=== priority_arb_n ===
priority_arb_n/placement.png
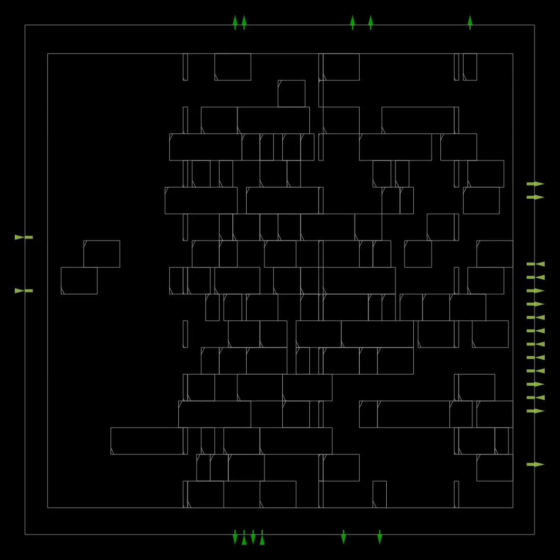
### src/rtl/priority_arb_n.sv
// priority_arb_n: N-input priority arbiter with a registered grant and a
// valid/ready handoff toward one downstream consumer. Fixed priority
// (highest index wins) or rotating priority, chosen by ROUND_ROBIN.
//
// Handshake: valid is high whenever a grant is presented. The grant
// (idx/grant) is frozen while valid is high and is consumed on any rising
// edge where valid & out_ready. On that same edge a new winner is loaded if
// en & |req; otherwise valid drops on the following cycle. A grant is never
// withdrawn before it is consumed, except by rst.
module priority_arb_n #(
    parameter int N           = 8,
    parameter bit ROUND_ROBIN = 1'b0,
    localparam int W          = $clog2(N)
) (
    input  logic         clk,
    input  logic         rst,
    input  logic         en,
    input  logic [N-1:0] req,
    input  logic         out_ready,
    output logic         valid,
    output logic [W-1:0] idx,
    output logic [N-1:0] grant,
    output logic         o_dbg_state,
    output logic [W-1:0] o_dbg_ptr
);

    typedef enum logic {
        IDLE = 1'b0,
        HOLD = 1'b1
    } state_t;

    state_t         r_state;
    state_t         w_next_state;
    logic [W-1:0]   r_idx;
    logic [N-1:0]   r_grant;
    logic [W-1:0]   r_ptr;

    logic [W-1:0]   w_ptr_eff;
    logic [W-1:0]   w_win;
    logic           w_found;
    logic [N-1:0]   w_grant;
    logic           w_any;
    logic           w_load;
    logic [W-1:0]   w_ptr_next;

    // In fixed mode the search always starts from the top index.
    assign w_ptr_eff  = ROUND_ROBIN ? r_ptr : W'(N - 1);
    assign w_any      = |req;
    assign w_grant    = {{(N-1){1'b0}}, 1'b1} << w_win;
    // The source just served drops to lowest priority; index 0 wraps to N-1.
    assign w_ptr_next = (w_win == '0) ? W'(N - 1) : (w_win - 1'b1);

    // Winner search: walk ptr, ptr-1, ..., wrapping, first set request wins.
    always_comb begin : p_select
        int c;
        w_win   = '0;
        w_found = 1'b0;
        c       = 0;
        for (int k = 0; k < N; k++) begin
            c = int'(w_ptr_eff) - k;
            if (c < 0) begin
                c = c + N;
            end
            if (!w_found && req[c]) begin
                w_win   = W'(c);
                w_found = 1'b1;
            end
        end
    end

    // Next-state and load decision.
    always_comb begin
        w_next_state = r_state;
        w_load       = 1'b0;
        case (r_state)
            IDLE: begin
                if (en && w_any) begin
                    w_load       = 1'b1;
                    w_next_state = HOLD;
                end
            end
            HOLD: begin
                if (out_ready) begin
                    if (en && w_any) begin
                        w_load = 1'b1;
                    end else begin
                        w_next_state = IDLE;
                    end
                end
            end
            default: w_next_state = IDLE;
        endcase
    end

    // State register, grant capture and rotating pointer.
    always_ff @(posedge clk) begin
        if (rst) begin
            r_state <= IDLE;
            r_idx   <= '0;
            r_grant <= '0;
            r_ptr   <= W'(N - 1);
        end else begin
            r_state <= w_next_state;
            if (w_load) begin
                r_idx   <= w_win;
                r_grant <= w_grant;
                if (ROUND_ROBIN) begin
                    r_ptr <= w_ptr_next;
                end
            end
        end
    end

    assign valid       = (r_state == HOLD);
    assign idx         = r_idx;
    assign grant       = r_grant;
    assign o_dbg_state = r_state;
    assign o_dbg_ptr   = r_ptr;

endmodule

### config.mk
export PLATFORM = sky130hd
export DESIGN_NAME = priority_arb_n
export DESIGN_NICKNAME = d
export VERILOG_FILES = /design/src/rtl/priority_arb_n.sv
export SDC_FILE = /design/constraint.sdc
export NUM_CORES = 1
export LEC_CHECK = 0
export CAP_MARGIN = 25
export CORE_MARGIN = 2
export CORE_UTILIZATION = 25
export DETAILED_ROUTE_END_ITERATION = 8
export SLEW_MARGIN = 25
export SYNTH_ARGS = -nofsm -noshare
export SYNTH_HDL_FRONTEND = slang
export SYNTH_SLANG_ARGS = --single-unit
### constraint.sdc
create_clock -name clk -period 1.85 [get_ports clk]
set_input_delay 0.185 -clock clk [delete_from_list [all_inputs] [get_ports clk]]
set_output_delay 0.185 -clock clk [all_outputs]
set_load 0.005 [all_outputs]
==> results.txt <==
Clock Sinks -> 12
crit path max-delay cell type -> or4_4
Crit path depth -> 5
multi-input gate count -> 48
CTS tree -> built
Placed Cells -> 121
top cells by count, synth -> dfxtp_1, a21oi_1, nand2_1
routed vias -> 572
Largest register FFs -> 8
leading power group -> sequential cells
final std cells w/o fill -> 125
die y size -> 51.9 um
status -> completed
post-detail-place hpwl -> 1120 um
first-pass GRT wire length -> 2480 um
Post-CTS Resized -> 0
Initial DRC Count -> 7
flops out of synthesis -> 12
final setup skew -> 0.00431 ns
# hold bufs at CTS -> 0
Final setup viols -> 0
R2R Path Start -> o_dbg_state$_SDFF_PP0_
Final Slew Violations -> 0
Top cell excl fill/tap -> clkdlybuf4s50_1
CP endpoint -> grant[4]$_SDFFE_PP0P_
About priority_arb_n/placement.png:
Seq Cell Count: 12
FILL cells: 222
row count: 17
core area: 0.00219 sq mm
TAP cells: 28


=== ac97_playback_fifo ===
File: config.mk
export PLATFORM = sky130hd
export DESIGN_NAME = ac97_playback_fifo
export DESIGN_NICKNAME = d
export VERILOG_FILES = /design/src/rtl/ac97_pkg.sv /design/src/rtl/ac97_fifo_mem.sv /design/src/rtl/ac97_playback_fifo.sv
export SDC_FILE = /design/constraint.sdc
export NUM_CORES = 1
export LEC_CHECK = 0
export CORE_MARGIN = 10
export CORE_UTILIZATION = 40
export CTS_CLUSTER_SIZE = 24
export DETAILED_ROUTE_END_ITERATION = 8
export PLACE_DENSITY_LB_ADDON = 0.05
export SYNTH_ARGS = -nofsm -noshare
export SYNTH_HDL_FRONTEND = slang
export SYNTH_SLANG_ARGS = --single-unit
File: constraint.sdc
create_clock -name sys_clk -period 9.21 [get_ports sys_clk]
set_input_delay 0.921 -clock sys_clk [delete_from_list [all_inputs] [get_ports sys_clk]]
set_output_delay 0.921 -clock sys_clk [all_outputs]
set_load 0.01 [all_outputs]
File: src/rtl/ac97_pkg.sv
// ============================================================================
// Module : ac97_pkg
// Shared types and widths for the AC97 playback path.
// Rev    : 1.0
// ============================================================================
`default_nettype none

package ac97_pkg;

  typedef enum logic [1:0] {
    ST_STOPPED = 2'd0,
    ST_PRIMING = 2'd1,
    ST_PLAYING = 2'd2
  } state_t;

  localparam int AC97_SAMPLE_W = 20;
  localparam int PCM_IN_W      = 16;
  localparam int PAD_W         = 4;

  // Left-justify a 16-bit PCM sample into a 20-bit AC97 slot.
  function automatic logic [AC97_SAMPLE_W-1:0] to_slot(input logic [PCM_IN_W-1:0] s);
    return {s, {PAD_W{1'b0}}};
  endfunction

endpackage

`default_nettype wire

File: src/rtl/ac97_fifo_mem.sv
// ============================================================================
// Module : ac97_fifo_mem
// Sample storage: synchronous write, asynchronous read.
// Rev    : 1.0
// ============================================================================
`default_nettype none

module ac97_fifo_mem #(
  parameter int ADDR_W = 4,
  parameter int DATA_W = 32
) (
  input  logic              clk,
  input  logic              we,
  input  logic [ADDR_W-1:0] waddr,
  input  logic [DATA_W-1:0] wdata,
  input  logic [ADDR_W-1:0] raddr,
  output logic [DATA_W-1:0] rdata
);

  logic [DATA_W-1:0] mem [1<<ADDR_W];

  always_ff @(posedge clk) begin
    if (we) mem[waddr] <= wdata;
  end

  assign rdata = mem[raddr];

endmodule

`default_nettype wire

File: src/rtl/ac97_playback_fifo.sv
// ============================================================================
// Module : ac97_playback_fifo
// DMA-to-framer playback buffer with priming, refill request and underrun.
// Rev    : 1.0
// ============================================================================
`default_nettype none

module ac97_playback_fifo
  import ac97_pkg::*;
#(
  parameter int DEPTH_LOG2    = 4,
  parameter int PRIME_LEVEL   = 4,
  parameter int LOW_WATERMARK = 8
) (
  input  logic                     sys_clk,
  input  logic                     sys_rst_n,
  input  logic                     en,
  input  logic                     flush,
  input  logic                     wr_stb,
  input  logic [31:0]              wr_data,
  output logic                     wr_ready,
  output logic                     refill_req,
  input  logic                     next_frame,
  output logic                     pcmleft_valid,
  output logic [AC97_SAMPLE_W-1:0] pcmleft,
  output logic                     pcmright_valid,
  output logic [AC97_SAMPLE_W-1:0] pcmright,
  output logic [DEPTH_LOG2:0]      level,
  output logic                     playing,
  output logic                     underrun,
  input  logic                     underrun_clr
);

  localparam int DEPTH = 1 << DEPTH_LOG2;
  localparam logic [DEPTH_LOG2:0] LVL_FULL  = (DEPTH_LOG2+1)'(DEPTH);
  localparam logic [DEPTH_LOG2:0] LVL_PRIME = (DEPTH_LOG2+1)'(PRIME_LEVEL);
  localparam logic [DEPTH_LOG2:0] LVL_LOW   = (DEPTH_LOG2+1)'(LOW_WATERMARK);

  state_t                state, state_nxt;
  logic [DEPTH_LOG2-1:0] wr_ptr, rd_ptr;
  logic [31:0]           rd_data;
  logic                  full, empty, push, pop, starve, frame_playing;

  assign full          = (level == LVL_FULL);
  assign empty         = (level == '0);
  assign wr_ready      = !full;
  assign refill_req    = en && (level <= LVL_LOW);

  // flush overrides both sides of the FIFO in the same cycle
  assign push          = wr_stb && !full && !flush;
  assign frame_playing = next_frame && (state == ST_PLAYING);
  assign pop           = frame_playing && !empty && !flush;
  assign starve        = frame_playing && empty && !flush;

  ac97_fifo_mem #(
    .ADDR_W (DEPTH_LOG2),
    .DATA_W (32)
  ) u_mem (
    .clk   (sys_clk),
    .we    (push),
    .waddr (wr_ptr),
    .wdata (wr_data),
    .raddr (rd_ptr),
    .rdata (rd_data)
  );

  always_ff @(posedge sys_clk or negedge sys_rst_n) begin
    if (!sys_rst_n) begin
      wr_ptr <= '0;
      rd_ptr <= '0;
      level  <= '0;
    end else if (flush) begin
      wr_ptr <= '0;
      rd_ptr <= '0;
      level  <= '0;
    end else begin
      if (push) wr_ptr <= wr_ptr + 1'b1;
      if (pop)  rd_ptr <= rd_ptr + 1'b1;
      case ({push, pop})
        2'b10:   level <= level + 1'b1;
        2'b01:   level <= level - 1'b1;
        default: level <= level;
      endcase
    end
  end

  always_comb begin
    state_nxt = state;
    if (!en) begin
      state_nxt = ST_STOPPED;
    end else if (flush) begin
      state_nxt = ST_PRIMING;
    end else begin
      case (state)
        ST_STOPPED: state_nxt = ST_PRIMING;
        ST_PRIMING: if (level >= LVL_PRIME) state_nxt = ST_PLAYING;
        ST_PLAYING: if (starve) state_nxt = ST_PRIMING;
        default:    state_nxt = ST_STOPPED;
      endcase
    end
  end

  always_ff @(posedge sys_clk or negedge sys_rst_n) begin
    if (!sys_rst_n) begin
      state   <= ST_STOPPED;
      playing <= 1'b0;
    end else begin
      state   <= state_nxt;
      playing <= (state_nxt == ST_PLAYING);
    end
  end

  // Slot outputs change only on a frame boundary (or flush) and are held otherwise.
  always_ff @(posedge sys_clk or negedge sys_rst_n) begin
    if (!sys_rst_n) begin
      pcmleft_valid  <= 1'b0;
      pcmright_valid <= 1'b0;
      pcmleft        <= '0;
      pcmright       <= '0;
    end else if (flush) begin
      pcmleft_valid  <= 1'b0;
      pcmright_valid <= 1'b0;
      pcmleft        <= '0;
      pcmright       <= '0;
    end else if (next_frame) begin
      if (pop) begin
        pcmleft_valid  <= 1'b1;
        pcmright_valid <= 1'b1;
        pcmleft        <= to_slot(rd_data[31:16]);
        pcmright       <= to_slot(rd_data[15:0]);
      end else begin
        pcmleft_valid  <= 1'b0;
        pcmright_valid <= 1'b0;
        pcmleft        <= '0;
        pcmright       <= '0;
      end
    end
  end

  always_ff @(posedge sys_clk or negedge sys_rst_n) begin
    if (!sys_rst_n) begin
      underrun <= 1'b0;
    end else if (starve) begin
      underrun <= 1'b1;
    end else if (underrun_clr) begin
      underrun <= 1'b0;
    end
  end

endmodule

`default_nettype wire
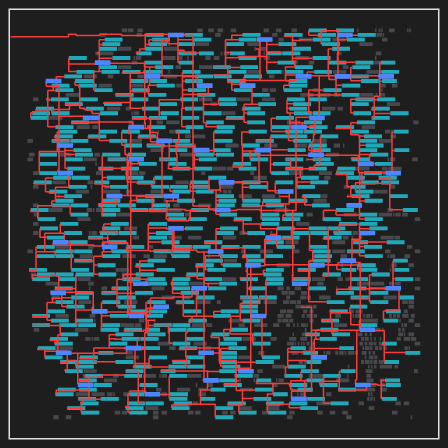
ac97_playback_fifo/clk_routes.png
legend:
  cyan:
    item: flip-flops
    count: 562
  blue:
    item: clock drivers
    count: 59
  red:
    item: clock wires
    length: 7130 um
routed clock nets: 60
clock network power: 2280 uW
final setup skew: 0.0164 ns
clk ins delay skew pair: 0.62 ns

==> results.txt <==
status -> completed
Post-CTS Resized -> 0
Largest logic family -> multiplexers
Leak -> 0.00789 uW
slew margin rel. -> 0.218
vias in the first global route -> 10700
biggest regs -> u_mem.mem (512), pcmleft (16), pcmright (16)
Register-to-Register Path Depth -> 4
die width -> 253 um
Syn Area/Cell -> 21.7 sq um
Sequential Area -> 0.0166 sq mm
simple share -> 0.0219
CP top delay family -> simple AND/OR/NAND/NOR gates
CP arrival -> 2.34 ns
leading power group -> sequential cells
antenna violations before repair -> 1
top cells by area -> edfxtp_1, mux4_2, dfrtp_1, mux2_2, mux2i_1
final total power -> 5210 uW
Unique cell types -> 45
fin crit share -> 0.354
Port Buffers -> 81
first-pass iteration count of the detailed router -> 5
CTS tree -> built
gr busiest metal -> met2
crit path launch type -> flip-flop
non-clock buffer contribution to total cell area -> 0.0391
R2R Path Start -> rd_ptr[0]$_DFFE_PN0P_
Clock Tree Buf Depth -> 3
gr ovfl total -> 0
global-route track usage on met3 -> 0.0249
flops out of synthesis -> 562
post-detail-place hpwl -> 25600 um
Synth Instances -> 998
FMAX -> 0.307 GHz
ys async rst share -> 0.0890
aoi/oai-family share of the synthesized area -> 0.0219
multi-input gate count -> 379
RD Place Congestion -> 0.715
Logic pwr share -> 0.022
Core Util at FP -> 0.403
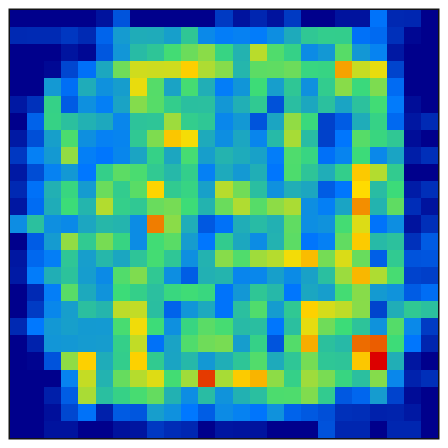
ac97_playback_fifo/metal_density.png
25 x 25 tiles, from dark blue (low) to red (high), scaled to the fullest tile. Values are wire area over tile area, all layers added.
emptiest ninth of the die: upper left
nearly empty tiles: 9.8%
fullest tile: 0.34
densest ninth of the die: centre
GRT Total Usage: 0.152
routed vias: 9989
drt wl/cell: 25.9 um
total wire length: 48100 um


=== ft245_fifo_ctrl ===
### src/rtl/ft245_pkg.sv
// Shared types and default bus timing for the FT245 FIFO sequencer.
package ft245_pkg;

    typedef enum logic [2:0] {
        ST_IDLE,
        ST_RD_STROBE,
        ST_WR_SETUP,
        ST_WR_STROBE,
        ST_WR_HOLD,
        ST_GAP
    } state_e;

    typedef enum logic {
        OP_READ  = 1'b0,
        OP_WRITE = 1'b1
    } op_e;

    localparam int unsigned RD_CYCLES  = 4;
    localparam int unsigned WR_SETUP   = 1;
    localparam int unsigned WR_CYCLES  = 4;
    localparam int unsigned GAP_CYCLES = 3;

    // Down-counter reload value: a state lasting n cycles exits when the count hits zero.
    function automatic logic [3:0] cnt_load(input int unsigned n);
        return 4'(n - 1);
    endfunction

endpackage

### src/rtl/ft245_fifo_ctrl.sv
// FT245 parallel FIFO bus sequencer: turns a TX byte stream and an RX byte stream
// into timed RD/WR bus cycles with round-robin arbitration between directions.
module ft245_fifo_ctrl #(
    parameter int unsigned RD_CYCLES  = ft245_pkg::RD_CYCLES,
    parameter int unsigned WR_SETUP   = ft245_pkg::WR_SETUP,
    parameter int unsigned WR_CYCLES  = ft245_pkg::WR_CYCLES,
    parameter int unsigned GAP_CYCLES = ft245_pkg::GAP_CYCLES
) (
    input  logic       clk,
    input  logic       rst_n,
    input  logic [7:0] uart_rdata,
    output logic [7:0] uart_wdata,
    input  logic       uart_rxf,
    input  logic       uart_txe,
    output logic       uart_rd,
    output logic       uart_wr,
    output logic       uart_oe,
    input  logic [7:0] tx_data,
    input  logic       tx_valid,
    output logic       tx_ready,
    output logic [7:0] rx_data,
    output logic       rx_valid,
    input  logic       rx_ready,
    output logic       busy
);
    import ft245_pkg::*;

    state_e     state_q;
    logic [3:0] cnt_q;
    op_e        last_op_q;
    logic [7:0] tx_buf_q;
    logic       tx_full_q;
    logic [7:0] rx_data_q;
    logic       rx_valid_q;
    logic       rd_q;
    logic       wr_q;
    logic       oe_q;
    logic [7:0] wdata_q;

    logic rd_ok;
    logic wr_ok;
    logic take_rd;

    assign rd_ok   = ~uart_rxf & ~rx_valid_q;
    assign wr_ok   = ~uart_txe & tx_full_q;
    assign take_rd = rd_ok & (~wr_ok | (last_op_q == OP_WRITE));

    // NOTE: strobes and oe are flops on the async reset, so asserting rst_n drops
    // them immediately without waiting for a clock edge.
    always_ff @(posedge clk or negedge rst_n) begin
        if (!rst_n) begin
            state_q    <= ST_IDLE;
            cnt_q      <= '0;
            last_op_q  <= OP_WRITE;
            tx_buf_q   <= '0;
            tx_full_q  <= 1'b0;
            rx_data_q  <= '0;
            rx_valid_q <= 1'b0;
            rd_q       <= 1'b0;
            wr_q       <= 1'b0;
            oe_q       <= 1'b0;
            wdata_q    <= '0;
        end else begin
            if (tx_valid && !tx_full_q) begin
                tx_buf_q  <= tx_data;
                tx_full_q <= 1'b1;
            end
            if (rx_valid_q && rx_ready) begin
                rx_valid_q <= 1'b0;
            end

            case (state_q)
                ST_IDLE: begin
                    if (take_rd) begin
                        state_q   <= ST_RD_STROBE;
                        cnt_q     <= cnt_load(RD_CYCLES);
                        rd_q      <= 1'b1;
                        last_op_q <= OP_READ;
                    end else if (wr_ok) begin
                        state_q   <= ST_WR_SETUP;
                        cnt_q     <= cnt_load(WR_SETUP);
                        oe_q      <= 1'b1;
                        wdata_q   <= tx_buf_q;
                        last_op_q <= OP_WRITE;
                    end
                end
                ST_RD_STROBE: begin
                    if (cnt_q == '0) begin
                        rx_data_q  <= uart_rdata;
                        rx_valid_q <= 1'b1;
                        rd_q       <= 1'b0;
                        state_q    <= ST_GAP;
                        cnt_q      <= cnt_load(GAP_CYCLES);
                    end else begin
                        cnt_q <= cnt_q - 4'd1;
                    end
                end
                ST_WR_SETUP: begin
                    if (cnt_q == '0) begin
                        wr_q    <= 1'b1;
                        state_q <= ST_WR_STROBE;
                        cnt_q   <= cnt_load(WR_CYCLES);
                    end else begin
                        cnt_q <= cnt_q - 4'd1;
                    end
                end
                ST_WR_STROBE: begin
                    if (cnt_q == '0) begin
                        wr_q    <= 1'b0;
                        state_q <= ST_WR_HOLD;
                    end else begin
                        cnt_q <= cnt_q - 4'd1;
                    end
                end
                ST_WR_HOLD: begin
                    // The byte is on the bus and latched by the FIFO; free the holding register.
                    tx_full_q <= 1'b0;
                    oe_q      <= 1'b0;
                    state_q   <= ST_GAP;
                    cnt_q     <= cnt_load(GAP_CYCLES);
                end
                ST_GAP: begin
                    if (cnt_q == '0) begin
                        state_q <= ST_IDLE;
                    end else begin
                        cnt_q <= cnt_q - 4'd1;
                    end
                end
                default: begin
                    state_q <= ST_IDLE;
                    rd_q    <= 1'b0;
                    wr_q    <= 1'b0;
                    oe_q    <= 1'b0;
                end
            endcase
        end
    end

    assign uart_rd    = rd_q;
    assign uart_wr    = wr_q;
    assign uart_oe    = oe_q;
    assign uart_wdata = wdata_q;
    assign rx_data    = rx_data_q;
    assign rx_valid   = rx_valid_q;
    assign tx_ready   = ~tx_full_q;
    assign busy       = (state_q != ST_IDLE);

endmodule
### config.mk
export PLATFORM = sky130hd
export DESIGN_NAME = ft245_fifo_ctrl
export DESIGN_NICKNAME = d
export VERILOG_FILES = /design/src/rtl/ft245_pkg.sv /design/src/rtl/ft245_fifo_ctrl.sv
export SDC_FILE = /design/constraint.sdc
export NUM_CORES = 1
export LEC_CHECK = 0
export ABC_AREA = 1
export CORE_MARGIN = 4
export CORE_UTILIZATION = 49
export CTS_BUF_LIST = sky130_fd_sc_hd__clkbuf_16
export DETAILED_ROUTE_END_ITERATION = 10
export GPL_TIMING_DRIVEN = 0
export MAX_ROUTING_LAYER = met4
export PLACE_DENSITY = 0.79
export SLEW_MARGIN = 20
export SYNTH_ARGS = -nofsm -noshare
export SYNTH_HDL_FRONTEND = slang
export SYNTH_SLANG_ARGS = --single-unit
### constraint.sdc
create_clock -name clk -period 1.9 [get_ports clk]
set_clock_uncertainty 0.1 [all_clocks]
set_input_delay 0.38 -clock clk [delete_from_list [all_inputs] [get_ports clk]]
set_output_delay 0.38 -clock clk [all_outputs]
set_load 0.005 [all_outputs]
==> results.txt <==
status -> completed
Final setup viols -> 0
clock power share -> 0.209
syn nets -> 223
clock network power -> 949 uW
drt wl/cell -> 13.2 um
P_int -> 2860 uW
Logic pwr share -> 0.482
WS Path Type -> flip-flop to primary output
slew margin rel. -> 0.725
Register-to-Register Setup Slack -> 0.21 ns
aoi/oai-family share of the synthesized area -> 0.101
slew of the pin with the lowest slew margin -> 0.413 ns
first-pass iteration count of the detailed router -> 4
Clock-cell share -> 0.0681
via density per instance -> 4.83
layout cells sized above 1 -> 0.195
simple share -> 0.236
Setup TNS Final -> 0 ns
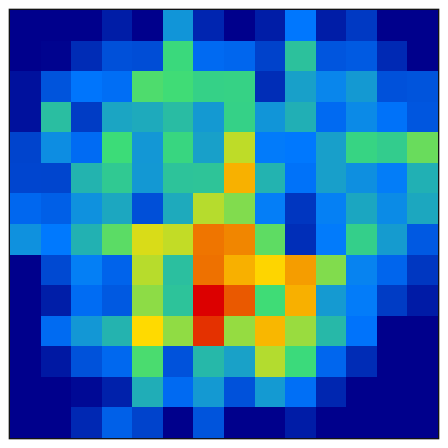
ft245_fifo_ctrl/metal_density.png
14 x 14 tiles, from dark blue (low) to red (high), scaled to the fullest tile. Values are wire area over tile area, all layers added.
fullest tile: 0.46
emptiest ninth of the die: lower right
nearly empty tiles: 17%
mean over tiles: 0.13
densest ninth of the die: centre
tiles over half the peak: 16%
GRT Total Usage: 0.184
total wire length: 3920 um
routed vias: 1434

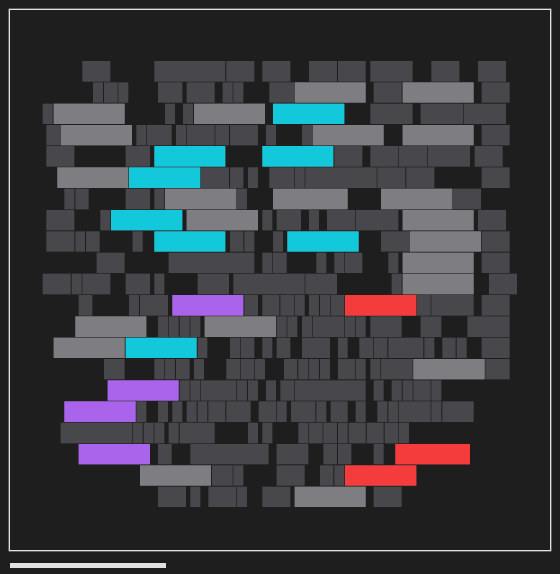
ft245_fifo_ctrl/flops_by_reg.png
Bar = 20 um. Other sequential cells in the stronger grey, the rest of the logic in the fainter grey.
legend:
  cyan:
    signal: uart_wdata
    flops: 8
  purple:
    signal: cnt_q
    flops: 4
    where: lower left
  red:
    signal: state_q
    flops: 3
sequential share of cell area: 0.369
Seq power: 1400 uW
Sequential Area: 928 sq um
Layout Utilization: 0.726


=== bomb_launcher ===
bomb_launcher/clk_routes.png
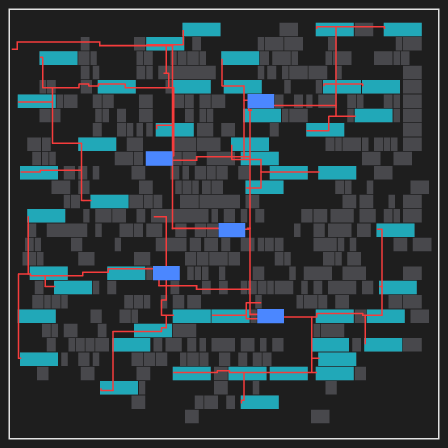
bomb_launcher/placement.png
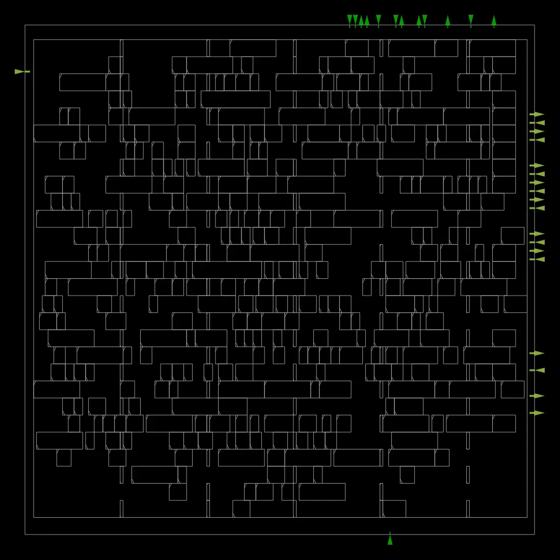
bomb_launcher/sizes.png
Bar = 20 um.
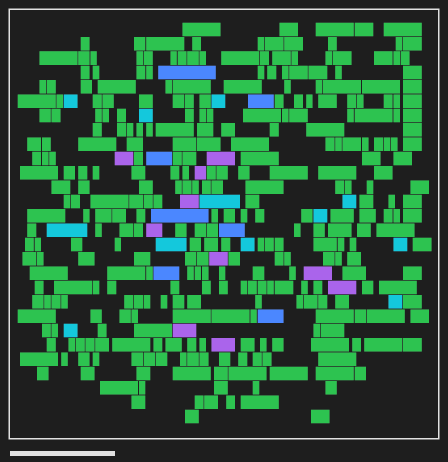
==> src/rtl/game_pkg.sv <==
// Shared definitions for the bomb/stun interface: tile coordinate width,
// bomb lifecycle states and the system clock rate used for timed durations.
package game_pkg;

  localparam int COORD_W = 6;
  localparam int CLK_HZ  = 50_000_000;

  typedef enum logic [1:0] {
    IDLE     = 2'd0,
    ARMED    = 2'd1,
    BLAST    = 2'd2,
    COOLDOWN = 2'd3
  } bomb_state_t;

  function automatic int max3(input int a, input int b, input int c);
    int m;
    m = (a > b) ? a : b;
    return (m > c) ? m : c;
  endfunction

endpackage

==> src/rtl/phase_counter.sv <==
// Loadable down-counter shared by the fuse, blast and cooldown phases.
// Decrement saturates at zero so a stray dec can never wrap the count.
module phase_counter #(
  parameter int W = 8
) (
  input  logic         clk,
  input  logic         reset,
  input  logic         load,
  input  logic [W-1:0] value,
  input  logic         dec,
  output logic         zero
);

  logic [W-1:0] count;

  always_ff @(posedge clk) begin
    if (reset) begin
      count <= '0;
    end else if (load) begin
      count <= value;
    end else if (dec && (count != '0)) begin
      count <= count - 1'b1;
    end
  end

  assign zero = (count == '0);

endmodule

==> src/rtl/bomb_launcher.sv <==
// Per-player bomb producer: latches the tile on a place request, runs the
// fuse, emits the explosion pulse and blast window, then enforces cooldown.
//
// state    | meaning
// IDLE     | no bomb in flight; a new placement is accepted if not stunned
// ARMED    | fuse running, bomb sprite shown
// BLAST    | blast window, stun detector samples the bomb tile
// COOLDOWN | waiting before another bomb may be placed
module bomb_launcher
  import game_pkg::*;
#(
  parameter int COORD_W         = game_pkg::COORD_W,
  parameter int FUSE_CYCLES     = 3 * CLK_HZ,
  parameter int BLAST_CYCLES    = 2,
  parameter int COOLDOWN_CYCLES = CLK_HZ
) (
  input  logic               clk,
  input  logic               reset,
  input  logic               placeBomb,
  input  logic [COORD_W-1:0] playerPosX,
  input  logic [COORD_W-1:0] playerPosY,
  input  logic               stunned,
  output logic [COORD_W-1:0] bombPosX,
  output logic [COORD_W-1:0] bombPosY,
  output logic               bombArmed,
  output logic               bombExploded,
  output logic               blastActive,
  output logic               ready
);

  localparam int MAX_CYC = max3(FUSE_CYCLES, BLAST_CYCLES, COOLDOWN_CYCLES);
  localparam int CNT_W   = $clog2(MAX_CYC + 1);

  localparam logic [CNT_W-1:0] FUSE_LOAD  = CNT_W'(FUSE_CYCLES - 1);
  localparam logic [CNT_W-1:0] BLAST_LOAD = CNT_W'(BLAST_CYCLES - 1);
  localparam logic [CNT_W-1:0] COOL_LOAD  =
    (COOLDOWN_CYCLES > 0) ? CNT_W'(COOLDOWN_CYCLES - 1) : '0;

  bomb_state_t      state, state_n;
  logic             place_d, place_req;
  logic             cnt_load, cnt_dec, cnt_zero, latch_pos;
  logic [CNT_W-1:0] cnt_value;

  phase_counter #(.W(CNT_W)) u_phase_counter (
    .clk   (clk),
    .reset (reset),
    .load  (cnt_load),
    .value (cnt_value),
    .dec   (cnt_dec),
    .zero  (cnt_zero)
  );

  always_comb begin
    state_n   = state;
    cnt_load  = 1'b0;
    cnt_value = '0;
    cnt_dec   = 1'b0;
    latch_pos = 1'b0;
    case (state)
      IDLE: begin
        if (place_req && !stunned) begin
          state_n   = ARMED;
          latch_pos = 1'b1;
          cnt_load  = 1'b1;
          cnt_value = FUSE_LOAD;
        end
      end
      ARMED: begin
        if (cnt_zero) begin
          state_n   = BLAST;
          cnt_load  = 1'b1;
          cnt_value = BLAST_LOAD;
        end else begin
          cnt_dec = 1'b1;
        end
      end
      BLAST: begin
        if (cnt_zero) begin
          if (COOLDOWN_CYCLES > 0) begin
            state_n   = COOLDOWN;
            cnt_load  = 1'b1;
            cnt_value = COOL_LOAD;
          end else begin
            state_n = IDLE;
          end
        end else begin
          cnt_dec = 1'b1;
        end
      end
      COOLDOWN: begin
        if (cnt_zero) state_n = IDLE;
        else          cnt_dec = 1'b1;
      end
      default: state_n = IDLE;
    endcase
  end

  // Outputs are registered from the next state so they align with the state register.
  always_ff @(posedge clk) begin
    if (reset) begin
      state        <= IDLE;
      place_d      <= 1'b0;
      place_req    <= 1'b0;
      bombPosX     <= '0;
      bombPosY     <= '0;
      bombArmed    <= 1'b0;
      bombExploded <= 1'b0;
      blastActive  <= 1'b0;
    end else begin
      state        <= state_n;
      place_d      <= placeBomb;
      place_req    <= placeBomb & ~place_d;
      if (latch_pos) begin
        bombPosX <= playerPosX;
        bombPosY <= playerPosY;
      end
      bombArmed    <= (state_n == ARMED);
      blastActive  <= (state_n == BLAST);
      bombExploded <= (state == ARMED) && (state_n == BLAST);
    end
  end

  assign ready = (state == IDLE) && !stunned && !reset;

endmodule

==> config.mk <==
export PLATFORM = sky130hd
export DESIGN_NAME = bomb_launcher
export DESIGN_NICKNAME = d
export VERILOG_FILES = /design/src/rtl/game_pkg.sv /design/src/rtl/phase_counter.sv /design/src/rtl/bomb_launcher.sv
export SDC_FILE = /design/constraint.sdc
export NUM_CORES = 1
export LEC_CHECK = 0
export CAP_MARGIN = 20
export CORE_UTILIZATION = 40
export DETAILED_ROUTE_END_ITERATION = 8
export PLACE_DENSITY = 0.58
export SYNTH_ARGS = -nofsm -noshare
export SYNTH_HDL_FRONTEND = slang
export SYNTH_SLANG_ARGS = --single-unit
==> constraint.sdc <==
create_clock -name clk -period 3.2 [get_ports clk]
set_clock_uncertainty 0.1 [all_clocks]
set_input_delay 0.32 -clock clk [delete_from_list [all_inputs] [get_ports clk]]
set_output_delay 0.32 -clock clk [all_outputs]
set_load 0.02 [all_outputs]
==> results.txt <==
Register-to-Register Path Depth -> 7
via density per instance -> 5.68
count of tool warnings -> 31
# DRC -> 0
Seq Cell Count -> 47
met1 wire length -> 3120 um
post-synthesis cell area -> 0.00251 sq mm
CP arrival -> 2.92 ns
Sw Share -> 0.360
status -> completed
met2 wire len -> 2970 um
RR Endpoint -> u_phase_counter.count[5]$_SDFFE_PP0P_
Routed Antenna Nets -> 0
sequential share of cell area -> 0.308
sequential area share after synthesis -> 0.375
Layout Utilization -> 0.509
Top Layer Used -> met4
crit-path max FO -> 15
Setup Buffers After CTS -> 0
power per cell area -> 611 mW/mm^2
Flop pwr share -> 0.381
Notes on bomb_launcher/clk_routes.png above:
legend:
  cyan:
    item: flip-flops
    count: 47
  blue:
    item: clock drivers
    count: 5
  red:
    item: clock wires
    length: 621 um
routed clock nets: 6
flops lie: spread over the die
clock network power: 515 uW
clk ins delay skew pair: 0.30 ns

Notes on bomb_launcher/placement.png above:
FILL cells: 598
core area: 0.00599 sq mm

Notes on bomb_launcher/sizes.png above:
legend:
  blue:
    size: _6 and larger
    cells: 7
    share: 2.0%
    most_used: clkbuf_8
  cyan:
    size: _3 and _4 cells
    cells: 12
    share: 3.4%
    most_used: buf_4
  purple:
    size: _2 cells
    cells: 10
    share: 2.8%
  green:
    size: _0 and _1 cells
    cells: 325
    share: 92%
    most_used: dfxtp_1
Layout area overhead: 21.5%
Final Cell Area: 0.00305 sq mm
final worst setup slack: 0.394 ns
Buffers excl. clock: 40


=== bsg_fifos_to_axil_master_flat ===
==> src/rtl/cl_mcl_pkg.sv <==
// Shared types and field layout for the manycore-FIFO to AXI-Lite master bridge.
package cl_mcl_pkg;

  typedef enum logic [2:0] {
    S_IDLE    = 3'd0,
    S_WR      = 3'd1,
    S_WR_RESP = 3'd2,
    S_RD_ADDR = 3'd3,
    S_RD_DATA = 3'd4,
    S_RESP    = 3'd5
  } state_e;

  localparam int req_data_lsb_lp   = 0;
  localparam int req_addr_lsb_lp   = 32;
  localparam int req_wstrb_lsb_lp  = 64;
  localparam int req_op_bit_lp     = 68;
  localparam int req_tag_lsb_lp    = 69;

  localparam int resp_rdata_lsb_lp = 0;
  localparam int resp_code_lsb_lp  = 32;
  localparam int resp_op_bit_lp    = 34;
  localparam int resp_tag_lsb_lp   = 35;

  localparam int default_tag_width_lp = 8;

  // Tag-independent low portion of each entry; the tag sits directly above it.
  typedef struct packed {
    logic        op;
    logic [3:0]  wstrb;
    logic [31:0] addr;
    logic [31:0] data;
  } req_base_s;

  typedef struct packed {
    logic        op;
    logic [1:0]  code;
    logic [31:0] rdata;
  } resp_base_s;

  typedef struct packed {
    logic [default_tag_width_lp-1:0] tag;
    req_base_s                       base;
  } req_s;

  typedef struct packed {
    logic [default_tag_width_lp-1:0] tag;
    resp_base_s                      base;
  } resp_s;

  function automatic logic [31:0] word_to_byte_addr(input logic [31:0] base,
                                                    input logic [31:0] word);
    return base + {word[29:0], 2'b00};
  endfunction

endpackage

==> src/rtl/bsg_fifos_to_axil_master_if.sv <==
// AXI-Lite bus between the bridge (master) and the host interconnect (slave).
interface bsg_fifos_to_axil_master_if;
  logic [31:0] awaddr;
  logic        awvalid;
  logic        awready;
  logic [31:0] wdata;
  logic [3:0]  wstrb;
  logic        wvalid;
  logic        wready;
  logic [1:0]  bresp;
  logic        bvalid;
  logic        bready;
  logic [31:0] araddr;
  logic        arvalid;
  logic        arready;
  logic [31:0] rdata;
  logic [1:0]  rresp;
  logic        rvalid;
  logic        rready;

  modport master (
    output awaddr, awvalid, input awready,
    output wdata, wstrb, wvalid, input wready,
    input  bresp, bvalid, output bready,
    output araddr, arvalid, input arready,
    input  rdata, rresp, rvalid, output rready
  );

  modport slave (
    input  awaddr, awvalid, output awready,
    input  wdata, wstrb, wvalid, output wready,
    output bresp, bvalid, input bready,
    input  araddr, arvalid, output arready,
    output rdata, rresp, rvalid, input rready
  );
endinterface

==> src/rtl/bsg_fifos_to_axil_master.sv <==
// Turns one request FIFO entry into one AXI-Lite read or write and returns one
// response entry; a single transaction is in flight at a time.
module bsg_fifos_to_axil_master
  import cl_mcl_pkg::*;
#(
  parameter int          fifo_width_p     = 128,
  parameter logic [31:0] axil_base_addr_p = 32'h0000_0000,
  parameter int          tag_width_p      = 8
) (
  input  logic                        clk_i,
  input  logic                        reset_n_i,
  input  logic                        req_v_i,
  input  logic [fifo_width_p-1:0]     req_data_i,
  output logic                        req_ready_o,
  output logic                        resp_v_o,
  output logic [fifo_width_p-1:0]     resp_data_o,
  input  logic                        resp_ready_i,
  bsg_fifos_to_axil_master_if.master  m_axil,
  output logic [31:0]                 num_wr_o,
  output logic [31:0]                 num_rd_o,
  output logic                        err_o
);

  state_e                 state_q, state_d;
  logic                   req_ready_q, req_ready_d;
  logic                   resp_v_q, resp_v_d;
  logic                   awvalid_q, awvalid_d;
  logic                   wvalid_q, wvalid_d;
  logic                   bready_q, bready_d;
  logic                   arvalid_q, arvalid_d;
  logic                   rready_q, rready_d;
  logic [31:0]            addr_q, addr_d;
  logic [31:0]            wdata_q, wdata_d;
  logic [3:0]             wstrb_q, wstrb_d;
  logic                   op_q, op_d;
  logic [tag_width_p-1:0] tag_q, tag_d;
  logic [1:0]             code_q, code_d;
  logic [31:0]            rdata_q, rdata_d;
  logic [31:0]            num_wr_q, num_wr_d;
  logic [31:0]            num_rd_q, num_rd_d;
  logic                   err_q, err_d;

  req_base_s              req_base_s_s;
  logic [tag_width_p-1:0] req_tag_s;
  logic                   aw_fire_s, w_fire_s, aw_done_s, w_done_s;
  logic                   unused_req_bits_s;

  assign req_base_s_s      = req_data_i[req_tag_lsb_lp-1:0];
  assign req_tag_s         = req_data_i[req_tag_lsb_lp +: tag_width_p];
  assign unused_req_bits_s = ^req_data_i[fifo_width_p-1:req_tag_lsb_lp+tag_width_p];

  // A write channel is done once its valid has dropped or is handshaking now.
  assign aw_fire_s = awvalid_q & m_axil.awready;
  assign w_fire_s  = wvalid_q & m_axil.wready;
  assign aw_done_s = ~awvalid_q | aw_fire_s;
  assign w_done_s  = ~wvalid_q | w_fire_s;

  // Next-state and next-register values for the transaction sequencer.
  always_comb begin
    state_d     = state_q;
    req_ready_d = req_ready_q;
    resp_v_d    = resp_v_q;
    awvalid_d   = awvalid_q;
    wvalid_d    = wvalid_q;
    bready_d    = bready_q;
    arvalid_d   = arvalid_q;
    rready_d    = rready_q;
    addr_d      = addr_q;
    wdata_d     = wdata_q;
    wstrb_d     = wstrb_q;
    op_d        = op_q;
    tag_d       = tag_q;
    code_d      = code_q;
    rdata_d     = rdata_q;
    num_wr_d    = num_wr_q;
    num_rd_d    = num_rd_q;
    err_d       = err_q;

    case (state_q)
      S_IDLE: begin
        if (req_ready_q && req_v_i) begin
          req_ready_d = 1'b0;
          addr_d      = word_to_byte_addr(axil_base_addr_p, req_base_s_s.addr);
          wdata_d     = req_base_s_s.data;
          wstrb_d     = req_base_s_s.wstrb;
          op_d        = req_base_s_s.op;
          tag_d       = req_tag_s;
          if (req_base_s_s.op) begin
            state_d   = S_WR;
            awvalid_d = 1'b1;
            wvalid_d  = 1'b1;
          end else begin
            state_d   = S_RD_ADDR;
            arvalid_d = 1'b1;
          end
        end else begin
          req_ready_d = 1'b1;
        end
      end
      S_WR: begin
        awvalid_d = awvalid_q & ~aw_fire_s;
        wvalid_d  = wvalid_q & ~w_fire_s;
        if (aw_done_s && w_done_s) begin
          state_d  = S_WR_RESP;
          bready_d = 1'b1;
        end else begin
          state_d  = S_WR;
        end
      end
      S_WR_RESP: begin
        if (m_axil.bvalid) begin
          state_d  = S_RESP;
          bready_d = 1'b0;
          resp_v_d = 1'b1;
          code_d   = m_axil.bresp;
          rdata_d  = 32'd0;
          num_wr_d = num_wr_q + 32'd1;
          err_d    = err_q | (|m_axil.bresp);
        end else begin
          state_d  = S_WR_RESP;
        end
      end
      S_RD_ADDR: begin
        if (m_axil.arready) begin
          state_d   = S_RD_DATA;
          arvalid_d = 1'b0;
          rready_d  = 1'b1;
        end else begin
          state_d   = S_RD_ADDR;
        end
      end
      S_RD_DATA: begin
        if (m_axil.rvalid) begin
          state_d  = S_RESP;
          rready_d = 1'b0;
          resp_v_d = 1'b1;
          code_d   = m_axil.rresp;
          rdata_d  = m_axil.rdata;
          num_rd_d = num_rd_q + 32'd1;
          err_d    = err_q | (|m_axil.rresp);
        end else begin
          state_d  = S_RD_DATA;
        end
      end
      S_RESP: begin
        if (resp_ready_i) begin
          state_d     = S_IDLE;
          resp_v_d    = 1'b0;
          req_ready_d = 1'b1;
        end else begin
          state_d     = S_RESP;
        end
      end
      default: begin
        state_d     = S_IDLE;
        req_ready_d = 1'b0;
        resp_v_d    = 1'b0;
        awvalid_d   = 1'b0;
        wvalid_d    = 1'b0;
        bready_d    = 1'b0;
        arvalid_d   = 1'b0;
        rready_d    = 1'b0;
      end
    endcase
  end

  // State and datapath registers; reset drops any in-flight transaction.
  always_ff @(posedge clk_i or negedge reset_n_i) begin
    if (!reset_n_i) begin
      state_q     <= S_IDLE;
      req_ready_q <= 1'b0;
      resp_v_q    <= 1'b0;
      awvalid_q   <= 1'b0;
      wvalid_q    <= 1'b0;
      bready_q    <= 1'b0;
      arvalid_q   <= 1'b0;
      rready_q    <= 1'b0;
      addr_q      <= 32'd0;
      wdata_q     <= 32'd0;
      wstrb_q     <= 4'd0;
      op_q        <= 1'b0;
      tag_q       <= '0;
      code_q      <= 2'd0;
      rdata_q     <= 32'd0;
      num_wr_q    <= 32'd0;
      num_rd_q    <= 32'd0;
      err_q       <= 1'b0;
    end else begin
      state_q     <= state_d;
      req_ready_q <= req_ready_d;
      resp_v_q    <= resp_v_d;
      awvalid_q   <= awvalid_d;
      wvalid_q    <= wvalid_d;
      bready_q    <= bready_d;
      arvalid_q   <= arvalid_d;
      rready_q    <= rready_d;
      addr_q      <= addr_d;
      wdata_q     <= wdata_d;
      wstrb_q     <= wstrb_d;
      op_q        <= op_d;
      tag_q       <= tag_d;
      code_q      <= code_d;
      rdata_q     <= rdata_d;
      num_wr_q    <= num_wr_d;
      num_rd_q    <= num_rd_d;
      err_q       <= err_d;
    end
  end

  // Response entry is pure wiring of registered fields; unused upper bits are zero.
  always_comb begin
    resp_data_o = '0;
    resp_data_o[resp_tag_lsb_lp +: tag_width_p] = tag_q;
    resp_data_o[resp_op_bit_lp:0] = {op_q, code_q, rdata_q};
  end

  assign req_ready_o    = req_ready_q;
  assign resp_v_o       = resp_v_q;
  assign m_axil.awaddr  = addr_q;
  assign m_axil.awvalid = awvalid_q;
  assign m_axil.wdata   = wdata_q;
  assign m_axil.wstrb   = wstrb_q;
  assign m_axil.wvalid  = wvalid_q;
  assign m_axil.bready  = bready_q;
  assign m_axil.araddr  = addr_q;
  assign m_axil.arvalid = arvalid_q;
  assign m_axil.rready  = rready_q;
  assign num_wr_o       = num_wr_q;
  assign num_rd_o       = num_rd_q;
  assign err_o          = err_q;

endmodule
==> src/flat_wrapper.sv <==
// flat-port wrapper written by rule: the top's interface ports become plain ports
module bsg_fifos_to_axil_master_flat import cl_mcl_pkg::*;
#(
  parameter int          fifo_width_p     = 128,
  parameter logic [31:0] axil_base_addr_p = 32'h0000_0000,
  parameter int          tag_width_p      = 8
)
  (clk_i, reset_n_i, req_v_i, req_data_i, req_ready_o, resp_v_o, resp_data_o, resp_ready_i, num_wr_o, num_rd_o, err_o, m_axil_awaddr, m_axil_awvalid, m_axil_awready, m_axil_wdata, m_axil_wstrb, m_axil_wvalid, m_axil_wready, m_axil_bresp, m_axil_bvalid, m_axil_bready, m_axil_araddr, m_axil_arvalid, m_axil_arready, m_axil_rdata, m_axil_rresp, m_axil_rvalid, m_axil_rready);
  bsg_fifos_to_axil_master_if m_axil_i ();
  input  logic clk_i;
  input  logic reset_n_i;
  input  logic req_v_i;
  input  logic [fifo_width_p-1:0] req_data_i;
  output logic req_ready_o;
  output logic resp_v_o;
  output logic [fifo_width_p-1:0] resp_data_o;
  input  logic resp_ready_i;
  output logic [31:0] num_wr_o;
  output logic [31:0] num_rd_o;
  output logic err_o;
  output wire logic [$bits(m_axil_i.awaddr)-1:0] m_axil_awaddr;
  output wire logic [$bits(m_axil_i.awvalid)-1:0] m_axil_awvalid;
  input wire logic [$bits(m_axil_i.awready)-1:0] m_axil_awready;
  output wire logic [$bits(m_axil_i.wdata)-1:0] m_axil_wdata;
  output wire logic [$bits(m_axil_i.wstrb)-1:0] m_axil_wstrb;
  output wire logic [$bits(m_axil_i.wvalid)-1:0] m_axil_wvalid;
  input wire logic [$bits(m_axil_i.wready)-1:0] m_axil_wready;
  input wire logic [$bits(m_axil_i.bresp)-1:0] m_axil_bresp;
  input wire logic [$bits(m_axil_i.bvalid)-1:0] m_axil_bvalid;
  output wire logic [$bits(m_axil_i.bready)-1:0] m_axil_bready;
  output wire logic [$bits(m_axil_i.araddr)-1:0] m_axil_araddr;
  output wire logic [$bits(m_axil_i.arvalid)-1:0] m_axil_arvalid;
  input wire logic [$bits(m_axil_i.arready)-1:0] m_axil_arready;
  input wire logic [$bits(m_axil_i.rdata)-1:0] m_axil_rdata;
  input wire logic [$bits(m_axil_i.rresp)-1:0] m_axil_rresp;
  input wire logic [$bits(m_axil_i.rvalid)-1:0] m_axil_rvalid;
  output wire logic [$bits(m_axil_i.rready)-1:0] m_axil_rready;
  assign m_axil_awaddr = m_axil_i.awaddr;
  assign m_axil_awvalid = m_axil_i.awvalid;
  assign m_axil_i.awready = m_axil_awready;
  assign m_axil_wdata = m_axil_i.wdata;
  assign m_axil_wstrb = m_axil_i.wstrb;
  assign m_axil_wvalid = m_axil_i.wvalid;
  assign m_axil_i.wready = m_axil_wready;
  assign m_axil_i.bresp = m_axil_bresp;
  assign m_axil_i.bvalid = m_axil_bvalid;
  assign m_axil_bready = m_axil_i.bready;
  assign m_axil_araddr = m_axil_i.araddr;
  assign m_axil_arvalid = m_axil_i.arvalid;
  assign m_axil_i.arready = m_axil_arready;
  assign m_axil_i.rdata = m_axil_rdata;
  assign m_axil_i.rresp = m_axil_rresp;
  assign m_axil_i.rvalid = m_axil_rvalid;
  assign m_axil_rready = m_axil_i.rready;
  bsg_fifos_to_axil_master #(.fifo_width_p(fifo_width_p), .axil_base_addr_p(axil_base_addr_p), .tag_width_p(tag_width_p)) u_core (.clk_i(clk_i), .reset_n_i(reset_n_i), .req_v_i(req_v_i), .req_data_i(req_data_i), .req_ready_o(req_ready_o), .resp_v_o(resp_v_o), .resp_data_o(resp_data_o), .resp_ready_i(resp_ready_i), .m_axil(m_axil_i), .num_wr_o(num_wr_o), .num_rd_o(num_rd_o), .err_o(err_o));
endmodule
==> config.mk <==
export PLATFORM = sky130hd
export DESIGN_NAME = bsg_fifos_to_axil_master_flat
export DESIGN_NICKNAME = d
export VERILOG_FILES = /design/src/rtl/cl_mcl_pkg.sv /design/src/rtl/bsg_fifos_to_axil_master_if.sv /design/src/rtl/bsg_fifos_to_axil_master.sv /design/src/flat_wrapper.sv
export SDC_FILE = /design/constraint.sdc
export NUM_CORES = 1
export LEC_CHECK = 0
export CAP_MARGIN = 5
export CORE_AREA = 2 2 184 186
export CTS_CLUSTER_SIZE = 24
export DETAILED_ROUTE_END_ITERATION = 16
export DIE_AREA = 0 0 186 188
export PLACE_DENSITY_LB_ADDON = 0.3
export SYNTH_ARGS = -nofsm -noshare
export SYNTH_HDL_FRONTEND = slang
export SYNTH_SLANG_ARGS = --single-unit
==> constraint.sdc <==
create_clock -name clk_i -period 1.8 [get_ports clk_i]
set_input_delay 0.27 -clock clk_i [delete_from_list [all_inputs] [get_ports clk_i]]
set_output_delay 0.27 -clock clk_i [all_outputs]
set_load 0.03 [all_outputs]
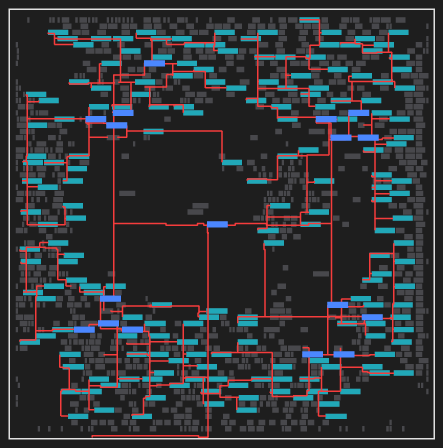
bsg_fifos_to_axil_master_flat/clk_routes.png
legend:
  cyan:
    item: flip-flops
    count: 184
  red:
    item: clock wires
    length: 2670 um
  blue:
    item: clock drivers
    count: 17
flops lie: spread over the die
clk ins delay skew pair: 0.44 ns
clock power share: 0.184

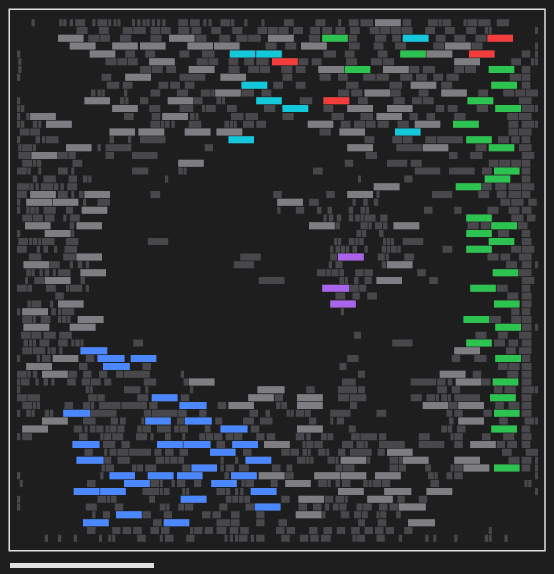
bsg_fifos_to_axil_master_flat/flops_by_reg.png
Bar = 50 um. Other sequential cells in the stronger grey, the rest of the logic in the fainter grey.
legend:
  blue:
    signal: u_core.num_wr_o
    flops: 32
  green:
    signal: u_core.m_axil.araddr
    flops: 30
    where: a vertical strip on the right
  purple:
    signal: u_core.state_q
    flops: 3
  red:
    signal: u_core.m_axil.wstrb
    flops: 4
  cyan:
    signal: u_core.tag_q
    flops: 8
    where: top centre
not coloured: 107
Sequential Area: 0.00462 sq mm
sequential share of cell area: 0.356

==> results.txt <==
status -> completed
adder share -> 0.00295
CP top delay family -> simple AND/OR/NAND/NOR gates
die width -> 186 um
top cells by area -> dfrtp_1, buf_4, mux2_2, nand2_1, xnor2_1
count of tool warnings -> 82
met1 wire length -> 9180 um
hold slack final -> 0.289 ns
Routed Antenna Nets -> 0
Flop pwr share -> 0.314
Register-to-Register Setup Slack -> 0.02 ns
Largest logic family -> buffers and inverters
antenna violations before repair -> 2
Initial DRC Count -> 178
most common logic cells in the final layout -> dfrtp_1, clkdlybuf4s50_1, dlygate4sd2_1
Post-CTS Resized -> 106
routed vias -> 6317
ys flop type -> dfrtp_1
Leak -> 0.00681 uW
Seq Cell Count -> 184
CTS Buf Count -> 17
crit path max-delay cell type -> or4_4
post-detail-place hpwl -> 17200 um
Setup crit start -> u_core.num_wr_o[8]$_DFFE_PN0P_
Placed Cells -> 1533
Top Layer Used -> met5
mux contribution to synthesized area -> 0.105
via density per instance -> 4.02
RD Place Congestion -> 0.740
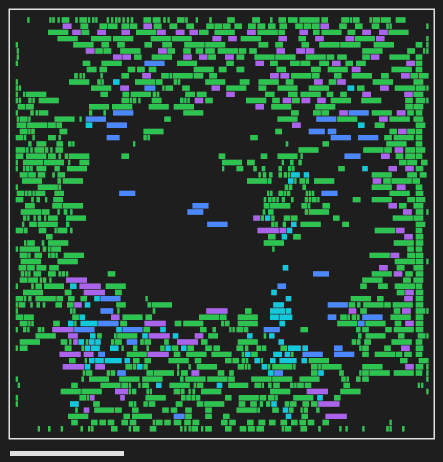
bsg_fifos_to_axil_master_flat/sizes.png
Bar = 50 um.
legend:
  blue:
    size: _6 and larger
    cells: 38
    share: 3.4%
    most_used: clkbuf_16
  cyan:
    size: _3 and _4 cells
    cells: 68
    share: 6.1%
    most_used: buf_4
  green:
    size: _0 and _1 cells
    cells: 911
    share: 81%
    most_used: dfrtp_1
  purple:
    size: _2 cells
    cells: 105
    share: 9.4%
    most_used: mux2_2
Layout area overhead: 53.1%
final worst setup slack: 0.0157 ns


=== instr_fetch_mem ===
**src/rtl/instr_fetch_mem.sv**
```systemverilog
// rtl/instr_fetch_mem.sv - PC register, next-PC select and 2^ADDR_W x DATA_W registered-read instruction memory
// Optional feature macro: IMEM_WRITE_EN (program-load write port; without it the memory is a zero ROM)
module instr_fetch_mem #(
    parameter int ADDR_W = 8,
    parameter int DATA_W = 32
) (
    input  logic              clk,
    input  logic              rst,
    input  logic              br_sel,
    input  logic [DATA_W-1:0] br_target,
    input  logic              wr_en,
    input  logic [ADDR_W-1:0] wr_addr,
    input  logic [DATA_W-1:0] wr_data,
    output logic [DATA_W-1:0] pc,
    output logic [DATA_W-1:0] pc_out,
    output logic [DATA_W-1:0] instr_out
);

    localparam int DEPTH = 1 << ADDR_W;

    logic [DATA_W-1:0] pc_inc;
    logic [DATA_W-1:0] next_pc;
    logic [ADDR_W-1:0] rd_addr;
    logic [DATA_W-1:0] rd_word;

    // Word addressing: sequential step is one word; the add wraps at the top of the 32-bit space.
    assign pc_inc  = pc + DATA_W'(1);
    assign next_pc = br_sel ? br_target : pc_inc;
    assign rd_addr = pc[ADDR_W-1:0];

`ifdef IMEM_WRITE_EN
    logic [DATA_W-1:0] mem [0:DEPTH-1];

    // The write path ignores rst so a loader can program the memory while the fetch is held in reset.
    always_ff @(posedge clk) begin
        if (wr_en) begin
            mem[wr_addr] <= wr_data;
        end
    end

    assign rd_word = mem[rd_addr];
`else
    logic unused_wr_port;

    assign unused_wr_port = ^{wr_en, wr_addr, wr_data, rd_addr, DEPTH[0]};
    assign rd_word        = '0;
`endif

    // Read happens on the same edge as any write, so a colliding write is seen only on the next fetch.
    always_ff @(posedge clk or posedge rst) begin
        if (rst) begin
            pc        <= '0;
            pc_out    <= '0;
            instr_out <= '0;
        end else begin
            instr_out <= rd_word;
            pc_out    <= pc_inc;
            pc        <= next_pc;
        end
    end

endmodule

```
**config.mk**
```make
export PLATFORM = sky130hd
export DESIGN_NAME = instr_fetch_mem
export DESIGN_NICKNAME = d
export VERILOG_FILES = /design/src/rtl/instr_fetch_mem.sv
export SDC_FILE = /design/constraint.sdc
export NUM_CORES = 1
export LEC_CHECK = 0
export ABC_AREA = 1
export CAP_MARGIN = 20
export CORE_UTILIZATION = 27
export CTS_BUF_LIST = sky130_fd_sc_hd__clkbuf_4 sky130_fd_sc_hd__clkbuf_8
export DETAILED_ROUTE_END_ITERATION = 10
export PLACE_DENSITY = 0.55
export SLEW_MARGIN = 0
export SYNTH_ARGS = -nofsm -noshare
export SYNTH_HDL_FRONTEND = slang
export SYNTH_SLANG_ARGS = --single-unit
```
**constraint.sdc**
```tcl
create_clock -name clk -period 3.2 [get_ports clk]
set_input_delay 0.32 -clock clk [delete_from_list [all_inputs] [get_ports clk]]
set_output_delay 0.32 -clock clk [all_outputs]
set_load 0.03 [all_outputs]
```
==> results.txt <==
final worst setup slack -> 1.36 ns
Crit path depth -> 1
Largest logic family -> simple AND/OR/NAND/NOR gates
Buffers excl. clock -> 101
dpl cell area -> 0.00432 sq mm
die area -> 0.0126 sq mm
# DRC -> 0
Final setup viols -> 0
met1 wire length -> 3970 um
ys async rst share -> 1.00
final total power -> 2390 uW
Clock Sinks -> 64
gr ovfl total -> 0
status -> completed
first-pass iteration count of the detailed router -> 4
Leak -> 0.00223 uW
crit-path max FO -> 5
Register-to-Register Setup Slack -> 1.58 ns
post-synthesis cell area -> 0.00329 sq mm
power per cell area -> 523 mW/mm^2
RD Place Congestion -> 0.846
Setup crit start -> pc[26]$_DFF_PP0_
GRT Total Usage -> 0.143
crit end category -> primary output
FMAX -> 0.543 GHz
Top cell excl fill/tap -> nand2_1
global-route track usage on met3 -> 0.0437
Sw Share -> 0.314
die width -> 112 um
count of tool warnings -> 67
met1 Track Usage GR -> 0.189
first-pass GRT wire length -> 13700 um
unrepaired setup endpoints after global routing -> false
sequential area share after synthesis -> 0.486
Synth Instances -> 394
top cells by area -> dfrtp_1, nand2_1, buf_4, nor2_1, xor2_2
Clock Pin Slew Worst Setup and Hold Paths -> 0.07 ns
biggest regs -> pc (32), pc_out (32)
total wire length -> 8340 um
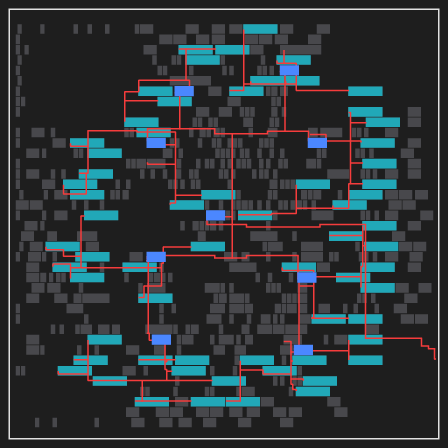
instr_fetch_mem/clk_routes.png
legend:
  blue:
    item: clock drivers
    count: 9
  red:
    item: clock wires
    length: 939 um
  cyan:
    item: flip-flops
    count: 64
flops lie: spread over the die
clk ins delay skew pair: 0.35 ns
final setup skew: 0.00903 ns


=== riscv_wb_arbiter ===
### src/rtl/riscv_wb_arbiter.sv
// Writeback-port arbiter for the RV64I register file: the pipeline writes first and is
// never stalled, and long-op results bypass or wait in an in-order buffer.
module riscv_wb_arbiter #(
   parameter int DEPTH = 2,
   parameter int CW    = $clog2(DEPTH+1)
) (
   input  logic          i_riscv_wbarb_clk,
   input  logic          i_riscv_rf_rst,
   input  logic          i_riscv_wbarb_pipe_regwrite,
   input  logic [4:0]    i_riscv_wbarb_pipe_rdaddr,
   input  logic [63:0]   i_riscv_wbarb_pipe_rddata,
   input  logic          i_riscv_wbarb_lop_valid,
   output logic          o_riscv_wbarb_lop_ready,
   input  logic [4:0]    i_riscv_wbarb_lop_rdaddr,
   input  logic [63:0]   i_riscv_wbarb_lop_rddata,
   output logic          o_riscv_wbarb_regwrite,
   output logic [4:0]    o_riscv_wbarb_rdaddr,
   output logic [63:0]   o_riscv_wbarb_rddata,
   output logic [31:0]   o_riscv_wbarb_pending,
   output logic [CW-1:0] o_riscv_wbarb_count
);

   localparam int PTR_W = (DEPTH > 1) ? $clog2(DEPTH) : 1;

   logic [4:0]       addr_reg [DEPTH];
   logic [63:0]      data_reg [DEPTH];
   logic [DEPTH-1:0] occ_reg, occ_next;
   logic [DEPTH-1:0] kill_reg, kill_next;
   logic [PTR_W-1:0] head_reg, head_next;
   logic [PTR_W-1:0] tail_reg, tail_next;
   logic [CW-1:0]    count_reg, count_next;

   logic pipe_wr, lop_hs, buf_empty, bypass, push, pop;

   function automatic logic [PTR_W-1:0] ptr_inc(input logic [PTR_W-1:0] p);
      return (p == PTR_W'(DEPTH-1)) ? '0 : p + PTR_W'(1);
   endfunction

   // Ready looks only at registered occupancy, so it never depends on this cycle's inputs.
   assign o_riscv_wbarb_lop_ready = (count_reg < CW'(DEPTH));
   assign o_riscv_wbarb_count     = count_reg;

   assign pipe_wr   = i_riscv_wbarb_pipe_regwrite && (i_riscv_wbarb_pipe_rdaddr != 5'd0);
   assign lop_hs    = i_riscv_wbarb_lop_valid && o_riscv_wbarb_lop_ready;
   assign buf_empty = (count_reg == '0);
   assign bypass    = !pipe_wr && buf_empty && lop_hs && (i_riscv_wbarb_lop_rdaddr != 5'd0);
   // A result whose register the pipe overwrites in the same cycle is already stale.
   assign push      = lop_hs && (i_riscv_wbarb_lop_rdaddr != 5'd0) && !bypass &&
                      !(pipe_wr && (i_riscv_wbarb_pipe_rdaddr == i_riscv_wbarb_lop_rdaddr));
   assign pop       = !pipe_wr && !buf_empty;

   always_comb begin
      o_riscv_wbarb_regwrite = 1'b0;
      o_riscv_wbarb_rdaddr   = 5'd0;
      o_riscv_wbarb_rddata   = 64'd0;
      if (pipe_wr) begin
         o_riscv_wbarb_regwrite = 1'b1;
         o_riscv_wbarb_rdaddr   = i_riscv_wbarb_pipe_rdaddr;
         o_riscv_wbarb_rddata   = i_riscv_wbarb_pipe_rddata;
      end else if (!buf_empty) begin
         o_riscv_wbarb_regwrite = !kill_reg[head_reg];
         o_riscv_wbarb_rdaddr   = addr_reg[head_reg];
         o_riscv_wbarb_rddata   = data_reg[head_reg];
      end else if (bypass) begin
         o_riscv_wbarb_regwrite = 1'b1;
         o_riscv_wbarb_rdaddr   = i_riscv_wbarb_lop_rdaddr;
         o_riscv_wbarb_rddata   = i_riscv_wbarb_lop_rddata;
      end
   end

   always_comb begin
      occ_next   = occ_reg;
      kill_next  = kill_reg;
      head_next  = head_reg;
      tail_next  = tail_reg;
      count_next = count_reg;
      for (int i = 0; i < DEPTH; i++) begin
         // The pipe instruction is younger than any buffered long op, so it wins the WAW.
         if (pipe_wr && occ_reg[i] && (addr_reg[i] == i_riscv_wbarb_pipe_rdaddr))
            kill_next[i] = 1'b1;
         if (pop && (head_reg == PTR_W'(i)))
            occ_next[i] = 1'b0;
         if (push && (tail_reg == PTR_W'(i))) begin
            occ_next[i]  = 1'b1;
            kill_next[i] = 1'b0;
         end
      end
      if (pop)
         head_next = ptr_inc(head_reg);
      if (push)
         tail_next = ptr_inc(tail_reg);
      case ({push, pop})
         2'b10:   count_next = count_reg + CW'(1);
         2'b01:   count_next = count_reg - CW'(1);
         default: count_next = count_reg;
      endcase
   end

   always_ff @(posedge i_riscv_wbarb_clk or posedge i_riscv_rf_rst) begin
      if (i_riscv_rf_rst) begin
         occ_reg   <= '0;
         kill_reg  <= '0;
         head_reg  <= '0;
         tail_reg  <= '0;
         count_reg <= '0;
      end else begin
         occ_reg   <= occ_next;
         kill_reg  <= kill_next;
         head_reg  <= head_next;
         tail_reg  <= tail_next;
         count_reg <= count_next;
      end
   end

   // Payload needs no reset: it is only read while the entry is occupied.
   always_ff @(posedge i_riscv_wbarb_clk) begin
      if (push) begin
         addr_reg[tail_reg] <= i_riscv_wbarb_lop_rdaddr;
         data_reg[tail_reg] <= i_riscv_wbarb_lop_rddata;
      end
   end

   logic [31:0] entry_mask [DEPTH];

   generate
      for (genvar gi = 0; gi < DEPTH; gi++) begin : g_pending
         assign entry_mask[gi] = (occ_reg[gi] && !kill_reg[gi]) ? (32'd1 << addr_reg[gi]) : 32'd0;
      end
   endgenerate

   always_comb begin
      o_riscv_wbarb_pending = 32'd0;
      for (int i = 0; i < DEPTH; i++)
         o_riscv_wbarb_pending = o_riscv_wbarb_pending | entry_mask[i];
      o_riscv_wbarb_pending[0] = 1'b0;
   end

endmodule

### config.mk
export PLATFORM = sky130hd
export DESIGN_NAME = riscv_wb_arbiter
export DESIGN_NICKNAME = d
export VERILOG_FILES = /design/src/rtl/riscv_wb_arbiter.sv
export SDC_FILE = /design/constraint.sdc
export NUM_CORES = 1
export LEC_CHECK = 0
export CAP_MARGIN = 10
export CORE_UTILIZATION = 45
export CTS_BUF_LIST = sky130_fd_sc_hd__clkbuf_8
export DETAILED_ROUTE_END_ITERATION = 7
export GPL_TIMING_DRIVEN = 1
export PLACE_DENSITY = 0.77
export SLEW_MARGIN = 10
export SYNTH_ARGS = -nofsm -noshare
export SYNTH_HDL_FRONTEND = slang
export SYNTH_SLANG_ARGS = --single-unit
### constraint.sdc
create_clock -name i_riscv_wbarb_clk -period 7.95 [get_ports i_riscv_wbarb_clk]
set_clock_uncertainty 0.15 [all_clocks]
set_input_delay 1.1925 -clock i_riscv_wbarb_clk [delete_from_list [all_inputs] [get_ports i_riscv_wbarb_clk]]
set_output_delay 1.1925 -clock i_riscv_wbarb_clk [all_outputs]
set_load 0.01 [all_outputs]
==> results.txt <==
status -> completed
met1 Track Usage GR -> 0.266
post-detail-place hpwl -> 12400 um
simple share -> 0.114
ys flop type -> edfxtp_1
worst endpoint required time -> 6.61 ns
XORs/XNORs by Area -> 0.0239
peak supply drop -> 218 uV
global-route track usage on met3 -> 0.0513
Clock-cell share -> 0.0358
non-clock buffer contribution to total cell area -> 0.244
largest net degree at the start of global routing -> 111
Ports -> 247
WHS Path Cells -> 1
first-pass GRT wire length -> 27500 um
Critical Path Max Stage Delay -> 0.61 ns
RR Endpoint -> data_reg[1][53]$_DFFE_PP_
Comb area -> 0.00279 sq mm
met2 wire len -> 9060 um
Setup crit start -> i_riscv_wbarb_pipe_rdaddr[1]
Flop pwr share -> 0.382
core area -> 0.0159 sq mm
slew margin rel. -> 0.286
GRT Total Usage -> 0.213
combinational share of cell area -> 0.270
hold worst-path end -> occ_reg[0]$_DFFE_PP0P_
most common logic cells in the final layout -> clkdlybuf4s50_1, nor2_1, edfxtp_1
CP top delay family -> buffers and inverters
multi-input gate count -> 460
syn nets -> 811
final worst setup slack -> 2.41 ns
Buffers excl. clock -> 252
Antenna Cells -> 0
Largest logic family -> AND-OR/OR-AND gates
P_int -> 1810 uW
power per cell area -> 274 mW/mm^2
# hold bufs at CTS -> 0
RD Place Congestion -> 0.832
R2R Path Start -> o_riscv_wbarb_count[0]$_DFFE_PP0P_
met1 wire length -> 7400 um
crit path launch type -> primary input
Synth top area share -> 0.565
drt wl/cell -> 16.2 um
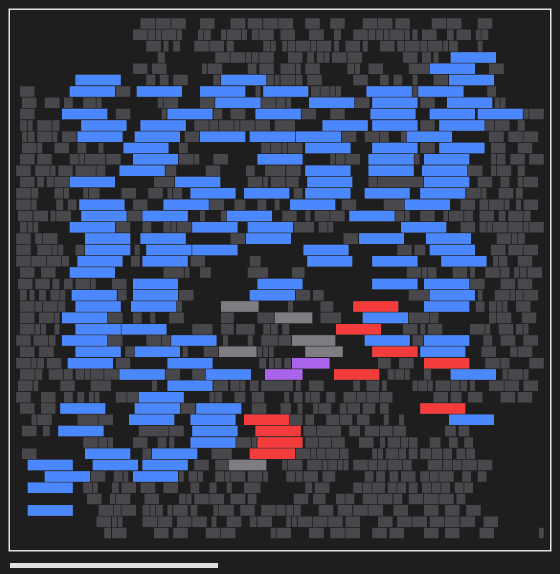
riscv_wb_arbiter/flops_by_reg.png
Bar = 50 um. Other sequential cells in the stronger grey, the rest of the logic in the fainter grey.
legend:
  purple:
    signal: kill_reg
    flops: 2
  blue:
    signal: data_reg
    flops: 128
  red:
    signal: addr_reg
    flops: 10
Sequential Area: 0.00435 sq mm
Layout Utilization: 0.649
Seq power: 1080 uW
sequential share of cell area: 0.422



==> gallery <==
Placement view.
image #1
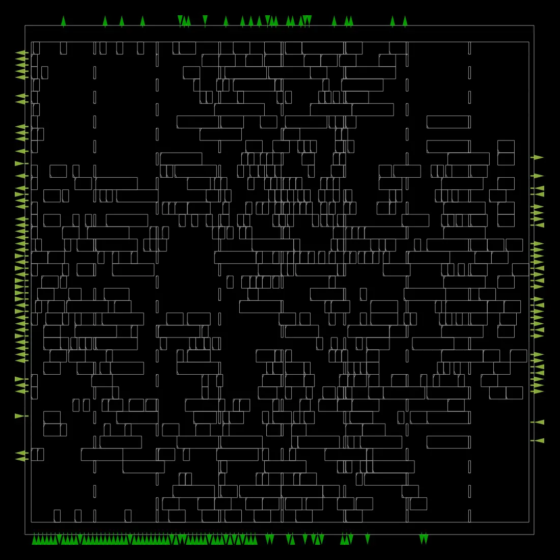
image #2
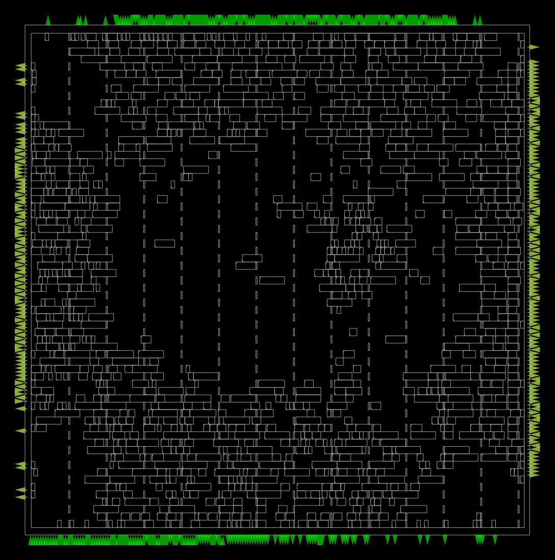
image #3
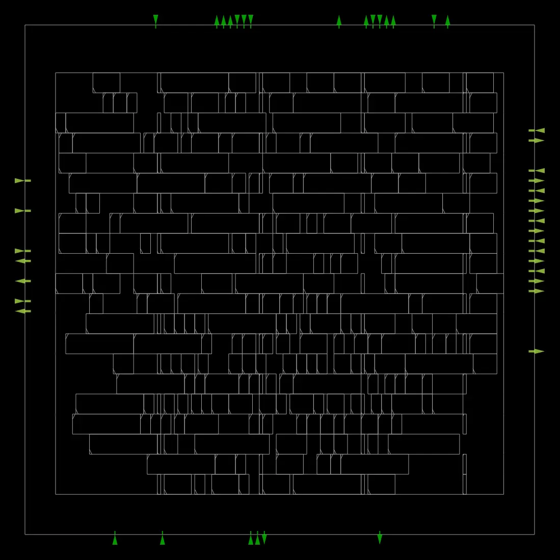
image #4
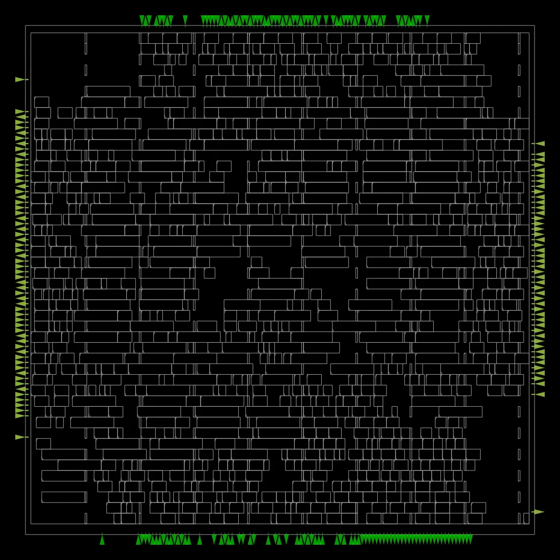
image #5
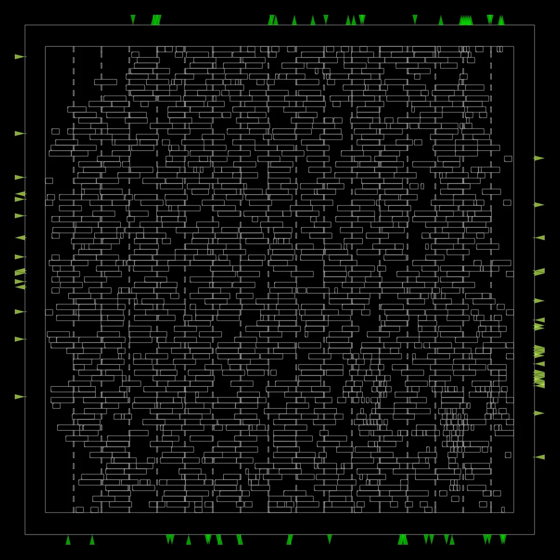
- most cells: image #5
- most sequential cells: image #5
Image #4 is riscv_wb_arbiter.
Image #3 is ft245_fifo_ctrl.
Image #1 is instr_fetch_mem.
Image #5 is ac97_playback_fifo.
Image #2 is bsg_fifos_to_axil_master_flat.


## Gallery

Sizing map.
Plate I
Bar = 50 um.
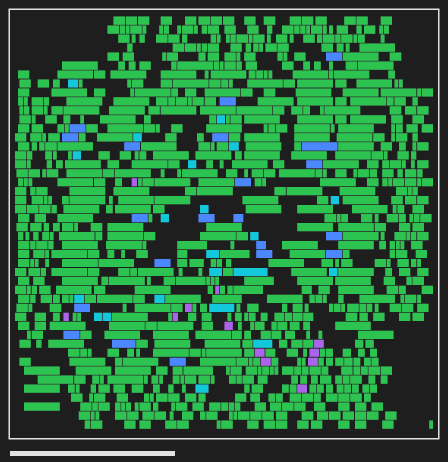
Plate II
Bar = 20 um.
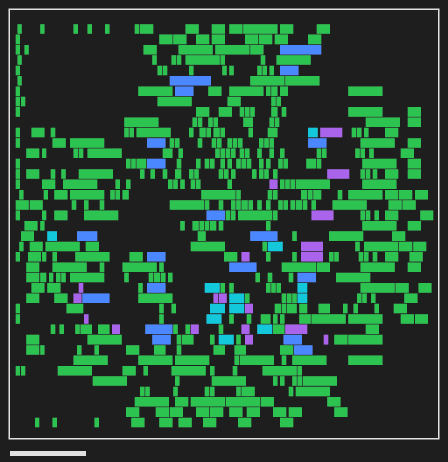
Plate III
Bar = 100 um.
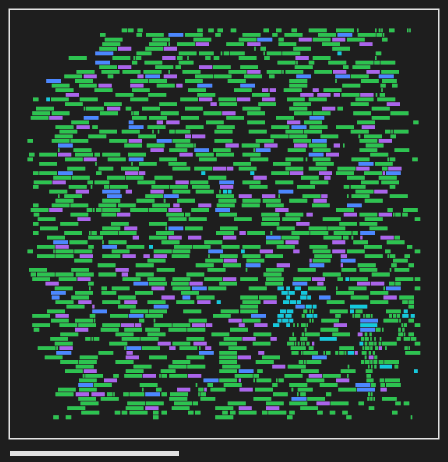
Plate IV
Bar = 20 um.
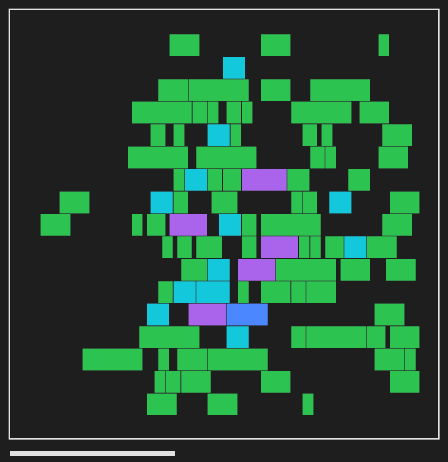
Plate V
Bar = 20 um.
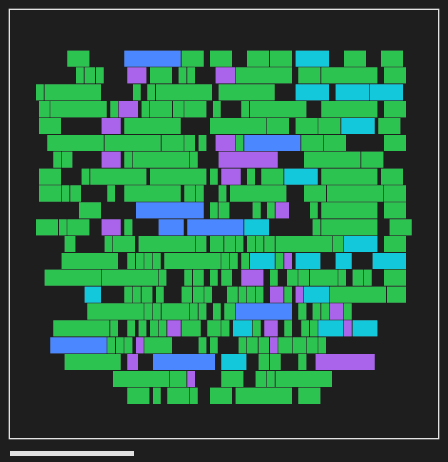
- instr_fetch_mem = Plate II
- ac97_playback_fifo = Plate III
- ft245_fifo_ctrl = Plate V
- riscv_wb_arbiter = Plate I
- priority_arb_n = Plate IV

Key to Plate V:
legend:
  blue:
    size: _6 and larger
    cells: 8
    share: 3.2%
    most_used: clkbuf_16
  cyan:
    size: _3 and _4 cells
    cells: 18
    share: 7.2%
    most_used: mux2_4
  purple:
    size: _2 cells
    cells: 23
    share: 9.2%
    most_used: o21ai_2
  green:
    size: _0 and _1 cells
    cells: 202
    share: 80%
    most_used: nand2_1

Power and IR drop assume default switching activity.
